######## design 1 ########
Figure 1. M3 wires (design 1).
Scale bar: 50 microns.
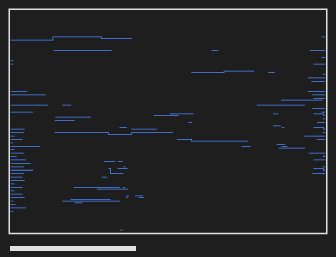

==> config.mk <==
export PLATFORM = sky130hd
export DESIGN_NAME = fetch_unit
export DESIGN_NICKNAME = d
export VERILOG_FILES = /design/src/rtl/fetch_unit_pkg.sv /design/src/rtl/fetch_queue.sv /design/src/rtl/fetch_unit.sv
export SDC_FILE = /design/constraint.sdc
export NUM_CORES = 1
export LEC_CHECK = 0
export ABC_AREA = 1
export CAP_MARGIN = 25
export CORE_ASPECT_RATIO = 0.7
export CORE_MARGIN = 1
export CORE_UTILIZATION = 45
export DETAILED_ROUTE_END_ITERATION = 10
export PLACE_DENSITY = 0.74
export SLEW_MARGIN = 10
export SYNTH_ARGS = -nofsm -noshare
export SYNTH_HDL_FRONTEND = slang
export SYNTH_SLANG_ARGS = --single-unit
==> constraint.sdc <==
create_clock -name clk -period 4.47 [get_ports clk]
set_input_delay 0.894 -clock clk [delete_from_list [all_inputs] [get_ports clk]]
set_output_delay 0.894 -clock clk [all_outputs]
set_load 0.02 [all_outputs]
==> src/rtl/fetch_unit_pkg.sv <==
// fetch_unit_pkg: fetch sequencer state encodings, default widths and the queued entry record
package fetch_unit_pkg;
  localparam int N_DEF = 15;
  localparam int W_DEF = 16;
  typedef enum logic [1:0] {
    FETCH_REQ  = 2'd0,
    FETCH_WAIT = 2'd1,
    FETCH_HOLD = 2'd2
  } fetch_state_t;
  typedef struct packed {
    logic [W_DEF-1:0] instr;
    logic [N_DEF-1:0] pc;
  } fetch_entry_t;
endpackage

==> src/rtl/fetch_queue.sv <==
// fetch_queue: 2-entry in-order instruction buffer with flush; head is visible combinationally
module fetch_queue import fetch_unit_pkg::*; #(
  parameter int N = N_DEF,
  parameter int W = W_DEF
) (
  input  logic         clk,
  input  logic         reset_n,
  input  logic         flush,
  input  logic         push,
  input  logic         pop,
  input  logic [W-1:0] push_instr,
  input  logic [N-1:0] push_pc,
  output logic [1:0]   count,
  output logic         valid,
  output logic [W-1:0] head_instr,
  output logic [N-1:0] head_pc
);
  logic [W-1:0] instr [2];
  logic [N-1:0] pc [2];
  logic slot;
  assign valid = count != 2'd0;
  assign head_instr = instr[0];
  assign head_pc = pc[0];
  // entry 0 is always the head, so a pop shifts entry 1 down and the write slot moves with it
  assign slot = pop ? count == 2'd2 : count == 2'd1;
  always_ff @(posedge clk or posedge reset_n)
    if (reset_n) begin
      count <= 2'd0;
      instr <= '{default: '0};
      pc <= '{default: '0};
    end else if (flush) begin
      count <= 2'd0;
    end else begin
      count <= count + {1'b0, push} - {1'b0, pop};
      if (pop) begin
        instr[0] <= instr[1];
        pc[0] <= pc[1];
      end
      if (push) begin
        instr[slot] <= push_instr;
        pc[slot] <= push_pc;
      end
    end
endmodule

==> src/rtl/fetch_unit.sv <==
// fetch_unit: drives the PC register, issues one imem read per PC and buffers returns toward decode
module fetch_unit import fetch_unit_pkg::*; #(
  parameter int N = N_DEF,
  parameter int W = W_DEF
) (
  input  logic         clk,
  input  logic         reset_n,
  input  logic [N-1:0] pc_in,
  output logic [N-1:0] pc_next,
  output logic         pc_we,
  output logic         imem_req_valid,
  input  logic         imem_req_ready,
  output logic [N-1:0] imem_req_addr,
  input  logic         imem_resp_valid,
  input  logic [W-1:0] imem_resp_data,
  input  logic         redirect_valid,
  input  logic [N-1:0] redirect_pc,
  input  logic         halt,
  output logic         dec_valid,
  input  logic         dec_ready,
  output logic [W-1:0] dec_instr,
  output logic [N-1:0] dec_pc
);
  fetch_state_t state, state_nx;
  logic squash, squash_nx, hs, push, pop;
  logic [N-1:0] pend_pc;
  logic [1:0] count;
  assign imem_req_addr = pc_in;
  assign imem_req_valid = !reset_n && state == FETCH_REQ && !redirect_valid && !halt && count < 2'd2;
  assign hs = imem_req_valid && imem_req_ready;
  assign pop = dec_valid && dec_ready && !redirect_valid;
  assign push = state == FETCH_WAIT && imem_resp_valid && !squash && !redirect_valid;
  assign pc_we = !reset_n && (redirect_valid || hs);
  assign pc_next = reset_n ? '0 : redirect_valid ? redirect_pc : pc_in + N'(1);
  always_comb begin
    state_nx = state;
    squash_nx = squash;
    case (state)
      FETCH_REQ: state_nx = hs ? FETCH_WAIT : FETCH_REQ;
      FETCH_WAIT: begin
        state_nx = !imem_resp_valid ? FETCH_WAIT :
                   (push && !pop && count == 2'd1) ? FETCH_HOLD : FETCH_REQ;
        // a redirect while the read is still out marks its eventual response as stale
        squash_nx = imem_resp_valid ? 1'b0 : squash || redirect_valid;
      end
      FETCH_HOLD: state_nx = (redirect_valid || pop) ? FETCH_REQ : FETCH_HOLD;
      default: state_nx = FETCH_REQ;
    endcase
  end
  always_ff @(posedge clk or posedge reset_n)
    if (reset_n) begin
      state <= FETCH_REQ;
      squash <= 1'b0;
      pend_pc <= '0;
    end else begin
      state <= state_nx;
      squash <= squash_nx;
      if (hs) pend_pc <= pc_in;
    end
  fetch_queue #(.N(N), .W(W)) u_queue (
    .clk(clk),
    .reset_n(reset_n),
    .flush(redirect_valid),
    .push(push),
    .pop(pop),
    .push_instr(imem_resp_data),
    .push_pc(pend_pc),
    .count(count),
    .valid(dec_valid),
    .head_instr(dec_instr),
    .head_pc(dec_pc)
  );
endmodule

######## design 2 ########
<file path="src/rtl/avalon_mem_arbiter_pkg.sv">
// Shared types and constants for the two-port Avalon memory arbiter.
package avalon_mem_arbiter_pkg;

   typedef enum logic [1:0] {
      ST_IDLE    = 2'd0,
      ST_GRANT_I = 2'd1,
      ST_GRANT_D = 2'd2
   } arb_state_t;

   typedef enum logic {
      PORT_I = 1'b0,
      PORT_D = 1'b1
   } arb_port_t;

   localparam int DEFAULT_TIMEOUT = 255;

   // Width needed to hold the value 'limit' itself (the counter saturates there).
   function automatic int ctr_width(input int limit);
      return (limit < 2) ? 1 : $clog2(limit + 1);
   endfunction

endpackage

</file>
<file path="src/rtl/avalon_mem_arbiter_timeout_ctr.sv">
// Saturating stall counter: counts enabled cycles, clear wins over enable,
// expired is high once the count sits at TIMEOUT.
module arb_timeout_ctr
   import avalon_mem_arbiter_pkg::*;
#(
   parameter int TIMEOUT = DEFAULT_TIMEOUT
) (
   input  logic clk,
   input  logic reset,
   input  logic enable,
   input  logic clear,
   output logic expired
);

   localparam int W = ctr_width(TIMEOUT);
   localparam logic [W-1:0] LIMIT = W'(TIMEOUT);

   logic [W-1:0] count_q, count_d;

   always_comb begin
      count_d = count_q;
      if (clear) begin
         count_d = '0;
      end else if (enable && (count_q != LIMIT)) begin
         count_d = count_q + W'(1);
      end
   end

   always_ff @(posedge clk) begin
      if (reset) begin
         count_q <= '0;
      end else begin
         count_q <= count_d;
      end
   end

   assign expired = (count_q == LIMIT);

endmodule

</file>
<file path="src/rtl/avalon_mem_arbiter.sv">
// Arbitrates an instruction-fetch port and a data port onto one Avalon master,
// alternating between them under contention and aborting grants that stall too long.
module avalon_mem_arbiter
   import avalon_mem_arbiter_pkg::*;
#(
   parameter int TIMEOUT = DEFAULT_TIMEOUT
) (
   input  logic        clk,
   input  logic        reset,
   input  logic [31:0] i_address,
   input  logic        i_read,
   output logic        i_waitrequest,
   output logic [31:0] i_readdata,
   input  logic [31:0] d_address,
   input  logic        d_read,
   input  logic        d_write,
   input  logic [31:0] d_writedata,
   input  logic [3:0]  d_byteenable,
   output logic        d_waitrequest,
   output logic [31:0] d_readdata,
   output logic [31:0] m_address,
   output logic        m_read,
   output logic        m_write,
   output logic [31:0] m_writedata,
   output logic [3:0]  m_byteenable,
   input  logic        m_waitrequest,
   input  logic [31:0] m_readdata,
   output logic        timeout_err
);

   arb_state_t state_q, state_d;
   arb_port_t  last_q, last_d;
   logic       timeout_err_q, timeout_err_d;

   logic i_req, d_req, d_rd;
   logic granted, own_req, other_req;
   logic complete, abort, expired;
   logic ctr_enable, ctr_clear;

   assign i_req = i_read;
   assign d_req = d_read | d_write;
   assign d_rd  = d_read & ~d_write;

   always_comb begin
      granted   = 1'b0;
      own_req   = 1'b0;
      other_req = 1'b0;
      case (state_q)
         ST_GRANT_I: begin
            granted   = 1'b1;
            own_req   = i_req;
            other_req = d_req;
         end
         ST_GRANT_D: begin
            granted   = 1'b1;
            own_req   = d_req;
            other_req = i_req;
         end
         default: ;
      endcase
   end

   // An expired counter takes precedence: the grant is aborted, never completed.
   assign abort    = granted & own_req & expired;
   assign complete = granted & own_req & ~m_waitrequest & ~expired;

   assign ctr_enable = granted & own_req & m_waitrequest;
   assign ctr_clear  = ~granted | ~own_req | complete | abort;

   arb_timeout_ctr #(
      .TIMEOUT (TIMEOUT)
   ) u_timeout_ctr (
      .clk     (clk),
      .reset   (reset),
      .enable  (ctr_enable),
      .clear   (ctr_clear),
      .expired (expired)
   );

   always_ff @(posedge clk) begin
      if (reset) begin
         state_q       <= ST_IDLE;
         last_q        <= PORT_I;
         timeout_err_q <= 1'b0;
      end else begin
         state_q       <= state_d;
         last_q        <= last_d;
         timeout_err_q <= timeout_err_d;
      end
   end

   always_comb begin
      state_d       = state_q;
      last_d        = last_q;
      timeout_err_d = timeout_err_q | abort;
      case (state_q)
         ST_IDLE: begin
            if (i_req && d_req) begin
               state_d = (last_q == PORT_D) ? ST_GRANT_I : ST_GRANT_D;
            end else if (d_req) begin
               state_d = ST_GRANT_D;
            end else if (i_req) begin
               state_d = ST_GRANT_I;
            end
         end
         ST_GRANT_I: begin
            if (!own_req || abort) begin
               state_d = ST_IDLE;
            end else if (complete) begin
               last_d  = PORT_I;
               state_d = other_req ? ST_GRANT_D : ST_GRANT_I;
            end
         end
         ST_GRANT_D: begin
            if (!own_req || abort) begin
               state_d = ST_IDLE;
            end else if (complete) begin
               last_d  = PORT_D;
               state_d = other_req ? ST_GRANT_I : ST_GRANT_D;
            end
         end
         default: state_d = ST_IDLE;
      endcase
   end

   // Strobes are withheld in the abort cycle so the slave cannot accept a
   // transfer the requester is being told was dropped.
   always_comb begin
      m_address     = '0;
      m_read        = 1'b0;
      m_write       = 1'b0;
      m_writedata   = '0;
      m_byteenable  = '0;
      i_waitrequest = 1'b1;
      d_waitrequest = 1'b1;
      i_readdata    = abort ? 32'h0 : m_readdata;
      d_readdata    = abort ? 32'h0 : m_readdata;
      case (state_q)
         ST_GRANT_I: begin
            m_address     = i_address;
            m_read        = i_read & ~abort;
            m_byteenable  = 4'hF;
            i_waitrequest = abort ? 1'b0 : m_waitrequest;
         end
         ST_GRANT_D: begin
            m_address     = d_address;
            m_read        = d_rd & ~abort;
            m_write       = d_write & ~abort;
            m_writedata   = d_writedata;
            m_byteenable  = d_byteenable;
            d_waitrequest = abort ? 1'b0 : m_waitrequest;
         end
         default: ;
      endcase
   end

   assign timeout_err = timeout_err_q;

endmodule
</file>
<file path="config.mk">
export PLATFORM = sky130hd
export DESIGN_NAME = avalon_mem_arbiter
export DESIGN_NICKNAME = d
export VERILOG_FILES = /design/src/rtl/avalon_mem_arbiter_pkg.sv /design/src/rtl/avalon_mem_arbiter_timeout_ctr.sv /design/src/rtl/avalon_mem_arbiter.sv
export SDC_FILE = /design/constraint.sdc
export NUM_CORES = 1
export LEC_CHECK = 0
export CORE_AREA = 3 3 106 108
export CTS_BUF_LIST = sky130_fd_sc_hd__clkbuf_4 sky130_fd_sc_hd__clkbuf_8 sky130_fd_sc_hd__clkbuf_16
export DETAILED_ROUTE_END_ITERATION = 10
export DIE_AREA = 0 0 109 111
export PLACE_DENSITY = 0.6
export SETUP_SLACK_MARGIN = 0.02
export SYNTH_ARGS = -nofsm -noshare
export SYNTH_HDL_FRONTEND = slang
export SYNTH_SLANG_ARGS = --single-unit
</file>
<file path="constraint.sdc">
create_clock -name clk -period 4.4 [get_ports clk]
set_input_delay 0.88 -clock clk [delete_from_list [all_inputs] [get_ports clk]]
set_output_delay 0.88 -clock clk [all_outputs]
set_load 0.1 [all_outputs]
</file>
Figure 2. Met1 routing (design 1).
Cells faint in the background.
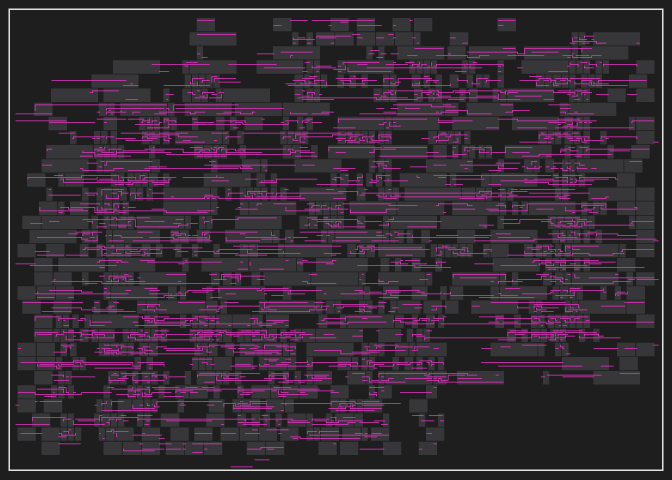
longest straight run	31.7 microns
wire length on this layer	5340 microns
share of all routed wire	46%
nets with wire on the layer	737
main direction	horizontal

About Figure 1:
main direction	horizontal
share of all routed wire	5.5%

==> flow_summary.yaml, design 1 <==
# flow metrics
worst_setup_path:
  critPathBufInv: 3
  cpMostUsedCell: "clkdlybuf4s50_1"
  cp.depth: 8
synthesis:
  ys_sh_mux_pct: 0
  yosys_area_sq_um: 4810
route:
  drt_drc_violations_left: 5
  drt-met1-wl_microns: 5340
  dr.pass1.iters: 8
outcome:
  violations: "DRC"
  outcome: "finished with violations"
power:
  power_mw: 2.89
finish:
  inverters: 129
  clkCellAreaFrac_pct: 4.73
clock_tree:
  post_cts_buffers: 0
global_route:
  met3_usage_pct: 5.44
  grt_pass1_wl_microns: 19400
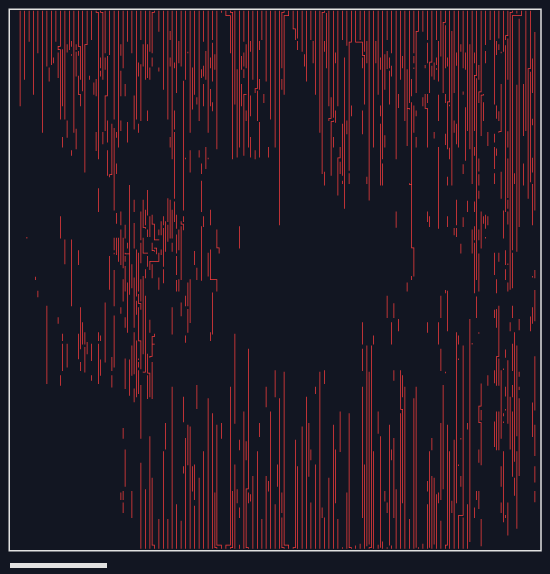
Figure 3: design 2, met2 routing.
Scale bar: 20 microns.
wire length on this layer	6010 microns
longest straight run	56.9 microns

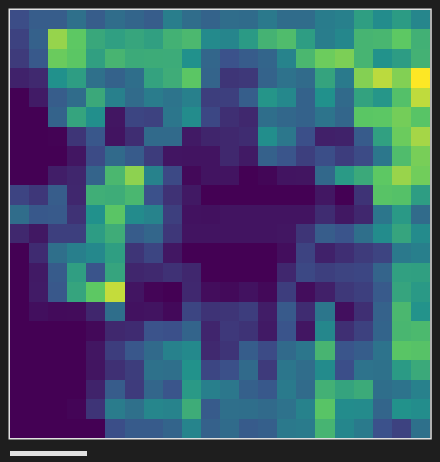
Figure 4: design 2, wiring heat map.
Scale bar: 20 microns. 22 x 22 tiles, from dark purple (low) to yellow (high), scaled to the fullest tile. Values are wire area over tile area, all layers added.
emptiest ninth of the die	center
nearly empty tiles	12%
fullest tile	0.47
mean over tiles	0.14
densest ninth of the die	north-east

==> flow_summary.yaml, design 2 <==
# flow metrics
outcome:
  outcome: "completed"
worst_setup_path:
  endpoint: "d_readdata[6]"
  cpPeakStageDelay_ns: 0.51
  critPathLaunchType: "primary input"
  ff2ff_setup_slack_ns: 2.46
  cp.depth: 6
  critical_path_arrival_ns: 2.79
  critPathBufInv: 3
  crit_type: "in2out"
  critPathLaunch: "d_write"
  end_kind: "output port"
global_route:
  grtUsageTotal_pct: 16.1
  grt-ovfl-total: 0
  grt_pass1_wl_microns: 15300
  grt-busiest-layer: "met2"
finish:
  drive_above_1_share_pct: 29.2
  largest_register: "u_timeout_ctr.count_q"
  layout_top_cells: "clkdlybuf4s50_1, buf_4, nor2b_1"
  nNonClkBuffers: 278
  logic_gate_count: 201
  flops: 12
  nets: 644
  synthToLayoutAreaGrowth_pct: 154
  clkCellAreaFrac_pct: 1.15
  layout_top_cell: "clkdlybuf4s50_1"
  buffer_area_share_pct: 62.6
route:
  drt-total-wl_microns: 10700
  ant_nets: 0
power:
  powerDensity_nw_per_um2: 278
  p_sw_share_pct: 60.6
  power_leader: "combinational logic"
  power_switching_mw: 0.808
  seq_cell_power_mw: 0.114
  p_clk_share_pct: 8.8
sta:
  setup_viol: 0
  finalHoldViolCount: 0
  setup_tns_ns: 0
  fmax_ghz: 0.272
  tightestPinTransition_ns: 1.01
  rsz0062_at_grt: "false"
  slew_headroom_pct: 32.7
clock_tree:
  htree_levels: 1
  clk_latency_ns: 0.24
  cts_resized: 0
worst_hold_path:
  whs_path_depth: 1
  min_from: "u_timeout_ctr.count_q[0]"
synthesis:
  ys.flop_type: "dfxtp_1"
  ys_cells: 271
  adder_share_pct: 3.31
  top_cells_by_area: "nor2b_1, dfxtp_1, a22oi_1, buf_4, and2_1"
  synth_nets: 414
  common_cells: "nor2b_1, and2_1, a22oi_1, buf_4, nor2_1"
  top_area_share_pct: 22.5
floorplanning:
  nWellTaps: 136
  die_area_sq_um: 12100
place:
  place_ws_ns: 0.736
run:
  warnings: 29

######## design 3 ########
[config.mk]
export PLATFORM = sky130hd
export DESIGN_NAME = alu16_chain_sequencer_flat
export DESIGN_NICKNAME = d
export VERILOG_FILES = /design/src/rtl/alu16_chain_sequencer_if.sv /design/src/rtl/alu16_chain_sequencer.sv /design/src/flat_wrapper.sv
export SDC_FILE = /design/constraint.sdc
export NUM_CORES = 1
export LEC_CHECK = 0
export ABC_AREA = 0
export CAP_MARGIN = 20
export CORE_AREA = 2 2 86 88
export DETAILED_ROUTE_END_ITERATION = 8
export DIE_AREA = 0 0 88 90
export PLACE_DENSITY_LB_ADDON = 0.15
export SLEW_MARGIN = 10
export SYNTH_ARGS = -nofsm -noshare
export SYNTH_HDL_FRONTEND = slang
export SYNTH_SLANG_ARGS = --single-unit
export TNS_END_PERCENT = 100
[constraint.sdc]
create_clock -name clk -period 2.6 [get_ports clk]
set_input_delay 0.65 -clock clk [delete_from_list [all_inputs] [get_ports clk]]
set_output_delay 0.65 -clock clk [all_outputs]
set_load 0.05 [all_outputs]
[src/rtl/alu16_chain_sequencer_if.sv]
// rtl/alu16_chain_sequencer_if.sv - request, response and 8-bit ALU bus bundle for the 16-bit chain sequencer
interface alu16_chain_sequencer_if #(
    parameter int OP_W   = 3,
    parameter int BYTE_W = 8
);
    logic                  req_valid;
    logic                  req_ready;
    logic [2*BYTE_W-1:0]   req_a;
    logic [2*BYTE_W-1:0]   req_b;
    logic [OP_W-1:0]       req_op;

    logic                  rsp_valid;
    logic                  rsp_ready;
    logic [2*BYTE_W-1:0]   rsp_result;
    logic                  rsp_c;
    logic                  rsp_v;
    logic                  rsp_n;
    logic                  rsp_z;

    logic [BYTE_W-1:0]     alu_a;
    logic [BYTE_W-1:0]     alu_b;
    logic [OP_W-1:0]       alu_sel;
    logic [BYTE_W-1:0]     alu_out;
    logic                  alu_cout;

    modport master (
        output req_valid, req_a, req_b, req_op, rsp_ready, alu_out, alu_cout,
        input  req_ready, rsp_valid, rsp_result, rsp_c, rsp_v, rsp_n, rsp_z,
               alu_a, alu_b, alu_sel
    );

    modport slave (
        input  req_valid, req_a, req_b, req_op, rsp_ready, alu_out, alu_cout,
        output req_ready, rsp_valid, rsp_result, rsp_c, rsp_v, rsp_n, rsp_z,
               alu_a, alu_b, alu_sel
    );
endinterface

[src/rtl/alu16_chain_sequencer.sv]
// rtl/alu16_chain_sequencer.sv - 16-bit ALU ops built from byte passes through an external 8-bit ALU
module alu16_chain_sequencer #(
    parameter int OP_W   = 3,
    parameter int BYTE_W = 8
) (
    input  logic                  clk,
    input  logic                  rst_n,
    alu16_chain_sequencer_if.slave bus
);
    localparam int W = 2 * BYTE_W;

    localparam logic [OP_W-1:0] OP_ADD  = OP_W'(0);
    localparam logic [OP_W-1:0] OP_SUB  = OP_W'(1);
    localparam logic [OP_W-1:0] OP_INC  = OP_W'(2);
    localparam logic [OP_W-1:0] OP_PASS = OP_W'(3);

    typedef enum logic [2:0] {S_IDLE, S_LO, S_HI, S_FIX, S_DONE} state_t;

    state_t              r_state;
    logic [W-1:0]        r_a;
    logic [BYTE_W-1:0]   r_b_hi;
    logic [OP_W-1:0]     r_op;
    logic [BYTE_W-1:0]   r_res_lo;
    logic                r_c0;
    logic                r_c1;

    logic                r_req_ready;
    logic                r_rsp_valid;
    logic [W-1:0]        r_rsp_result;
    logic                r_rsp_c;
    logic                r_rsp_v;
    logic                r_rsp_n;
    logic                r_rsp_z;
    logic [BYTE_W-1:0]   r_alu_a;
    logic [BYTE_W-1:0]   r_alu_b;
    logic [OP_W-1:0]     r_alu_sel;

    logic                w_in_fix;
    logic                w_need_fix;
    logic [W-1:0]        w_res;
    logic                w_c1;
    logic                w_c2;
    logic                w_carry;
    logic                w_ovf;

    // The final high byte always arrives from the ALU in the last pass (HI or FIX).
    assign w_in_fix   = (r_state == S_FIX);
    assign w_res      = {bus.alu_out, r_res_lo};
    assign w_c1       = w_in_fix ? r_c1 : bus.alu_cout;
    assign w_c2       = w_in_fix ? bus.alu_cout : 1'b0;
    assign w_need_fix = ((r_op == OP_ADD) && r_c0) || ((r_op == OP_SUB) && !r_c0);

    always_comb begin
        w_carry = 1'b0;
        w_ovf   = 1'b0;
        case (r_op)
            OP_ADD: begin
                w_carry = w_c1 | w_c2;
                w_ovf   = (r_a[W-1] == r_b_hi[BYTE_W-1]) && (w_res[W-1] != r_a[W-1]);
            end
            OP_SUB: begin
                w_carry = w_c1 & (w_in_fix ? w_c2 : 1'b1);
                w_ovf   = (r_a[W-1] != r_b_hi[BYTE_W-1]) && (w_res[W-1] != r_a[W-1]);
            end
            OP_INC: begin
                w_carry = r_c0 & w_c1;
                w_ovf   = (r_a == {1'b0, {(W-1){1'b1}}});
            end
            default: begin
                w_carry = 1'b0;
                w_ovf   = 1'b0;
            end
        endcase
    end

    // ALU drive registers are loaded on the edge entering each pass state so the pass lasts one cycle.
    always_ff @(posedge clk or negedge rst_n) begin
        if (!rst_n) begin
            r_state      <= S_IDLE;
            r_a          <= '0;
            r_b_hi       <= '0;
            r_op         <= '0;
            r_res_lo     <= '0;
            r_c0         <= 1'b0;
            r_c1         <= 1'b0;
            r_req_ready  <= 1'b1;
            r_rsp_valid  <= 1'b0;
            r_rsp_result <= '0;
            r_rsp_c      <= 1'b0;
            r_rsp_v      <= 1'b0;
            r_rsp_n      <= 1'b0;
            r_rsp_z      <= 1'b0;
            r_alu_a      <= '0;
            r_alu_b      <= '0;
            r_alu_sel    <= '0;
        end else begin
            case (r_state)
                S_IDLE: begin
                    if (bus.req_valid) begin
                        r_a         <= bus.req_a;
                        r_b_hi      <= bus.req_b[W-1:BYTE_W];
                        r_op        <= bus.req_op;
                        r_req_ready <= 1'b0;
                        r_alu_a     <= bus.req_a[BYTE_W-1:0];
                        r_alu_b     <= bus.req_b[BYTE_W-1:0];
                        r_alu_sel   <= bus.req_op;
                        r_state     <= S_LO;
                    end
                end
                S_LO: begin
                    r_res_lo  <= bus.alu_out;
                    r_c0      <= bus.alu_cout;
                    r_alu_a   <= r_a[W-1:BYTE_W];
                    r_alu_b   <= r_b_hi;
                    r_alu_sel <= ((r_op == OP_INC) && !bus.alu_cout) ? OP_PASS : r_op;
                    r_state   <= S_HI;
                end
                S_HI, S_FIX: begin
                    if ((r_state == S_HI) && w_need_fix) begin
                        // No carry-in on the ALU: propagate the low-byte carry/borrow with a second high pass.
                        r_c1      <= bus.alu_cout;
                        r_alu_a   <= bus.alu_out;
                        r_alu_b   <= (r_op == OP_SUB) ? {BYTE_W{1'b1}} : '0;
                        r_alu_sel <= (r_op == OP_SUB) ? OP_ADD : OP_INC;
                        r_state   <= S_FIX;
                    end else begin
                        r_rsp_valid  <= 1'b1;
                        r_rsp_result <= w_res;
                        r_rsp_c      <= w_carry;
                        r_rsp_v      <= w_ovf;
                        r_rsp_n      <= w_res[W-1];
                        r_rsp_z      <= (w_res == '0);
                        r_alu_a      <= '0;
                        r_alu_b      <= '0;
                        r_alu_sel    <= '0;
                        r_state      <= S_DONE;
                    end
                end
                S_DONE: begin
                    if (bus.rsp_ready) begin
                        r_rsp_valid <= 1'b0;
                        r_req_ready <= 1'b1;
                        r_state     <= S_IDLE;
                    end
                end
                default: begin
                    r_req_ready <= 1'b1;
                    r_rsp_valid <= 1'b0;
                    r_alu_a     <= '0;
                    r_alu_b     <= '0;
                    r_alu_sel   <= '0;
                    r_state     <= S_IDLE;
                end
            endcase
        end
    end

    assign bus.req_ready  = r_req_ready;
    assign bus.rsp_valid  = r_rsp_valid;
    assign bus.rsp_result = r_rsp_result;
    assign bus.rsp_c      = r_rsp_c;
    assign bus.rsp_v      = r_rsp_v;
    assign bus.rsp_n      = r_rsp_n;
    assign bus.rsp_z      = r_rsp_z;
    assign bus.alu_a      = r_alu_a;
    assign bus.alu_b      = r_alu_b;
    assign bus.alu_sel    = r_alu_sel;
endmodule

[src/flat_wrapper.sv]
// flat-port wrapper written by rule: the top's interface ports become plain ports
module alu16_chain_sequencer_flat 
#(
    parameter int OP_W   = 3,
    parameter int BYTE_W = 8
)
  (clk, rst_n, bus_req_valid, bus_req_a, bus_req_b, bus_req_op, bus_rsp_ready, bus_alu_out, bus_alu_cout, bus_req_ready, bus_rsp_valid, bus_rsp_result, bus_rsp_c, bus_rsp_v, bus_rsp_n, bus_rsp_z, bus_alu_a, bus_alu_b, bus_alu_sel);
  alu16_chain_sequencer_if #(.OP_W(OP_W), .BYTE_W(BYTE_W)) bus_i ();
  input  logic clk;
  input  logic rst_n;
  input wire logic [$bits(bus_i.req_valid)-1:0] bus_req_valid;
  input wire logic [$bits(bus_i.req_a)-1:0] bus_req_a;
  input wire logic [$bits(bus_i.req_b)-1:0] bus_req_b;
  input wire logic [$bits(bus_i.req_op)-1:0] bus_req_op;
  input wire logic [$bits(bus_i.rsp_ready)-1:0] bus_rsp_ready;
  input wire logic [$bits(bus_i.alu_out)-1:0] bus_alu_out;
  input wire logic [$bits(bus_i.alu_cout)-1:0] bus_alu_cout;
  output wire logic [$bits(bus_i.req_ready)-1:0] bus_req_ready;
  output wire logic [$bits(bus_i.rsp_valid)-1:0] bus_rsp_valid;
  output wire logic [$bits(bus_i.rsp_result)-1:0] bus_rsp_result;
  output wire logic [$bits(bus_i.rsp_c)-1:0] bus_rsp_c;
  output wire logic [$bits(bus_i.rsp_v)-1:0] bus_rsp_v;
  output wire logic [$bits(bus_i.rsp_n)-1:0] bus_rsp_n;
  output wire logic [$bits(bus_i.rsp_z)-1:0] bus_rsp_z;
  output wire logic [$bits(bus_i.alu_a)-1:0] bus_alu_a;
  output wire logic [$bits(bus_i.alu_b)-1:0] bus_alu_b;
  output wire logic [$bits(bus_i.alu_sel)-1:0] bus_alu_sel;
  assign bus_i.req_valid = bus_req_valid;
  assign bus_i.req_a = bus_req_a;
  assign bus_i.req_b = bus_req_b;
  assign bus_i.req_op = bus_req_op;
  assign bus_i.rsp_ready = bus_rsp_ready;
  assign bus_i.alu_out = bus_alu_out;
  assign bus_i.alu_cout = bus_alu_cout;
  assign bus_req_ready = bus_i.req_ready;
  assign bus_rsp_valid = bus_i.rsp_valid;
  assign bus_rsp_result = bus_i.rsp_result;
  assign bus_rsp_c = bus_i.rsp_c;
  assign bus_rsp_v = bus_i.rsp_v;
  assign bus_rsp_n = bus_i.rsp_n;
  assign bus_rsp_z = bus_i.rsp_z;
  assign bus_alu_a = bus_i.alu_a;
  assign bus_alu_b = bus_i.alu_b;
  assign bus_alu_sel = bus_i.alu_sel;
  alu16_chain_sequencer #(.OP_W(OP_W), .BYTE_W(BYTE_W)) u_core (.clk(clk), .rst_n(rst_n), .bus(bus_i));
endmodule
######## design 4 ########
**src/rtl/in_port_conditioner_if.sv**
```systemverilog
// Input-port bus between board pins / CPU and the conditioner.
// master: pins+CPU side (raw_in, evt_clr); slave: conditioner side.
interface in_port_conditioner_if #(
  parameter int WIDTH = 8
);
  logic [WIDTH-1:0] raw_in;
  logic [WIDTH-1:0] evt_clr;
  logic [WIDTH-1:0] in_stable;
  logic [WIDTH-1:0] rise_pulse;
  logic [WIDTH-1:0] evt_latch;

  modport master (
    output raw_in,
    output evt_clr,
    input  in_stable,
    input  rise_pulse,
    input  evt_latch
  );

  modport slave (
    input  raw_in,
    input  evt_clr,
    output in_stable,
    output rise_pulse,
    output evt_latch
  );
endinterface

```
**src/rtl/in_port_conditioner.sv**
```systemverilog
// Per-bit 2-flop sync + counter debounce for MY8CPU IN port; rise pulses.
// Ports: clock_in, nReset, port (raw_in,evt_clr -> in_stable,rise_pulse,evt_latch); macro IN_PORT_EDGE_LATCH_EN.
module in_port_conditioner #(
  parameter int WIDTH           = 8,
  parameter int DEBOUNCE_CYCLES = 16,
  parameter int CNT_W           = 5
) (
  input logic                 clock_in,
  input logic                 nReset,
  in_port_conditioner_if.slave port
);
  localparam logic [CNT_W-1:0] LAST =
    CNT_W'(DEBOUNCE_CYCLES - 1);

  logic [WIDTH-1:0] sync1;
  logic [WIDTH-1:0] sync2;
  logic [WIDTH-1:0] stable_q;
  logic [WIDTH-1:0] rise_q;
  logic [CNT_W-1:0] cnt_q [WIDTH];

  logic [WIDTH-1:0] stable_d;
  logic [WIDTH-1:0] rise_d;
  logic [CNT_W-1:0] cnt_d [WIDTH];

  always_comb begin
    stable_d = stable_q;
    rise_d   = '0;
    for (int i = 0; i < WIDTH; i++) begin
      cnt_d[i] = '0;
      unique case (1'b1)
        (sync2[i] == stable_q[i]): begin
          cnt_d[i] = '0;
        end
        (sync2[i] != stable_q[i]) &&
        (cnt_q[i] == LAST): begin
          stable_d[i] = sync2[i];
          rise_d[i]   = sync2[i];
        end
        default: begin
          cnt_d[i] = cnt_q[i] + CNT_W'(1);
        end
      endcase
    end
  end

  always_ff @(posedge clock_in or negedge nReset) begin
    if (!nReset) begin
      sync1    <= '0;
      sync2    <= '0;
      stable_q <= '0;
      rise_q   <= '0;
      for (int i = 0; i < WIDTH; i++) begin
        cnt_q[i] <= '0;
      end
    end else begin
      sync1    <= port.raw_in;
      sync2    <= sync1;
      stable_q <= stable_d;
      rise_q   <= rise_d;
      for (int i = 0; i < WIDTH; i++) begin
        cnt_q[i] <= cnt_d[i];
      end
    end
  end

  assign port.in_stable  = stable_q;
  assign port.rise_pulse = rise_q;

`ifdef IN_PORT_EDGE_LATCH_EN
  logic [WIDTH-1:0] latch_q;

  // set uses the same-edge rise so a set beats a simultaneous clear
  always_ff @(posedge clock_in or negedge nReset) begin
    if (!nReset) begin
      latch_q <= '0;
    end else begin
      latch_q <= (latch_q & ~port.evt_clr) | rise_d;
    end
  end

  assign port.evt_latch = latch_q;
`else
  logic unused_clr;
  assign unused_clr     = ^port.evt_clr;
  assign port.evt_latch = '0;
`endif
endmodule
```
**src/flat_wrapper.sv**
```systemverilog
// flat-port wrapper written by rule: the top's interface ports become plain ports
module in_port_conditioner_flat 
#(
  parameter int WIDTH           = 8,
  parameter int DEBOUNCE_CYCLES = 16,
  parameter int CNT_W           = 5
)
  (clock_in, nReset, port_raw_in, port_evt_clr, port_in_stable, port_rise_pulse, port_evt_latch);
  in_port_conditioner_if #(.WIDTH(WIDTH)) port_i ();
  input logic clock_in;
  input logic nReset;
  input wire logic [$bits(port_i.raw_in)-1:0] port_raw_in;
  input wire logic [$bits(port_i.evt_clr)-1:0] port_evt_clr;
  output wire logic [$bits(port_i.in_stable)-1:0] port_in_stable;
  output wire logic [$bits(port_i.rise_pulse)-1:0] port_rise_pulse;
  output wire logic [$bits(port_i.evt_latch)-1:0] port_evt_latch;
  assign port_i.raw_in = port_raw_in;
  assign port_i.evt_clr = port_evt_clr;
  assign port_in_stable = port_i.in_stable;
  assign port_rise_pulse = port_i.rise_pulse;
  assign port_evt_latch = port_i.evt_latch;
  in_port_conditioner #(.WIDTH(WIDTH), .DEBOUNCE_CYCLES(DEBOUNCE_CYCLES), .CNT_W(CNT_W)) u_core (.clock_in(clock_in), .nReset(nReset), .port(port_i));
endmodule
```
**config.mk**
```make
export PLATFORM = sky130hd
export DESIGN_NAME = in_port_conditioner_flat
export DESIGN_NICKNAME = d
export VERILOG_FILES = /design/src/rtl/in_port_conditioner_if.sv /design/src/rtl/in_port_conditioner.sv /design/src/flat_wrapper.sv
export SDC_FILE = /design/constraint.sdc
export NUM_CORES = 1
export LEC_CHECK = 0
export ABC_AREA = 1
export CAP_MARGIN = 40
export CORE_MARGIN = 5
export CORE_UTILIZATION = 55
export CTS_CLUSTER_DIAMETER = 30
export DETAILED_ROUTE_END_ITERATION = 8
export PLACE_DENSITY = 0.84
export SYNTH_ARGS = -nofsm -noshare
export SYNTH_HDL_FRONTEND = slang
export SYNTH_SLANG_ARGS = --single-unit
```
**constraint.sdc**
```tcl
create_clock -name clock_in -period 2.8 [get_ports clock_in]
set_input_delay 0.56 -clock clock_in [delete_from_list [all_inputs] [get_ports clock_in]]
set_output_delay 0.56 -clock clock_in [all_outputs]
set_load 0.01 [all_outputs]
```
######## design 5 ########
### src/rtl/microcode_seq.sv
// ============================================================================
// Module      : microcode_seq
// Description : Issues one micro-op index per cycle to the microcode ROM for
//               each dispatched run; stalls on mem_busy, aborts on flush and
//               drops runs that would index past the populated table.
//               Optional stall counter enabled by MICROSEQ_STALL_CNT_EN.
// Revision    : 1.0 - initial release
// ============================================================================
`default_nettype none

module microcode_seq #(
    parameter int UOP_AW    = 6,
    parameter int LEN_W     = 3,
    parameter int UOP_DEPTH = 49
) (
    input  logic              clk,
    input  logic              rst_n,
    input  logic              dispatch_valid,
    output logic              dispatch_ready,
    input  logic [UOP_AW-1:0] dispatch_uaddr,
    input  logic [LEN_W-1:0]  dispatch_len,
    input  logic              mem_busy,
    input  logic              flush,
    output logic [UOP_AW-1:0] uop_index,
    output logic              uop_valid,
    output logic              uop_last,
    output logic              busy,
    output logic              range_err
`ifdef MICROSEQ_STALL_CNT_EN
    ,
    output logic [15:0]       stall_cnt
`endif
);

    typedef enum logic [0:0] {
        S_IDLE = 1'b0,
        S_RUN  = 1'b1
    } state_t;

    localparam int CNT_W = LEN_W + 1;
    localparam logic [CNT_W-1:0]  c_len_max = CNT_W'(2 ** LEN_W);
    localparam logic [UOP_AW:0]   c_depth   = (UOP_AW + 1)'(UOP_DEPTH);

    state_t            r_state, w_state_nxt;
    logic [UOP_AW-1:0] r_uop_index, w_uop_index_nxt;
    logic [CNT_W-1:0]  r_remaining, w_remaining_nxt;
    logic              r_uop_last, w_uop_last_nxt;
    logic              r_range_err, w_range_err_nxt;

    logic [CNT_W-1:0]  w_len_eff;
    logic [UOP_AW:0]   w_end;
    logic              w_in_range;
    logic              w_run;
    logic              w_ready;
    logic              w_accept;

    // One extra bit on the end address so uaddr + len can't alias back into range
    assign w_len_eff  = (dispatch_len == '0) ? c_len_max : {1'b0, dispatch_len};
    assign w_end      = {1'b0, dispatch_uaddr} + (UOP_AW + 1)'(w_len_eff);
    assign w_in_range = (w_end <= c_depth);

    assign w_run    = (r_state == S_RUN);
    assign w_ready  = rst_n & ~flush & (~w_run | (r_uop_last & ~mem_busy));
    assign w_accept = dispatch_valid & w_ready;

    always_ff @(posedge clk or negedge rst_n) begin
        if (!rst_n) begin
            r_state     <= S_IDLE;
            r_uop_index <= '0;
            r_remaining <= '0;
            r_uop_last  <= 1'b0;
            r_range_err <= 1'b0;
        end else begin
            r_state     <= w_state_nxt;
            r_uop_index <= w_uop_index_nxt;
            r_remaining <= w_remaining_nxt;
            r_uop_last  <= w_uop_last_nxt;
            r_range_err <= w_range_err_nxt;
        end
    end

    always_comb begin
        w_state_nxt     = r_state;
        w_uop_index_nxt = r_uop_index;
        w_remaining_nxt = r_remaining;
        w_uop_last_nxt  = r_uop_last;
        w_range_err_nxt = r_range_err;

        if (flush) begin
            w_state_nxt     = S_IDLE;
            w_remaining_nxt = '0;
            w_uop_last_nxt  = 1'b0;
        end else if (w_accept) begin
            // Covers both an idle accept and the no-bubble follow-on after a last step
            if (w_in_range) begin
                w_state_nxt     = S_RUN;
                w_uop_index_nxt = dispatch_uaddr;
                w_remaining_nxt = w_len_eff;
                w_uop_last_nxt  = (w_len_eff == CNT_W'(1));
            end else begin
                w_state_nxt     = S_IDLE;
                w_remaining_nxt = '0;
                w_uop_last_nxt  = 1'b0;
                w_range_err_nxt = 1'b1;
            end
        end else if (w_run && !mem_busy) begin
            if (!r_uop_last) begin
                w_uop_index_nxt = r_uop_index + UOP_AW'(1);
                w_remaining_nxt = r_remaining - CNT_W'(1);
                w_uop_last_nxt  = (r_remaining == CNT_W'(2));
            end else begin
                w_state_nxt     = S_IDLE;
                w_remaining_nxt = '0;
                w_uop_last_nxt  = 1'b0;
            end
        end
    end

    assign dispatch_ready = w_ready;
    assign uop_index      = r_uop_index;
    assign uop_valid      = rst_n & w_run & ~mem_busy;
    assign uop_last       = r_uop_last;
    assign busy           = w_run;
    assign range_err      = r_range_err;

`ifdef MICROSEQ_STALL_CNT_EN
    logic [15:0] r_stall_cnt;

    always_ff @(posedge clk or negedge rst_n) begin
        if (!rst_n) begin
            r_stall_cnt <= '0;
        end else if (w_run && mem_busy && (r_stall_cnt != 16'hFFFF)) begin
            r_stall_cnt <= r_stall_cnt + 16'd1;
        end
    end

    assign stall_cnt = r_stall_cnt;
`endif

endmodule

`default_nettype wire
### config.mk
export PLATFORM = sky130hd
export DESIGN_NAME = microcode_seq
export DESIGN_NICKNAME = d
export VERILOG_FILES = /design/src/rtl/microcode_seq.sv
export SDC_FILE = /design/constraint.sdc
export NUM_CORES = 1
export LEC_CHECK = 0
export CAP_MARGIN = 20
export CORE_MARGIN = 1.5
export CORE_UTILIZATION = 52
export DETAILED_ROUTE_END_ITERATION = 7
export GPL_TIMING_DRIVEN = 0
export PLACE_DENSITY = 0.83
export SYNTH_ARGS = -nofsm -noshare
export SYNTH_HDL_FRONTEND = slang
export SYNTH_SLANG_ARGS = --single-unit
### constraint.sdc
create_clock -name clk -period 2.27 [get_ports clk]
set_input_delay 0.227 -clock clk [delete_from_list [all_inputs] [get_ports clk]]
set_output_delay 0.227 -clock clk [all_outputs]
set_load 0.03 [all_outputs]
######## design 6 ########
--- src/rtl/uart_tx_fifo.sv ---
// uart_tx_fifo
//   Transmit stage between the CPU byte-write port and the com_TxD pin.
//   Bytes written by the CPU are queued in a small circular FIFO. They are
//   sent as 8N1 frames (start 0, d0..d7 LSB first, stop 1). Each bit lasts
//   DIV = CLK_FREQ/BAUD clocks.
//
// Ports
//   clk50M   in   board clock, all logic on the rising edge
//   rst      in   synchronous reset, active-high
//   wr_en    in   push wr_data this cycle (dropped when full)
//   wr_data  in   byte to transmit
//   full     out  FIFO holds 2^FIFO_AW entries
//   busy     out  FIFO non-empty or a frame in progress
//   count    out  bytes queued, excluding the one being shifted out
//   overflow out  sticky, a write was attempted while full
//   com_TxD  out  registered serial line, idle high
//
// Shift FSM
//   state   | meaning
//   S_IDLE  | line high, waiting for a queued byte
//   S_START | start bit (0) for DIV clocks
//   S_DATA  | data bit bi for DIV clocks, LSB first
//   S_STOP  | stop bit (1) for DIV clocks, then next byte or idle

module uart_tx_fifo #(
  parameter int CLK_FREQ = 50000000,
  parameter int BAUD     = 115200,
  parameter int FIFO_AW  = 2
) (
  input  logic               clk50M,
  input  logic               rst,
  input  logic               wr_en,
  input  logic [7:0]         wr_data,
  output logic               full,
  output logic               busy,
  output logic [FIFO_AW:0]   count,
  output logic               overflow,
  output logic               com_TxD
);

  localparam int DIV   = CLK_FREQ / BAUD;
  localparam int BC_W  = $clog2(DIV);
  localparam int DEPTH = 1 << FIFO_AW;

  localparam logic [BC_W-1:0]    BC_LAST  = BC_W'(DIV - 1);
  localparam logic [BC_W-1:0]    BC_ONE   = BC_W'(1);
  localparam logic [FIFO_AW:0]   CNT_FULL = {1'b1, {FIFO_AW{1'b0}}};
  localparam logic [FIFO_AW:0]   CNT_ONE  = {{FIFO_AW{1'b0}}, 1'b1};
  localparam logic [FIFO_AW-1:0] PTR_ONE  = FIFO_AW'(1);

  typedef enum logic [1:0] {
    S_IDLE  = 2'd0,
    S_START = 2'd1,
    S_DATA  = 2'd2,
    S_STOP  = 2'd3
  } state_t;

  state_t               state_q, state_d;
  logic [BC_W-1:0]      bc_q, bc_d;
  logic [2:0]           bi_q, bi_d;
  logic [7:0]           shift_q, shift_d;
  logic                 txd_q, txd_d;
  logic [FIFO_AW-1:0]   wr_ptr_q, wr_ptr_d;
  logic [FIFO_AW-1:0]   rd_ptr_q, rd_ptr_d;
  logic [FIFO_AW:0]     count_q, count_d;
  logic                 overflow_q, overflow_d;
  logic [7:0]           mem_q [DEPTH];

  logic                 fifo_ne;
  logic                 bc_done;
  logic                 push;
  logic                 pop;
  logic [7:0]           head;
  logic [2:0]           bi_nxt;

  assign full     = (count_q == CNT_FULL);
  assign busy     = (state_q != S_IDLE) || fifo_ne;
  assign count    = count_q;
  assign overflow = overflow_q;
  assign com_TxD  = txd_q;

  // Pops happen only from IDLE or at the last clock of STOP, so a byte pushed
  // into an empty FIFO is never bypassed straight to the line.
  always_comb begin
    fifo_ne = (count_q != '0);
    bc_done = (bc_q == BC_LAST);
    head    = mem_q[rd_ptr_q];
    bi_nxt  = bi_q + 3'd1;
    push    = wr_en && !full;
    pop     = fifo_ne && ((state_q == S_IDLE) || ((state_q == S_STOP) && bc_done));
  end

  always_comb begin
    wr_ptr_d   = push ? wr_ptr_q + PTR_ONE : wr_ptr_q;
    rd_ptr_d   = pop  ? rd_ptr_q + PTR_ONE : rd_ptr_q;
    // A write while full is dropped even if a pop frees a slot this cycle.
    overflow_d = overflow_q || (wr_en && full);
    unique case ({push, pop})
      2'b10:   count_d = count_q + CNT_ONE;
      2'b01:   count_d = count_q - CNT_ONE;
      default: count_d = count_q;
    endcase
  end

  always_comb begin
    state_d = state_q;
    bc_d    = bc_q + BC_ONE;
    bi_d    = bi_q;
    shift_d = shift_q;
    txd_d   = txd_q;
    unique case (state_q)
      S_IDLE: begin
        txd_d = 1'b1;
        bc_d  = '0;
        if (pop) begin
          shift_d = head;
          txd_d   = 1'b0;
          state_d = S_START;
        end
      end
      S_START: begin
        if (bc_done) begin
          bc_d    = '0;
          bi_d    = 3'd0;
          txd_d   = shift_q[0];
          state_d = S_DATA;
        end
      end
      S_DATA: begin
        if (bc_done) begin
          bc_d = '0;
          if (bi_q == 3'd7) begin
            txd_d   = 1'b1;
            state_d = S_STOP;
          end else begin
            bi_d  = bi_nxt;
            txd_d = shift_q[bi_nxt];
          end
        end
      end
      S_STOP: begin
        if (bc_done) begin
          bc_d = '0;
          if (pop) begin
            // Chain straight into the next start bit, no idle gap.
            shift_d = head;
            txd_d   = 1'b0;
            state_d = S_START;
          end else begin
            state_d = S_IDLE;
          end
        end
      end
      default: begin
        bc_d    = '0;
        txd_d   = 1'b1;
        state_d = S_IDLE;
      end
    endcase
  end

  always_ff @(posedge clk50M) begin
    if (rst) begin
      state_q    <= S_IDLE;
      bc_q       <= '0;
      bi_q       <= 3'd0;
      shift_q    <= 8'h00;
      txd_q      <= 1'b1;
      wr_ptr_q   <= '0;
      rd_ptr_q   <= '0;
      count_q    <= '0;
      overflow_q <= 1'b0;
    end else begin
      state_q    <= state_d;
      bc_q       <= bc_d;
      bi_q       <= bi_d;
      shift_q    <= shift_d;
      txd_q      <= txd_d;
      wr_ptr_q   <= wr_ptr_d;
      rd_ptr_q   <= rd_ptr_d;
      count_q    <= count_d;
      overflow_q <= overflow_d;
    end
  end

  // Storage needs no reset: resetting the pointers and count discards it.
  always_ff @(posedge clk50M) begin
    if (push) begin
      mem_q[wr_ptr_q] <= wr_data;
    end
  end

endmodule

--- config.mk ---
export PLATFORM = sky130hd
export DESIGN_NAME = uart_tx_fifo
export DESIGN_NICKNAME = d
export VERILOG_FILES = /design/src/rtl/uart_tx_fifo.sv
export SDC_FILE = /design/constraint.sdc
export NUM_CORES = 1
export LEC_CHECK = 0
export CORE_MARGIN = 2
export CORE_UTILIZATION = 40
export DETAILED_ROUTE_END_ITERATION = 10
export GPL_ROUTABILITY_DRIVEN = 0
export GPL_TIMING_DRIVEN = 1
export MAX_ROUTING_LAYER = met4
export SKIP_CTS_REPAIR_TIMING = 1
export SYNTH_ARGS = -nofsm -noshare
export SYNTH_HDL_FRONTEND = slang
export SYNTH_SLANG_ARGS = --single-unit
--- constraint.sdc ---
create_clock -name clk50M -period 3.9 [get_ports clk50M]
set_clock_uncertainty 0.05 [all_clocks]
set_input_delay 0.78 -clock clk50M [delete_from_list [all_inputs] [get_ports clk50M]]
set_output_delay 0.78 -clock clk50M [all_outputs]
set_load 0.1 [all_outputs]
Figure 5. M3 wires (design 3).
Scale bar: 20 microns.
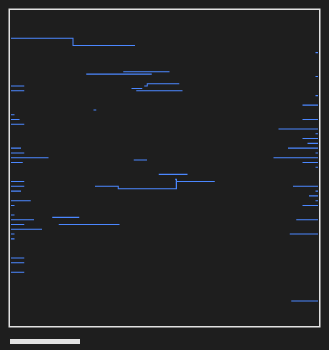
main direction	horizontal
share of all routed wire	4.2%
wire length on this layer	335 microns
nets with wire on the layer	55

==> flow_summary.yaml, design 3 <==
# flow metrics
worst_setup_path:
  ff2ff_setup_slack_ns: 0.65
  cpLargestDelayFamily: "buffers and inverters"
  critPathLaunch: "u_core.bus.req_ready"
  crit_required_ns: 1.95
  cp.depth: 1
synthesis:
  top_area_share_pct: 54.3
  top_cells_by_area: "dfrtp_1, mux2_4, mux2_2, a221o_1, mux2_1"
  common_cells: "dfrtp_1, mux2_4, mux2_2, a221o_1, mux2_1"
  synth_nets: 310
sta:
  maxSlewViolCount: 0
  setup_viol: 0
  tightestPinTransition_ns: 0.921
floorplanning:
  fp.coreArea_sq_um: 7020
finish:
  logic_gate_count: 161
  seq_area_sq_um: 2000
  logic_area_sq_um: 1460
  final_util_pct: 67.5
  instances_no_fill: 453
  nets: 397
route:
  met2_length_microns: 3790
  route.vias.total: 2503
outcome:
  outcome: "completed"
clock_tree:
  root_buffer: "clkbuf_8"
  clockBufferDepth: 2
run:
  warnings: 26
place:
  gp_congestion: 0.749
global_route:
  met3_usage_pct: 3.86
  grt-ovfl-total: 0
  grt_use_met2_pct: 31.4
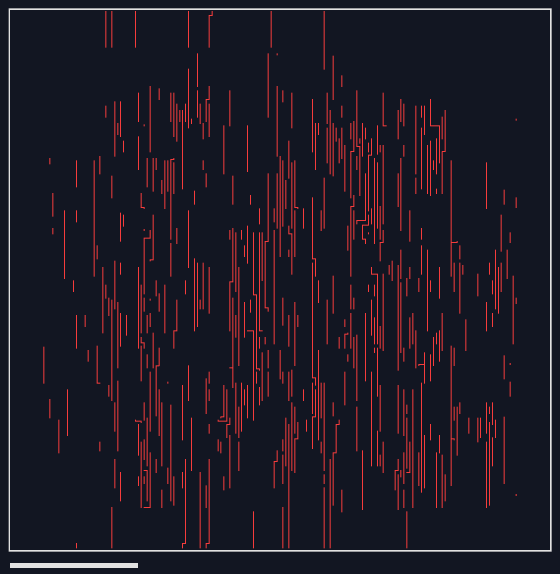
Figure 6: design 4, met2 routing.
Scale bar: 20 microns.
wire length on this layer	2310 microns
longest straight run	21.8 microns
share of all routed wire	53%

==> flow_summary.yaml, design 4 <==
# flow metrics
power:
  power_leader: "registers"
  powerDensity_nw_per_um2: 592
  seq_cell_power_mw: 1.11
  p_comb_share_pct: 5.5
  pg_clk_mw: 0.886
finish:
  fill_cells: 423
  nets: 361
  synthToLayoutAreaGrowth_pct: 18.1
  layout_top_cell: "dfrtp_1"
  sh_comb_area_pct: 28.3
  logic_area_sq_um: 1010
  largest_register_ffs: 40
  drive_above_1_share_pct: 13.6
  final_util_pct: 65.7
  seqAreaFraction_pct: 50.4
  clkCellAreaFrac_pct: 6.16
  nClkBuffers: 12
clock_tree:
  cts_sinks: 72
  hold_buffers: 1
  cts_resized: 0
  root_buffer: "clkbuf_8"
  htree_levels: 3
synthesis:
  synth.cellmix.compoundShare_pct: 1.32
  synthSimpleGateAreaFrac_pct: 22.2
  edf_count: 0
  syn_area_sq_um: 3030
  top_area_share_pct: 59.5
sta:
  rsz0062_at_grt: "false"
  fin_ws_ns: 0.951
  slew_headroom_pct: 66.1
  tightestPinTransition_ns: 0.509
  setup_tns_ns: 0
  setup_viol: 0
worst_setup_path:
  crit_required_ns: 2.24
  end_kind: "output port"
  endpoint: "port_in_stable[2]"
  crit_type: "reg2out"
  path_cells: "clkdlybuf4s50_1"
  cpLargestDelayFamily: "buffers and inverters"
  worstPathMaxFanout: 4
  critical_path.slowest_cell: "clkdlybuf4s50_1"
  critical_path_arrival_ns: 1.29
route:
  drt-met1-wl_microns: 1800
  met2_length_microns: 2310
  top_layer: "met4"
  drt_iter0_drc: 51
  dr.pass1.iters: 4
  route.vias.total: 1907
  wire_per_inst_microns: 10.9
worst_hold_path:
  min_from: "u_core.sync1[7]"
  hold_end: "u_core.sync2[7]"
global_route:
  grt_pass1_wl_microns: 8030
  met3_usage_pct: 3.83
  grt_use_met2_pct: 25.4
  grtUsageTotal_pct: 14.2
run:
  warnings: 34
place:
  gp_congestion: 0.743
  dp_cells: 387
  placed_area_sq_um: 3340
  dpl.hpwl_microns: 3160
floorplanning:
  fp.coreArea_sq_um: 5440
  die_w_microns: 84.2
outcome:
  outcome: "completed"
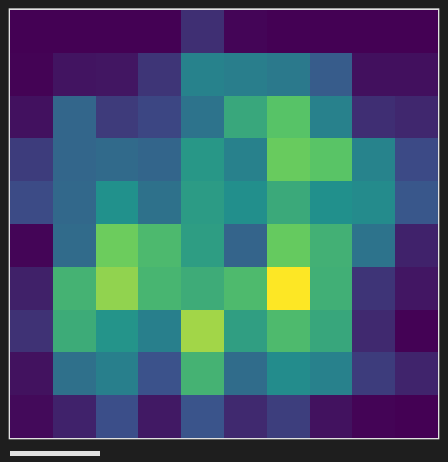
Figure 7: design 5, wiring heat map.
Scale bar: 10 microns. 10 x 10 tiles, from dark purple (low) to yellow (high), scaled to the fullest tile. Values are wire area over tile area, all layers added.
densest ninth of the die	center
tiles over half the peak	26%
nearly empty tiles	14%
emptiest ninth of the die	north-west

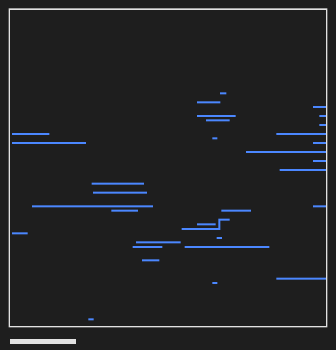
Figure 8: design 5, M3 wires.
Scale bar: 10 microns.
longest straight run	17.9 microns
share of all routed wire	5.3%
wire length on this layer	150 microns
nets with wire on the layer	28

==> flow_summary.yaml, design 5 <==
# flow metrics
finish:
  layout_top_cells: "clkdlybuf4s50_1, nor2_1, dfrtp_1"
  logic_area_sq_um: 757
worst_setup_path:
  end_kind: "flop"
  timing.rr.start: "uop_last"
synthesis:
  top_cells_by_area: "dfrtp_1, ha_1, nor2_1, nand2_1, a221o_1"
  syn_area_sq_um: 1030
  synthArstFlopShare_pct: 100
  top_area_cell: "dfrtp_1"
clock_tree:
  clockBufferDepth: 2
sta:
  period_used_pct: 96.6
  rsz0062_at_grt: "false"
  setup_tns_ns: 0
floorplanning:
  rows: 15
power:
  power_mw: 0.925
route:
  drt_drc_violations_left: 0
outcome:
  outcome: "completed"
global_route:
  grt-busiest-layer: "met2"
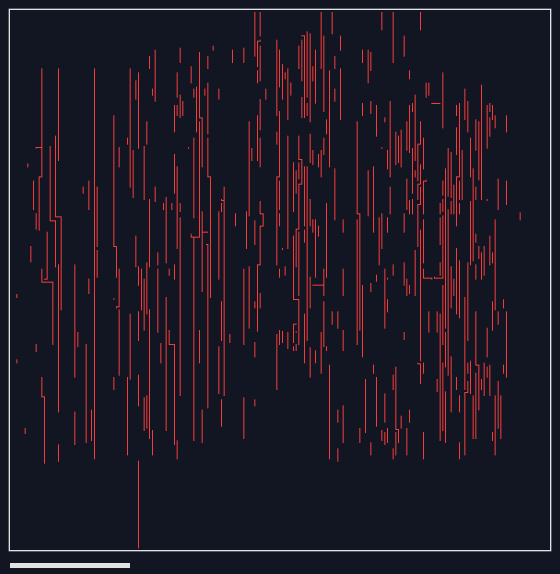
Figure 9: design 6, met2 routing.
Scale bar: 20 microns.
longest straight run	64.9 microns
wire length on this layer	2540 microns
main direction	vertical
nets with wire on the layer	230

==> flow_summary.yaml, design 6 <==
# flow metrics
worst_setup_path:
  crit_required_ns: 3.07
  ff2ff_setup_slack_ns: 1.21
  cp.depth: 1
  crit_type: "reg2out"
  cpPeakStageDelay_ns: 1.20
  path_cells: "clkdlybuf4s50_1"
  cpLargestDelayFamily: "buffers and inverters"
  end_kind: "output port"
  worstPathMaxFanout: 7
synthesis:
  synth.cellmix.compoundShare_pct: 11.3
  common_cells: "dfxtp_1, edfxtp_1, nor2_1, a21oi_1, ha_1"
  top_area_share_pct: 32.6
  synth_cell_types: 48
  top_cells_by_area: "edfxtp_1, dfxtp_1, mux4_2, ha_1, a21oi_1"
  synth_nets: 256
  top_area_cell: "edfxtp_1"
  ys_cells: 230
  ys_sh_mux_pct: 8.66
  syn_avg_cell_area_sq_um: 12.8
  ys_seq_share_pct: 55.0
floorplanning:
  die_w_microns: 89.8
  nWellTaps: 99
  die-height_microns: 89.8
  fp.coreArea_sq_um: 7180
  rows: 31
  fp_util_pct: 41.1
finish:
  instances_no_fill: 357
  top_regs: "mem_q x32, bc_q x9, shift_q x8"
  nets: 279
  sh_comb_area_pct: 37.2
  largestClassByArea: "flip-flops and latches"
  buffer_area_share_pct: 5.29
  fin_area_sq_um: 3410
  layout_top_cell: "dfxtp_1"
  seq_area_sq_um: 1620
  seqAreaFraction_pct: 47.6
sta:
  rsz0062_at_grt: "false"
  whs_ns: 0.418
  fin_crit_ns: 2.87
  setup_viol: 0
  fmax_ghz: 0.348
  tightestPinTransition_ns: 0.963
  finalHoldViolCount: 0
route:
  drt_iter0_drc: 68
  drt-met1-wl_microns: 2330
  wire_per_inst_microns: 14.4
  met2_length_microns: 2540
  routed-wl-met3_microns: 210
  dr.pass1.iters: 6
  drt_drc_violations_left: 0
  route.vias.total: 1813
  via_per_inst: 5.08
global_route:
  grt-busiest-layer: "met2"
  grt_max_degree: 15
  antenna_found_initial: 0
  grtUsageTotal_pct: 14.3
  met3_usage_pct: 5.11
  grt_use_met2_pct: 22.6
power:
  power_switching_mw: 1.01
  irDropWorstVdd_v: 0.000285
  comb_power_mw: 1.04
worst_hold_path:
  hold_end: "overflow"
  min_from: "overflow"
place:
  dpl.hpwl_microns: 3610
  dp_cells: 341
clock_tree:
  clk_latency_ns: 0.33
  clk_pin_slew_ns: 0.07
outcome:
  outcome: "completed"

==> screenshots <==
Met1 routing.
Cells faint in the background.
image #1
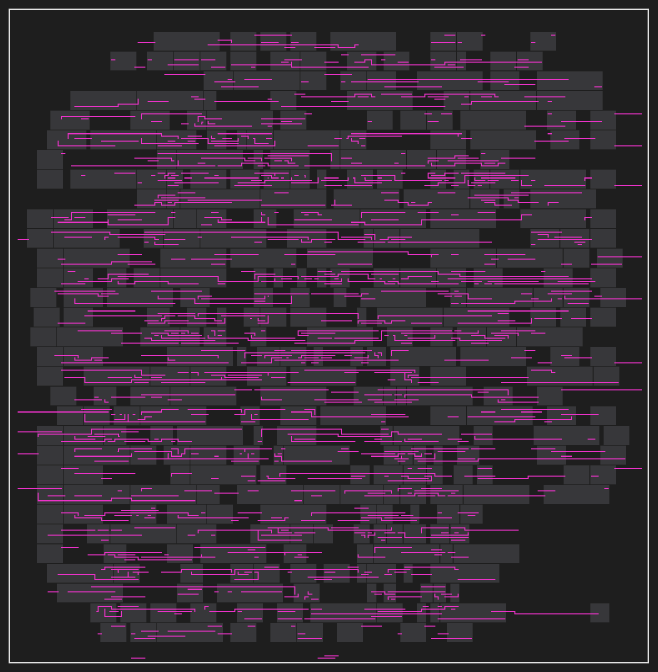
image #2
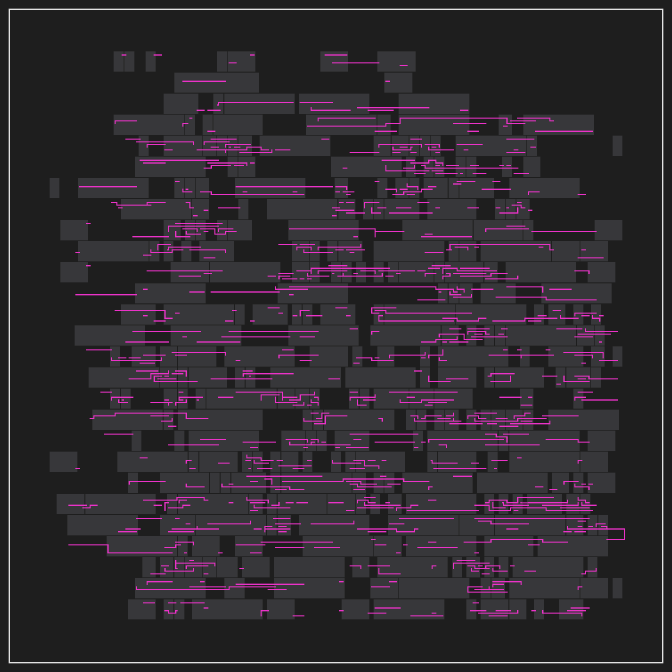
image #3
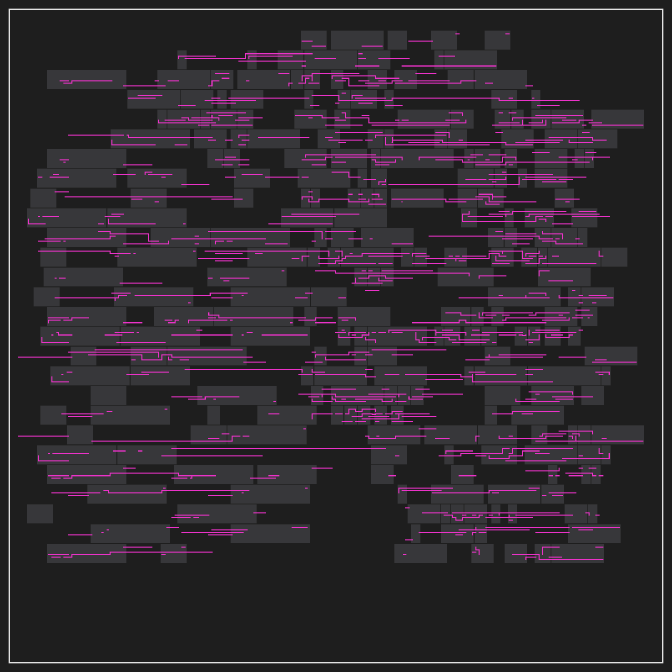
image #4
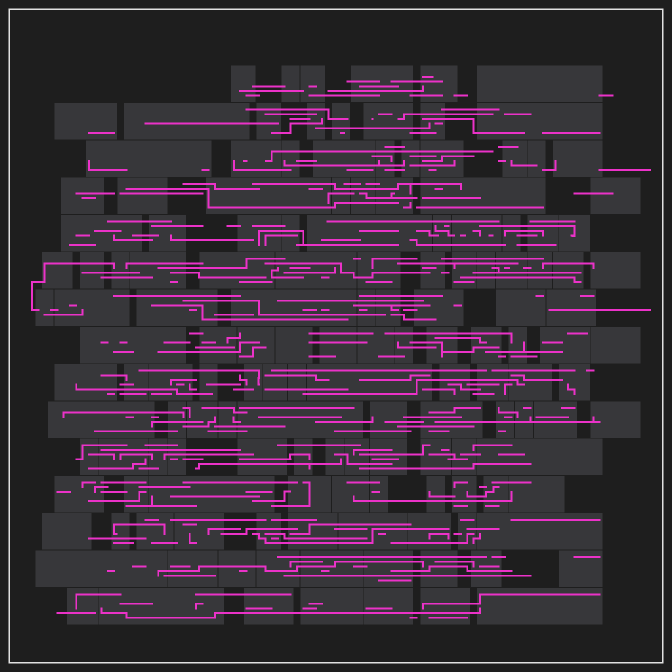
design 3: image #1
design 4: image #2
design 6: image #3
design 5: image #4


######## design 7 ########
Figure 10. Met1 routing (design 7).
Cells faint in the background.
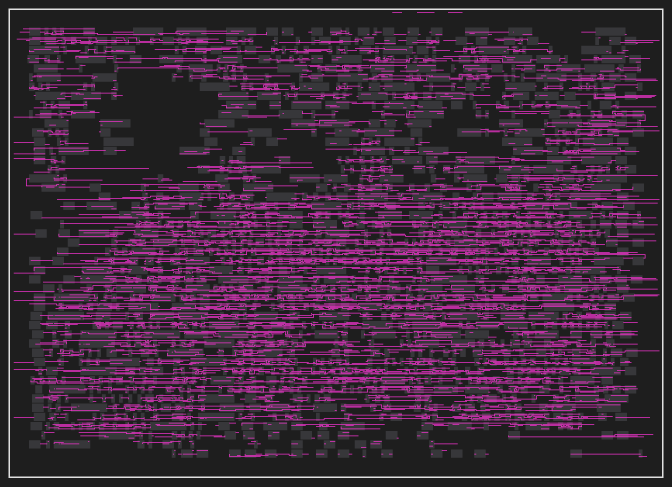
Figure 11. Met2 routing (design 7).
Scale bar: 50 microns.
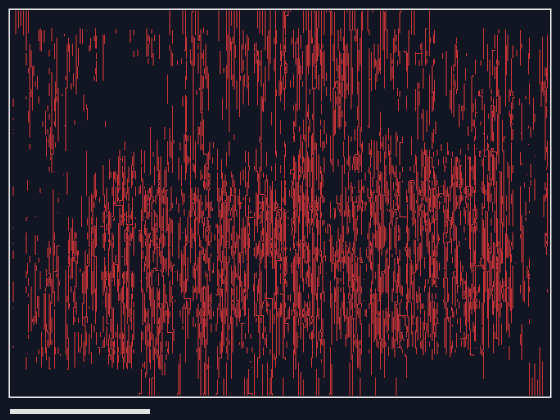
===== src/rtl/bus_dma_master_if.sv =====
// Valid/ready memory bus between the DMA initiator (master) and a RAM/ROM slave.
// Signal names are written from the master's point of view.
interface bus_dma_master_if #(
    parameter int ADDR_W = 32
);
    logic [ADDR_W-1:0] addr_o;
    logic [31:0]       data_o;
    logic [3:0]        sel_o;
    logic              we_o;
    logic [31:0]       data_i;
    logic              req_valid_o;
    logic              req_ready_i;
    logic              rsp_valid_i;
    logic              rsp_ready_o;

    modport master (
        output addr_o, data_o, sel_o, we_o, req_valid_o, rsp_ready_o,
        input  data_i, req_ready_i, rsp_valid_i
    );

    modport slave (
        input  addr_o, data_o, sel_o, we_o, req_valid_o, rsp_ready_o,
        output data_i, req_ready_i, rsp_valid_i
    );
endinterface


===== src/rtl/bus_dma_master.sv =====
// Single-channel word-copy DMA initiator: reads len words from src, writes them to dst.
// Optional DMA_FILL_EN adds a pattern-fill mode that skips the read phase.
module bus_dma_master #(
    parameter int ADDR_W = 32,
    parameter int LEN_W  = 16
) (
    input  logic              clk,
    input  logic              rst,
    input  logic              start_i,
    input  logic [ADDR_W-1:0] src_addr_i,
    input  logic [ADDR_W-1:0] dst_addr_i,
    input  logic [LEN_W-1:0]  len_i,
`ifdef DMA_FILL_EN
    input  logic              fill_i,
    input  logic [31:0]       pattern_i,
`endif
    output logic              busy_o,
    output logic              done_o,
    bus_dma_master_if.master  bus
);

    typedef enum logic [2:0] {
        IDLE,
        RD_REQ,
        RD_RSP,
        WR_REQ,
        WR_RSP,
        FIN
    } state_e;

    localparam logic [ADDR_W-1:0] ALIGN_MASK = ~(ADDR_W'(3));
    localparam logic [ADDR_W-1:0] WORD_STEP  = ADDR_W'(4);

    state_e            state_q, state_d;
    logic [ADDR_W-1:0] src_q, src_d;
    logic [ADDR_W-1:0] dst_q, dst_d;
    logic [LEN_W-1:0]  cnt_q, cnt_d;
    logic [31:0]       buf_q, buf_d;
    logic              fill_q, fill_d;

    logic [ADDR_W-1:0] addr_q, addr_d;
    logic [31:0]       wdata_q, wdata_d;
    logic              we_q, we_d;
    logic              req_valid_q, req_valid_d;
    logic              rsp_ready_q, rsp_ready_d;
    logic              done_q, done_d;

    logic              start_fill;
    logic [31:0]       start_pattern;

`ifdef DMA_FILL_EN
    assign start_fill    = fill_i;
    assign start_pattern = pattern_i;
`else
    assign start_fill    = 1'b0;
    assign start_pattern = 32'h0;
`endif

    always_comb begin
        state_d = state_q;
        src_d   = src_q;
        dst_d   = dst_q;
        cnt_d   = cnt_q;
        buf_d   = buf_q;
        fill_d  = fill_q;

        case (state_q)
            IDLE: begin
                if (start_i) begin
                    src_d  = src_addr_i & ALIGN_MASK;
                    dst_d  = dst_addr_i & ALIGN_MASK;
                    cnt_d  = len_i;
                    fill_d = start_fill;
                    buf_d  = start_fill ? start_pattern : buf_q;
                    if (len_i == '0)     state_d = FIN;
                    else if (start_fill) state_d = WR_REQ;
                    else                 state_d = RD_REQ;
                end
            end
            RD_REQ: if (bus.req_ready_i) state_d = RD_RSP;
            RD_RSP: begin
                if (bus.rsp_valid_i) begin
                    buf_d   = bus.data_i;
                    state_d = WR_REQ;
                end
            end
            WR_REQ: if (bus.req_ready_i) state_d = WR_RSP;
            WR_RSP: begin
                if (bus.rsp_valid_i) begin
                    src_d = src_q + WORD_STEP;
                    dst_d = dst_q + WORD_STEP;
                    cnt_d = cnt_q - LEN_W'(1);
                    if (cnt_d == '0) state_d = FIN;
                    else if (fill_q) state_d = WR_REQ;
                    else             state_d = RD_REQ;
                end
            end
            FIN:     state_d = IDLE;
            default: state_d = IDLE;
        endcase

        // Bus outputs are registered from the next state so a request appears the
        // cycle after the decision and stays frozen until its handshake.
        req_valid_d = (state_d == RD_REQ) || (state_d == WR_REQ);
        rsp_ready_d = (state_d == RD_RSP) || (state_d == WR_RSP);
        done_d      = (state_q == FIN);
        addr_d      = addr_q;
        wdata_d     = wdata_q;
        we_d        = we_q;
        if (state_d == RD_REQ) begin
            addr_d = src_d;
            we_d   = 1'b0;
        end else if (state_d == WR_REQ) begin
            addr_d  = dst_d;
            we_d    = 1'b1;
            wdata_d = buf_d;
        end
    end

    always_ff @(posedge clk or posedge rst) begin
        if (rst) begin
            state_q     <= IDLE;
            fill_q      <= 1'b0;
            addr_q      <= '0;
            wdata_q     <= '0;
            we_q        <= 1'b0;
            req_valid_q <= 1'b0;
            rsp_ready_q <= 1'b0;
            done_q      <= 1'b0;
        end else begin
            state_q     <= state_d;
            fill_q      <= fill_d;
            addr_q      <= addr_d;
            wdata_q     <= wdata_d;
            we_q        <= we_d;
            req_valid_q <= req_valid_d;
            rsp_ready_q <= rsp_ready_d;
            done_q      <= done_d;
        end
    end

    // Transfer bookkeeping is always reloaded at start, so it needs no reset.
    always_ff @(posedge clk) begin
        src_q <= src_d;
        dst_q <= dst_d;
        cnt_q <= cnt_d;
        buf_q <= buf_d;
    end

    assign busy_o          = (state_q != IDLE);
    assign done_o          = done_q;
    assign bus.addr_o      = addr_q;
    assign bus.data_o      = wdata_q;
    assign bus.sel_o       = 4'hF;
    assign bus.we_o        = we_q;
    assign bus.req_valid_o = req_valid_q;
    assign bus.rsp_ready_o = rsp_ready_q;

endmodule


===== src/flat_wrapper.sv =====
// flat-port wrapper written by rule: the top's interface ports become plain ports
module bus_dma_master_flat 
#(
    parameter int ADDR_W = 32,
    parameter int LEN_W  = 16
)
  (clk, rst, start_i, src_addr_i, dst_addr_i, len_i, busy_o, done_o, bus_addr_o, bus_data_o, bus_sel_o, bus_we_o, bus_req_valid_o, bus_rsp_ready_o, bus_data_i, bus_req_ready_i, bus_rsp_valid_i);
  bus_dma_master_if #(.ADDR_W(ADDR_W)) bus_i ();
  input  logic clk;
  input  logic rst;
  input  logic start_i;
  input  logic [ADDR_W-1:0] src_addr_i;
  input  logic [ADDR_W-1:0] dst_addr_i;
  input  logic [LEN_W-1:0] len_i;
  output logic busy_o;
  output logic done_o;
  output wire logic [$bits(bus_i.addr_o)-1:0] bus_addr_o;
  output wire logic [$bits(bus_i.data_o)-1:0] bus_data_o;
  output wire logic [$bits(bus_i.sel_o)-1:0] bus_sel_o;
  output wire logic [$bits(bus_i.we_o)-1:0] bus_we_o;
  output wire logic [$bits(bus_i.req_valid_o)-1:0] bus_req_valid_o;
  output wire logic [$bits(bus_i.rsp_ready_o)-1:0] bus_rsp_ready_o;
  input wire logic [$bits(bus_i.data_i)-1:0] bus_data_i;
  input wire logic [$bits(bus_i.req_ready_i)-1:0] bus_req_ready_i;
  input wire logic [$bits(bus_i.rsp_valid_i)-1:0] bus_rsp_valid_i;
  assign bus_addr_o = bus_i.addr_o;
  assign bus_data_o = bus_i.data_o;
  assign bus_sel_o = bus_i.sel_o;
  assign bus_we_o = bus_i.we_o;
  assign bus_req_valid_o = bus_i.req_valid_o;
  assign bus_rsp_ready_o = bus_i.rsp_ready_o;
  assign bus_i.data_i = bus_data_i;
  assign bus_i.req_ready_i = bus_req_ready_i;
  assign bus_i.rsp_valid_i = bus_rsp_valid_i;
  bus_dma_master #(.ADDR_W(ADDR_W), .LEN_W(LEN_W)) u_core (.clk(clk), .rst(rst), .start_i(start_i), .src_addr_i(src_addr_i), .dst_addr_i(dst_addr_i), .len_i(len_i), .busy_o(busy_o), .done_o(done_o), .bus(bus_i));
endmodule

===== config.mk =====
export PLATFORM = sky130hd
export DESIGN_NAME = bus_dma_master_flat
export DESIGN_NICKNAME = d
export VERILOG_FILES = /design/src/rtl/bus_dma_master_if.sv /design/src/rtl/bus_dma_master.sv /design/src/flat_wrapper.sv
export SDC_FILE = /design/constraint.sdc
export NUM_CORES = 1
export LEC_CHECK = 0
export ABC_AREA = 1
export CELL_PAD_IN_SITES_DETAIL_PLACEMENT = 1
export CELL_PAD_IN_SITES_GLOBAL_PLACEMENT = 1
export CORE_ASPECT_RATIO = 0.7
export CORE_MARGIN = 5
export CORE_UTILIZATION = 40
export DETAILED_ROUTE_END_ITERATION = 10
export PLACE_DENSITY = 0.94
export SLEW_MARGIN = 20
export SYNTH_ARGS = -nofsm -noshare
export SYNTH_HDL_FRONTEND = slang
export SYNTH_SLANG_ARGS = --single-unit

===== constraint.sdc =====
create_clock -name clk -period 7.1 [get_ports clk]
set_clock_uncertainty 0.1 [all_clocks]
set_input_delay 1.42 -clock clk [delete_from_list [all_inputs] [get_ports clk]]
set_output_delay 1.42 -clock clk [all_outputs]
set_load 0.005 [all_outputs]

==> flow_summary.yaml <==
# flow metrics
outcome:
  outcome: "completed"
finish:
  fin_area_sq_um: 12000
  inverters: 128
  largestClassByArea: "combinational gates"
  seq_area_sq_um: 4180
  insertedDiodeCount: 0
  layout_top_cells: "nand2_1, clkdlybuf4s50_1, inv_1"
  logic_area_sq_um: 4490
  synthToLayoutAreaGrowth_pct: 28.0
worst_setup_path:
  crit_type: "in2reg"
  timing.rr.start: "u_core.state_q[2]"
  critPathBufInv: 4
  cp.depth: 11
  ff2ff_setup_slack_ns: 3.44
route:
  route.vias.total: 9777
  drt-met1-wl_microns: 15800
  routed-wl-met3_microns: 2500
  wire_per_inst_microns: 20.0
synthesis:
  syn_avg_cell_area_sq_um: 7.34
  syn_inst: 1282
  edf_count: 16
  yosys_area_sq_um: 9410
  synthArstFlopShare_pct: 38.8
global_route:
  grtUsageTotal_pct: 25.8
  grt_use_met2_pct: 40.8
sta:
  fmax_ghz: 0.225
clock_tree:
  htree_levels: 4
  post_cts_buffers: 0
power:
  p_sw_share_pct: 44.3
  power_leader: "combinational logic"
  p_clk_share_pct: 19.0
place:
  gp_congestion: 0.967
  portBuffers: 181
worst_hold_path:
  whs_path_depth: 2
About Figure 10:
main direction	horizontal
nets with wire on the layer	1421
share of all routed wire	45%
wire length on this layer	15800 microns

About Figure 11:
main direction	vertical
wire length on this layer	16100 microns
share of all routed wire	46%



==> screenshots <==
Met2 routing.
shot_01.png
Scale bar: 10 microns.
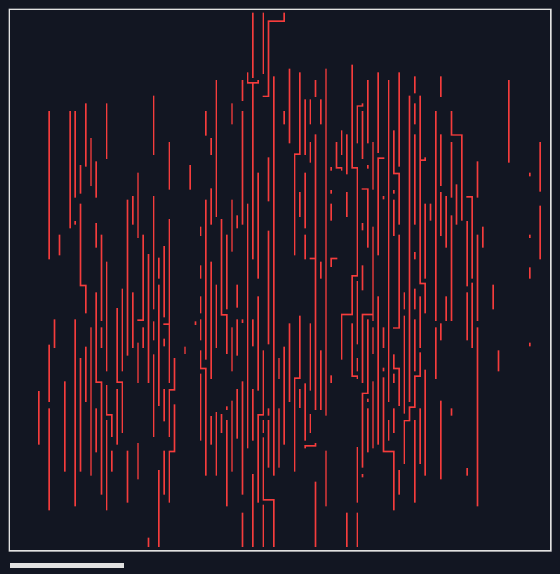
shot_02.png
Scale bar: 20 microns.
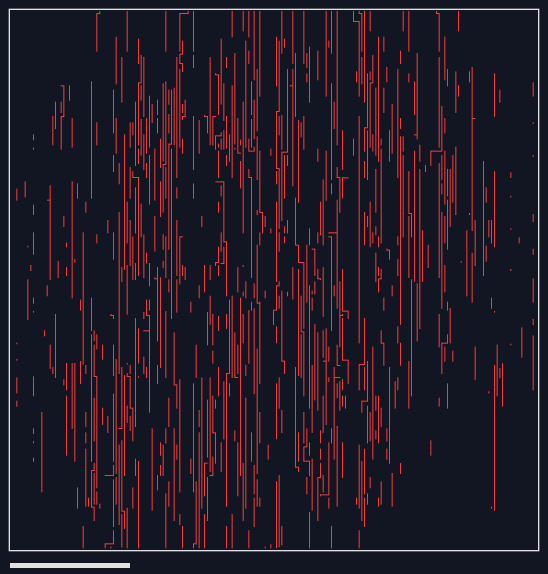
shot_03.png
Scale bar: 50 microns.
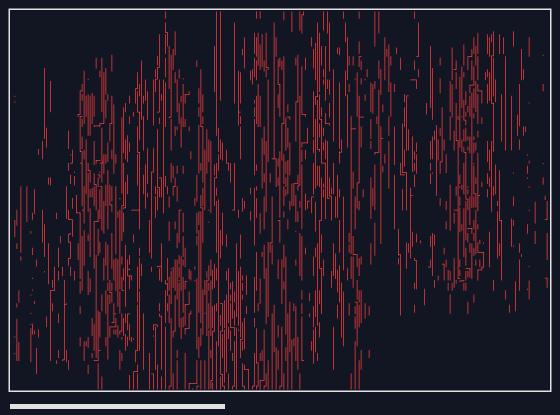
Of these, largest die: shot_03.png
Of these, smallest die: shot_01.png
For design 3, see shot_02.png.
For design 5, see shot_01.png.
For design 1, see shot_03.png.

Key to shot_03.png:
nets with wire on the layer	622
main direction	vertical
longest straight run	34.0 microns
wire length on this layer	5410 microns
share of all routed wire	47%


==> layout pictures side by side <==
Clock nets.
Plate I
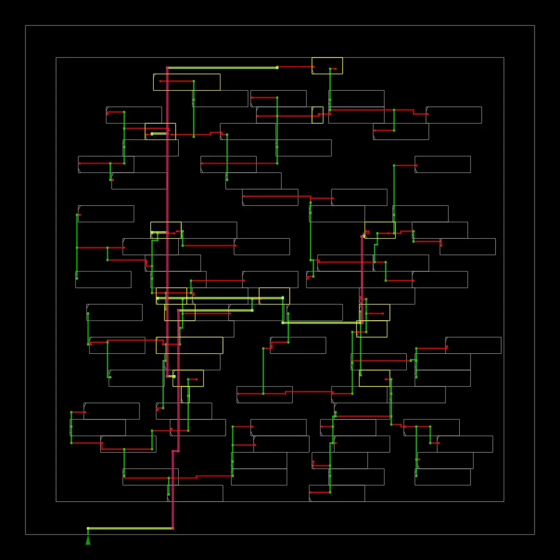
Plate II
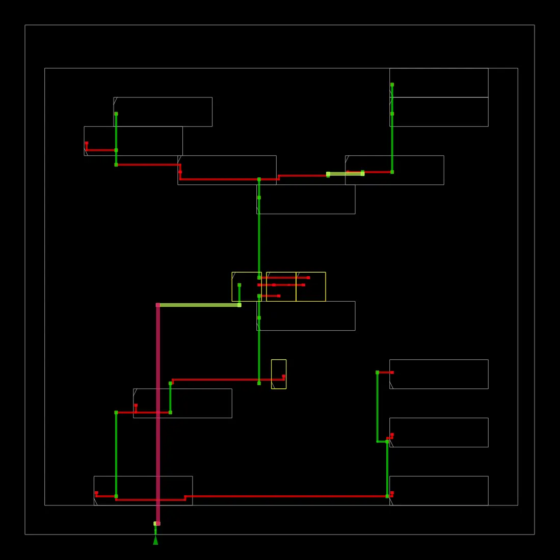
Plate III
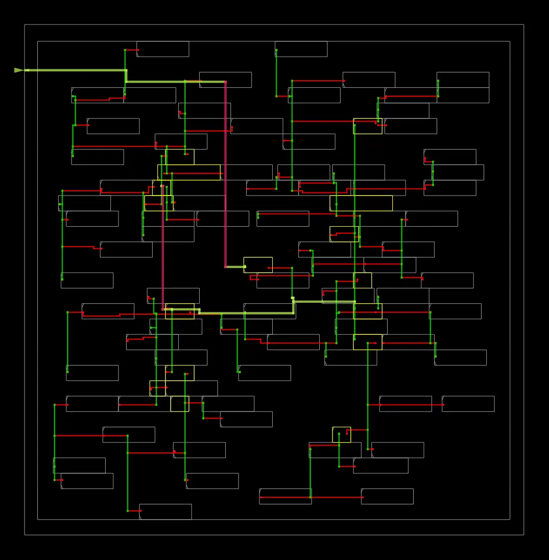
Plate IV
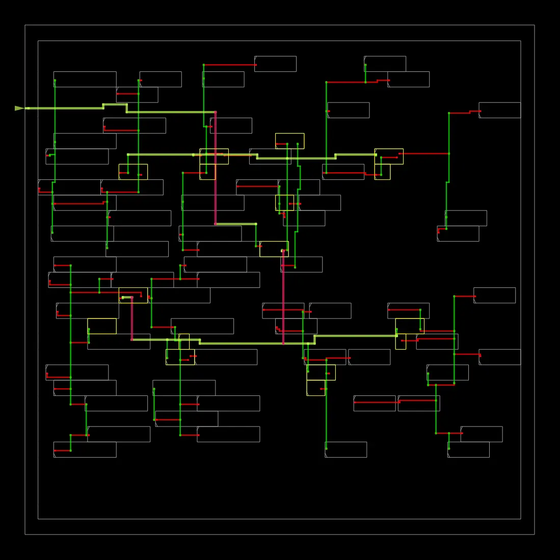
Plate V
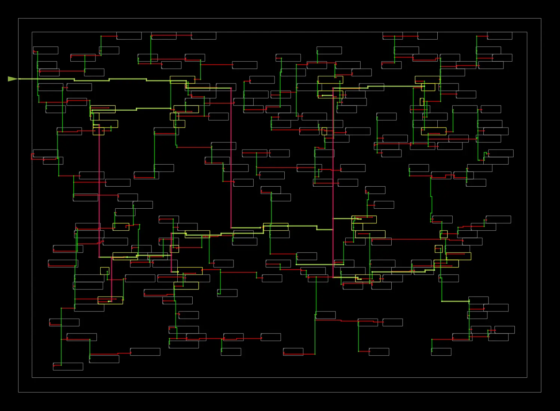
Plate VI
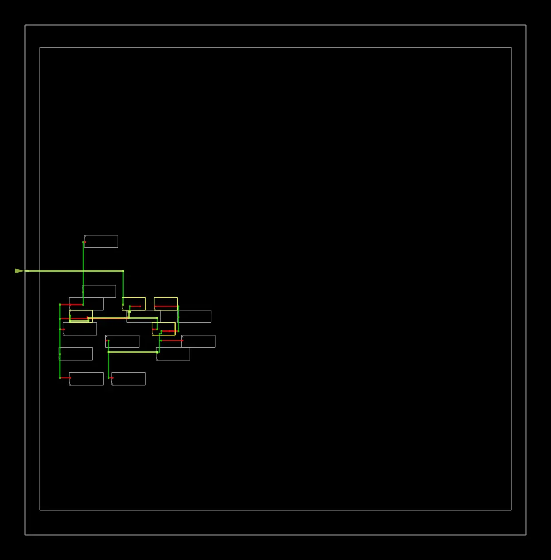
| picture | from |
|---|---|
| Plate III | design 3 |
| Plate II | design 5 |
| Plate VI | design 2 |
| Plate IV | design 6 |
| Plate V | design 7 |
| Plate I | design 4 |

Power is estimated from default activity; no workload was simulated.
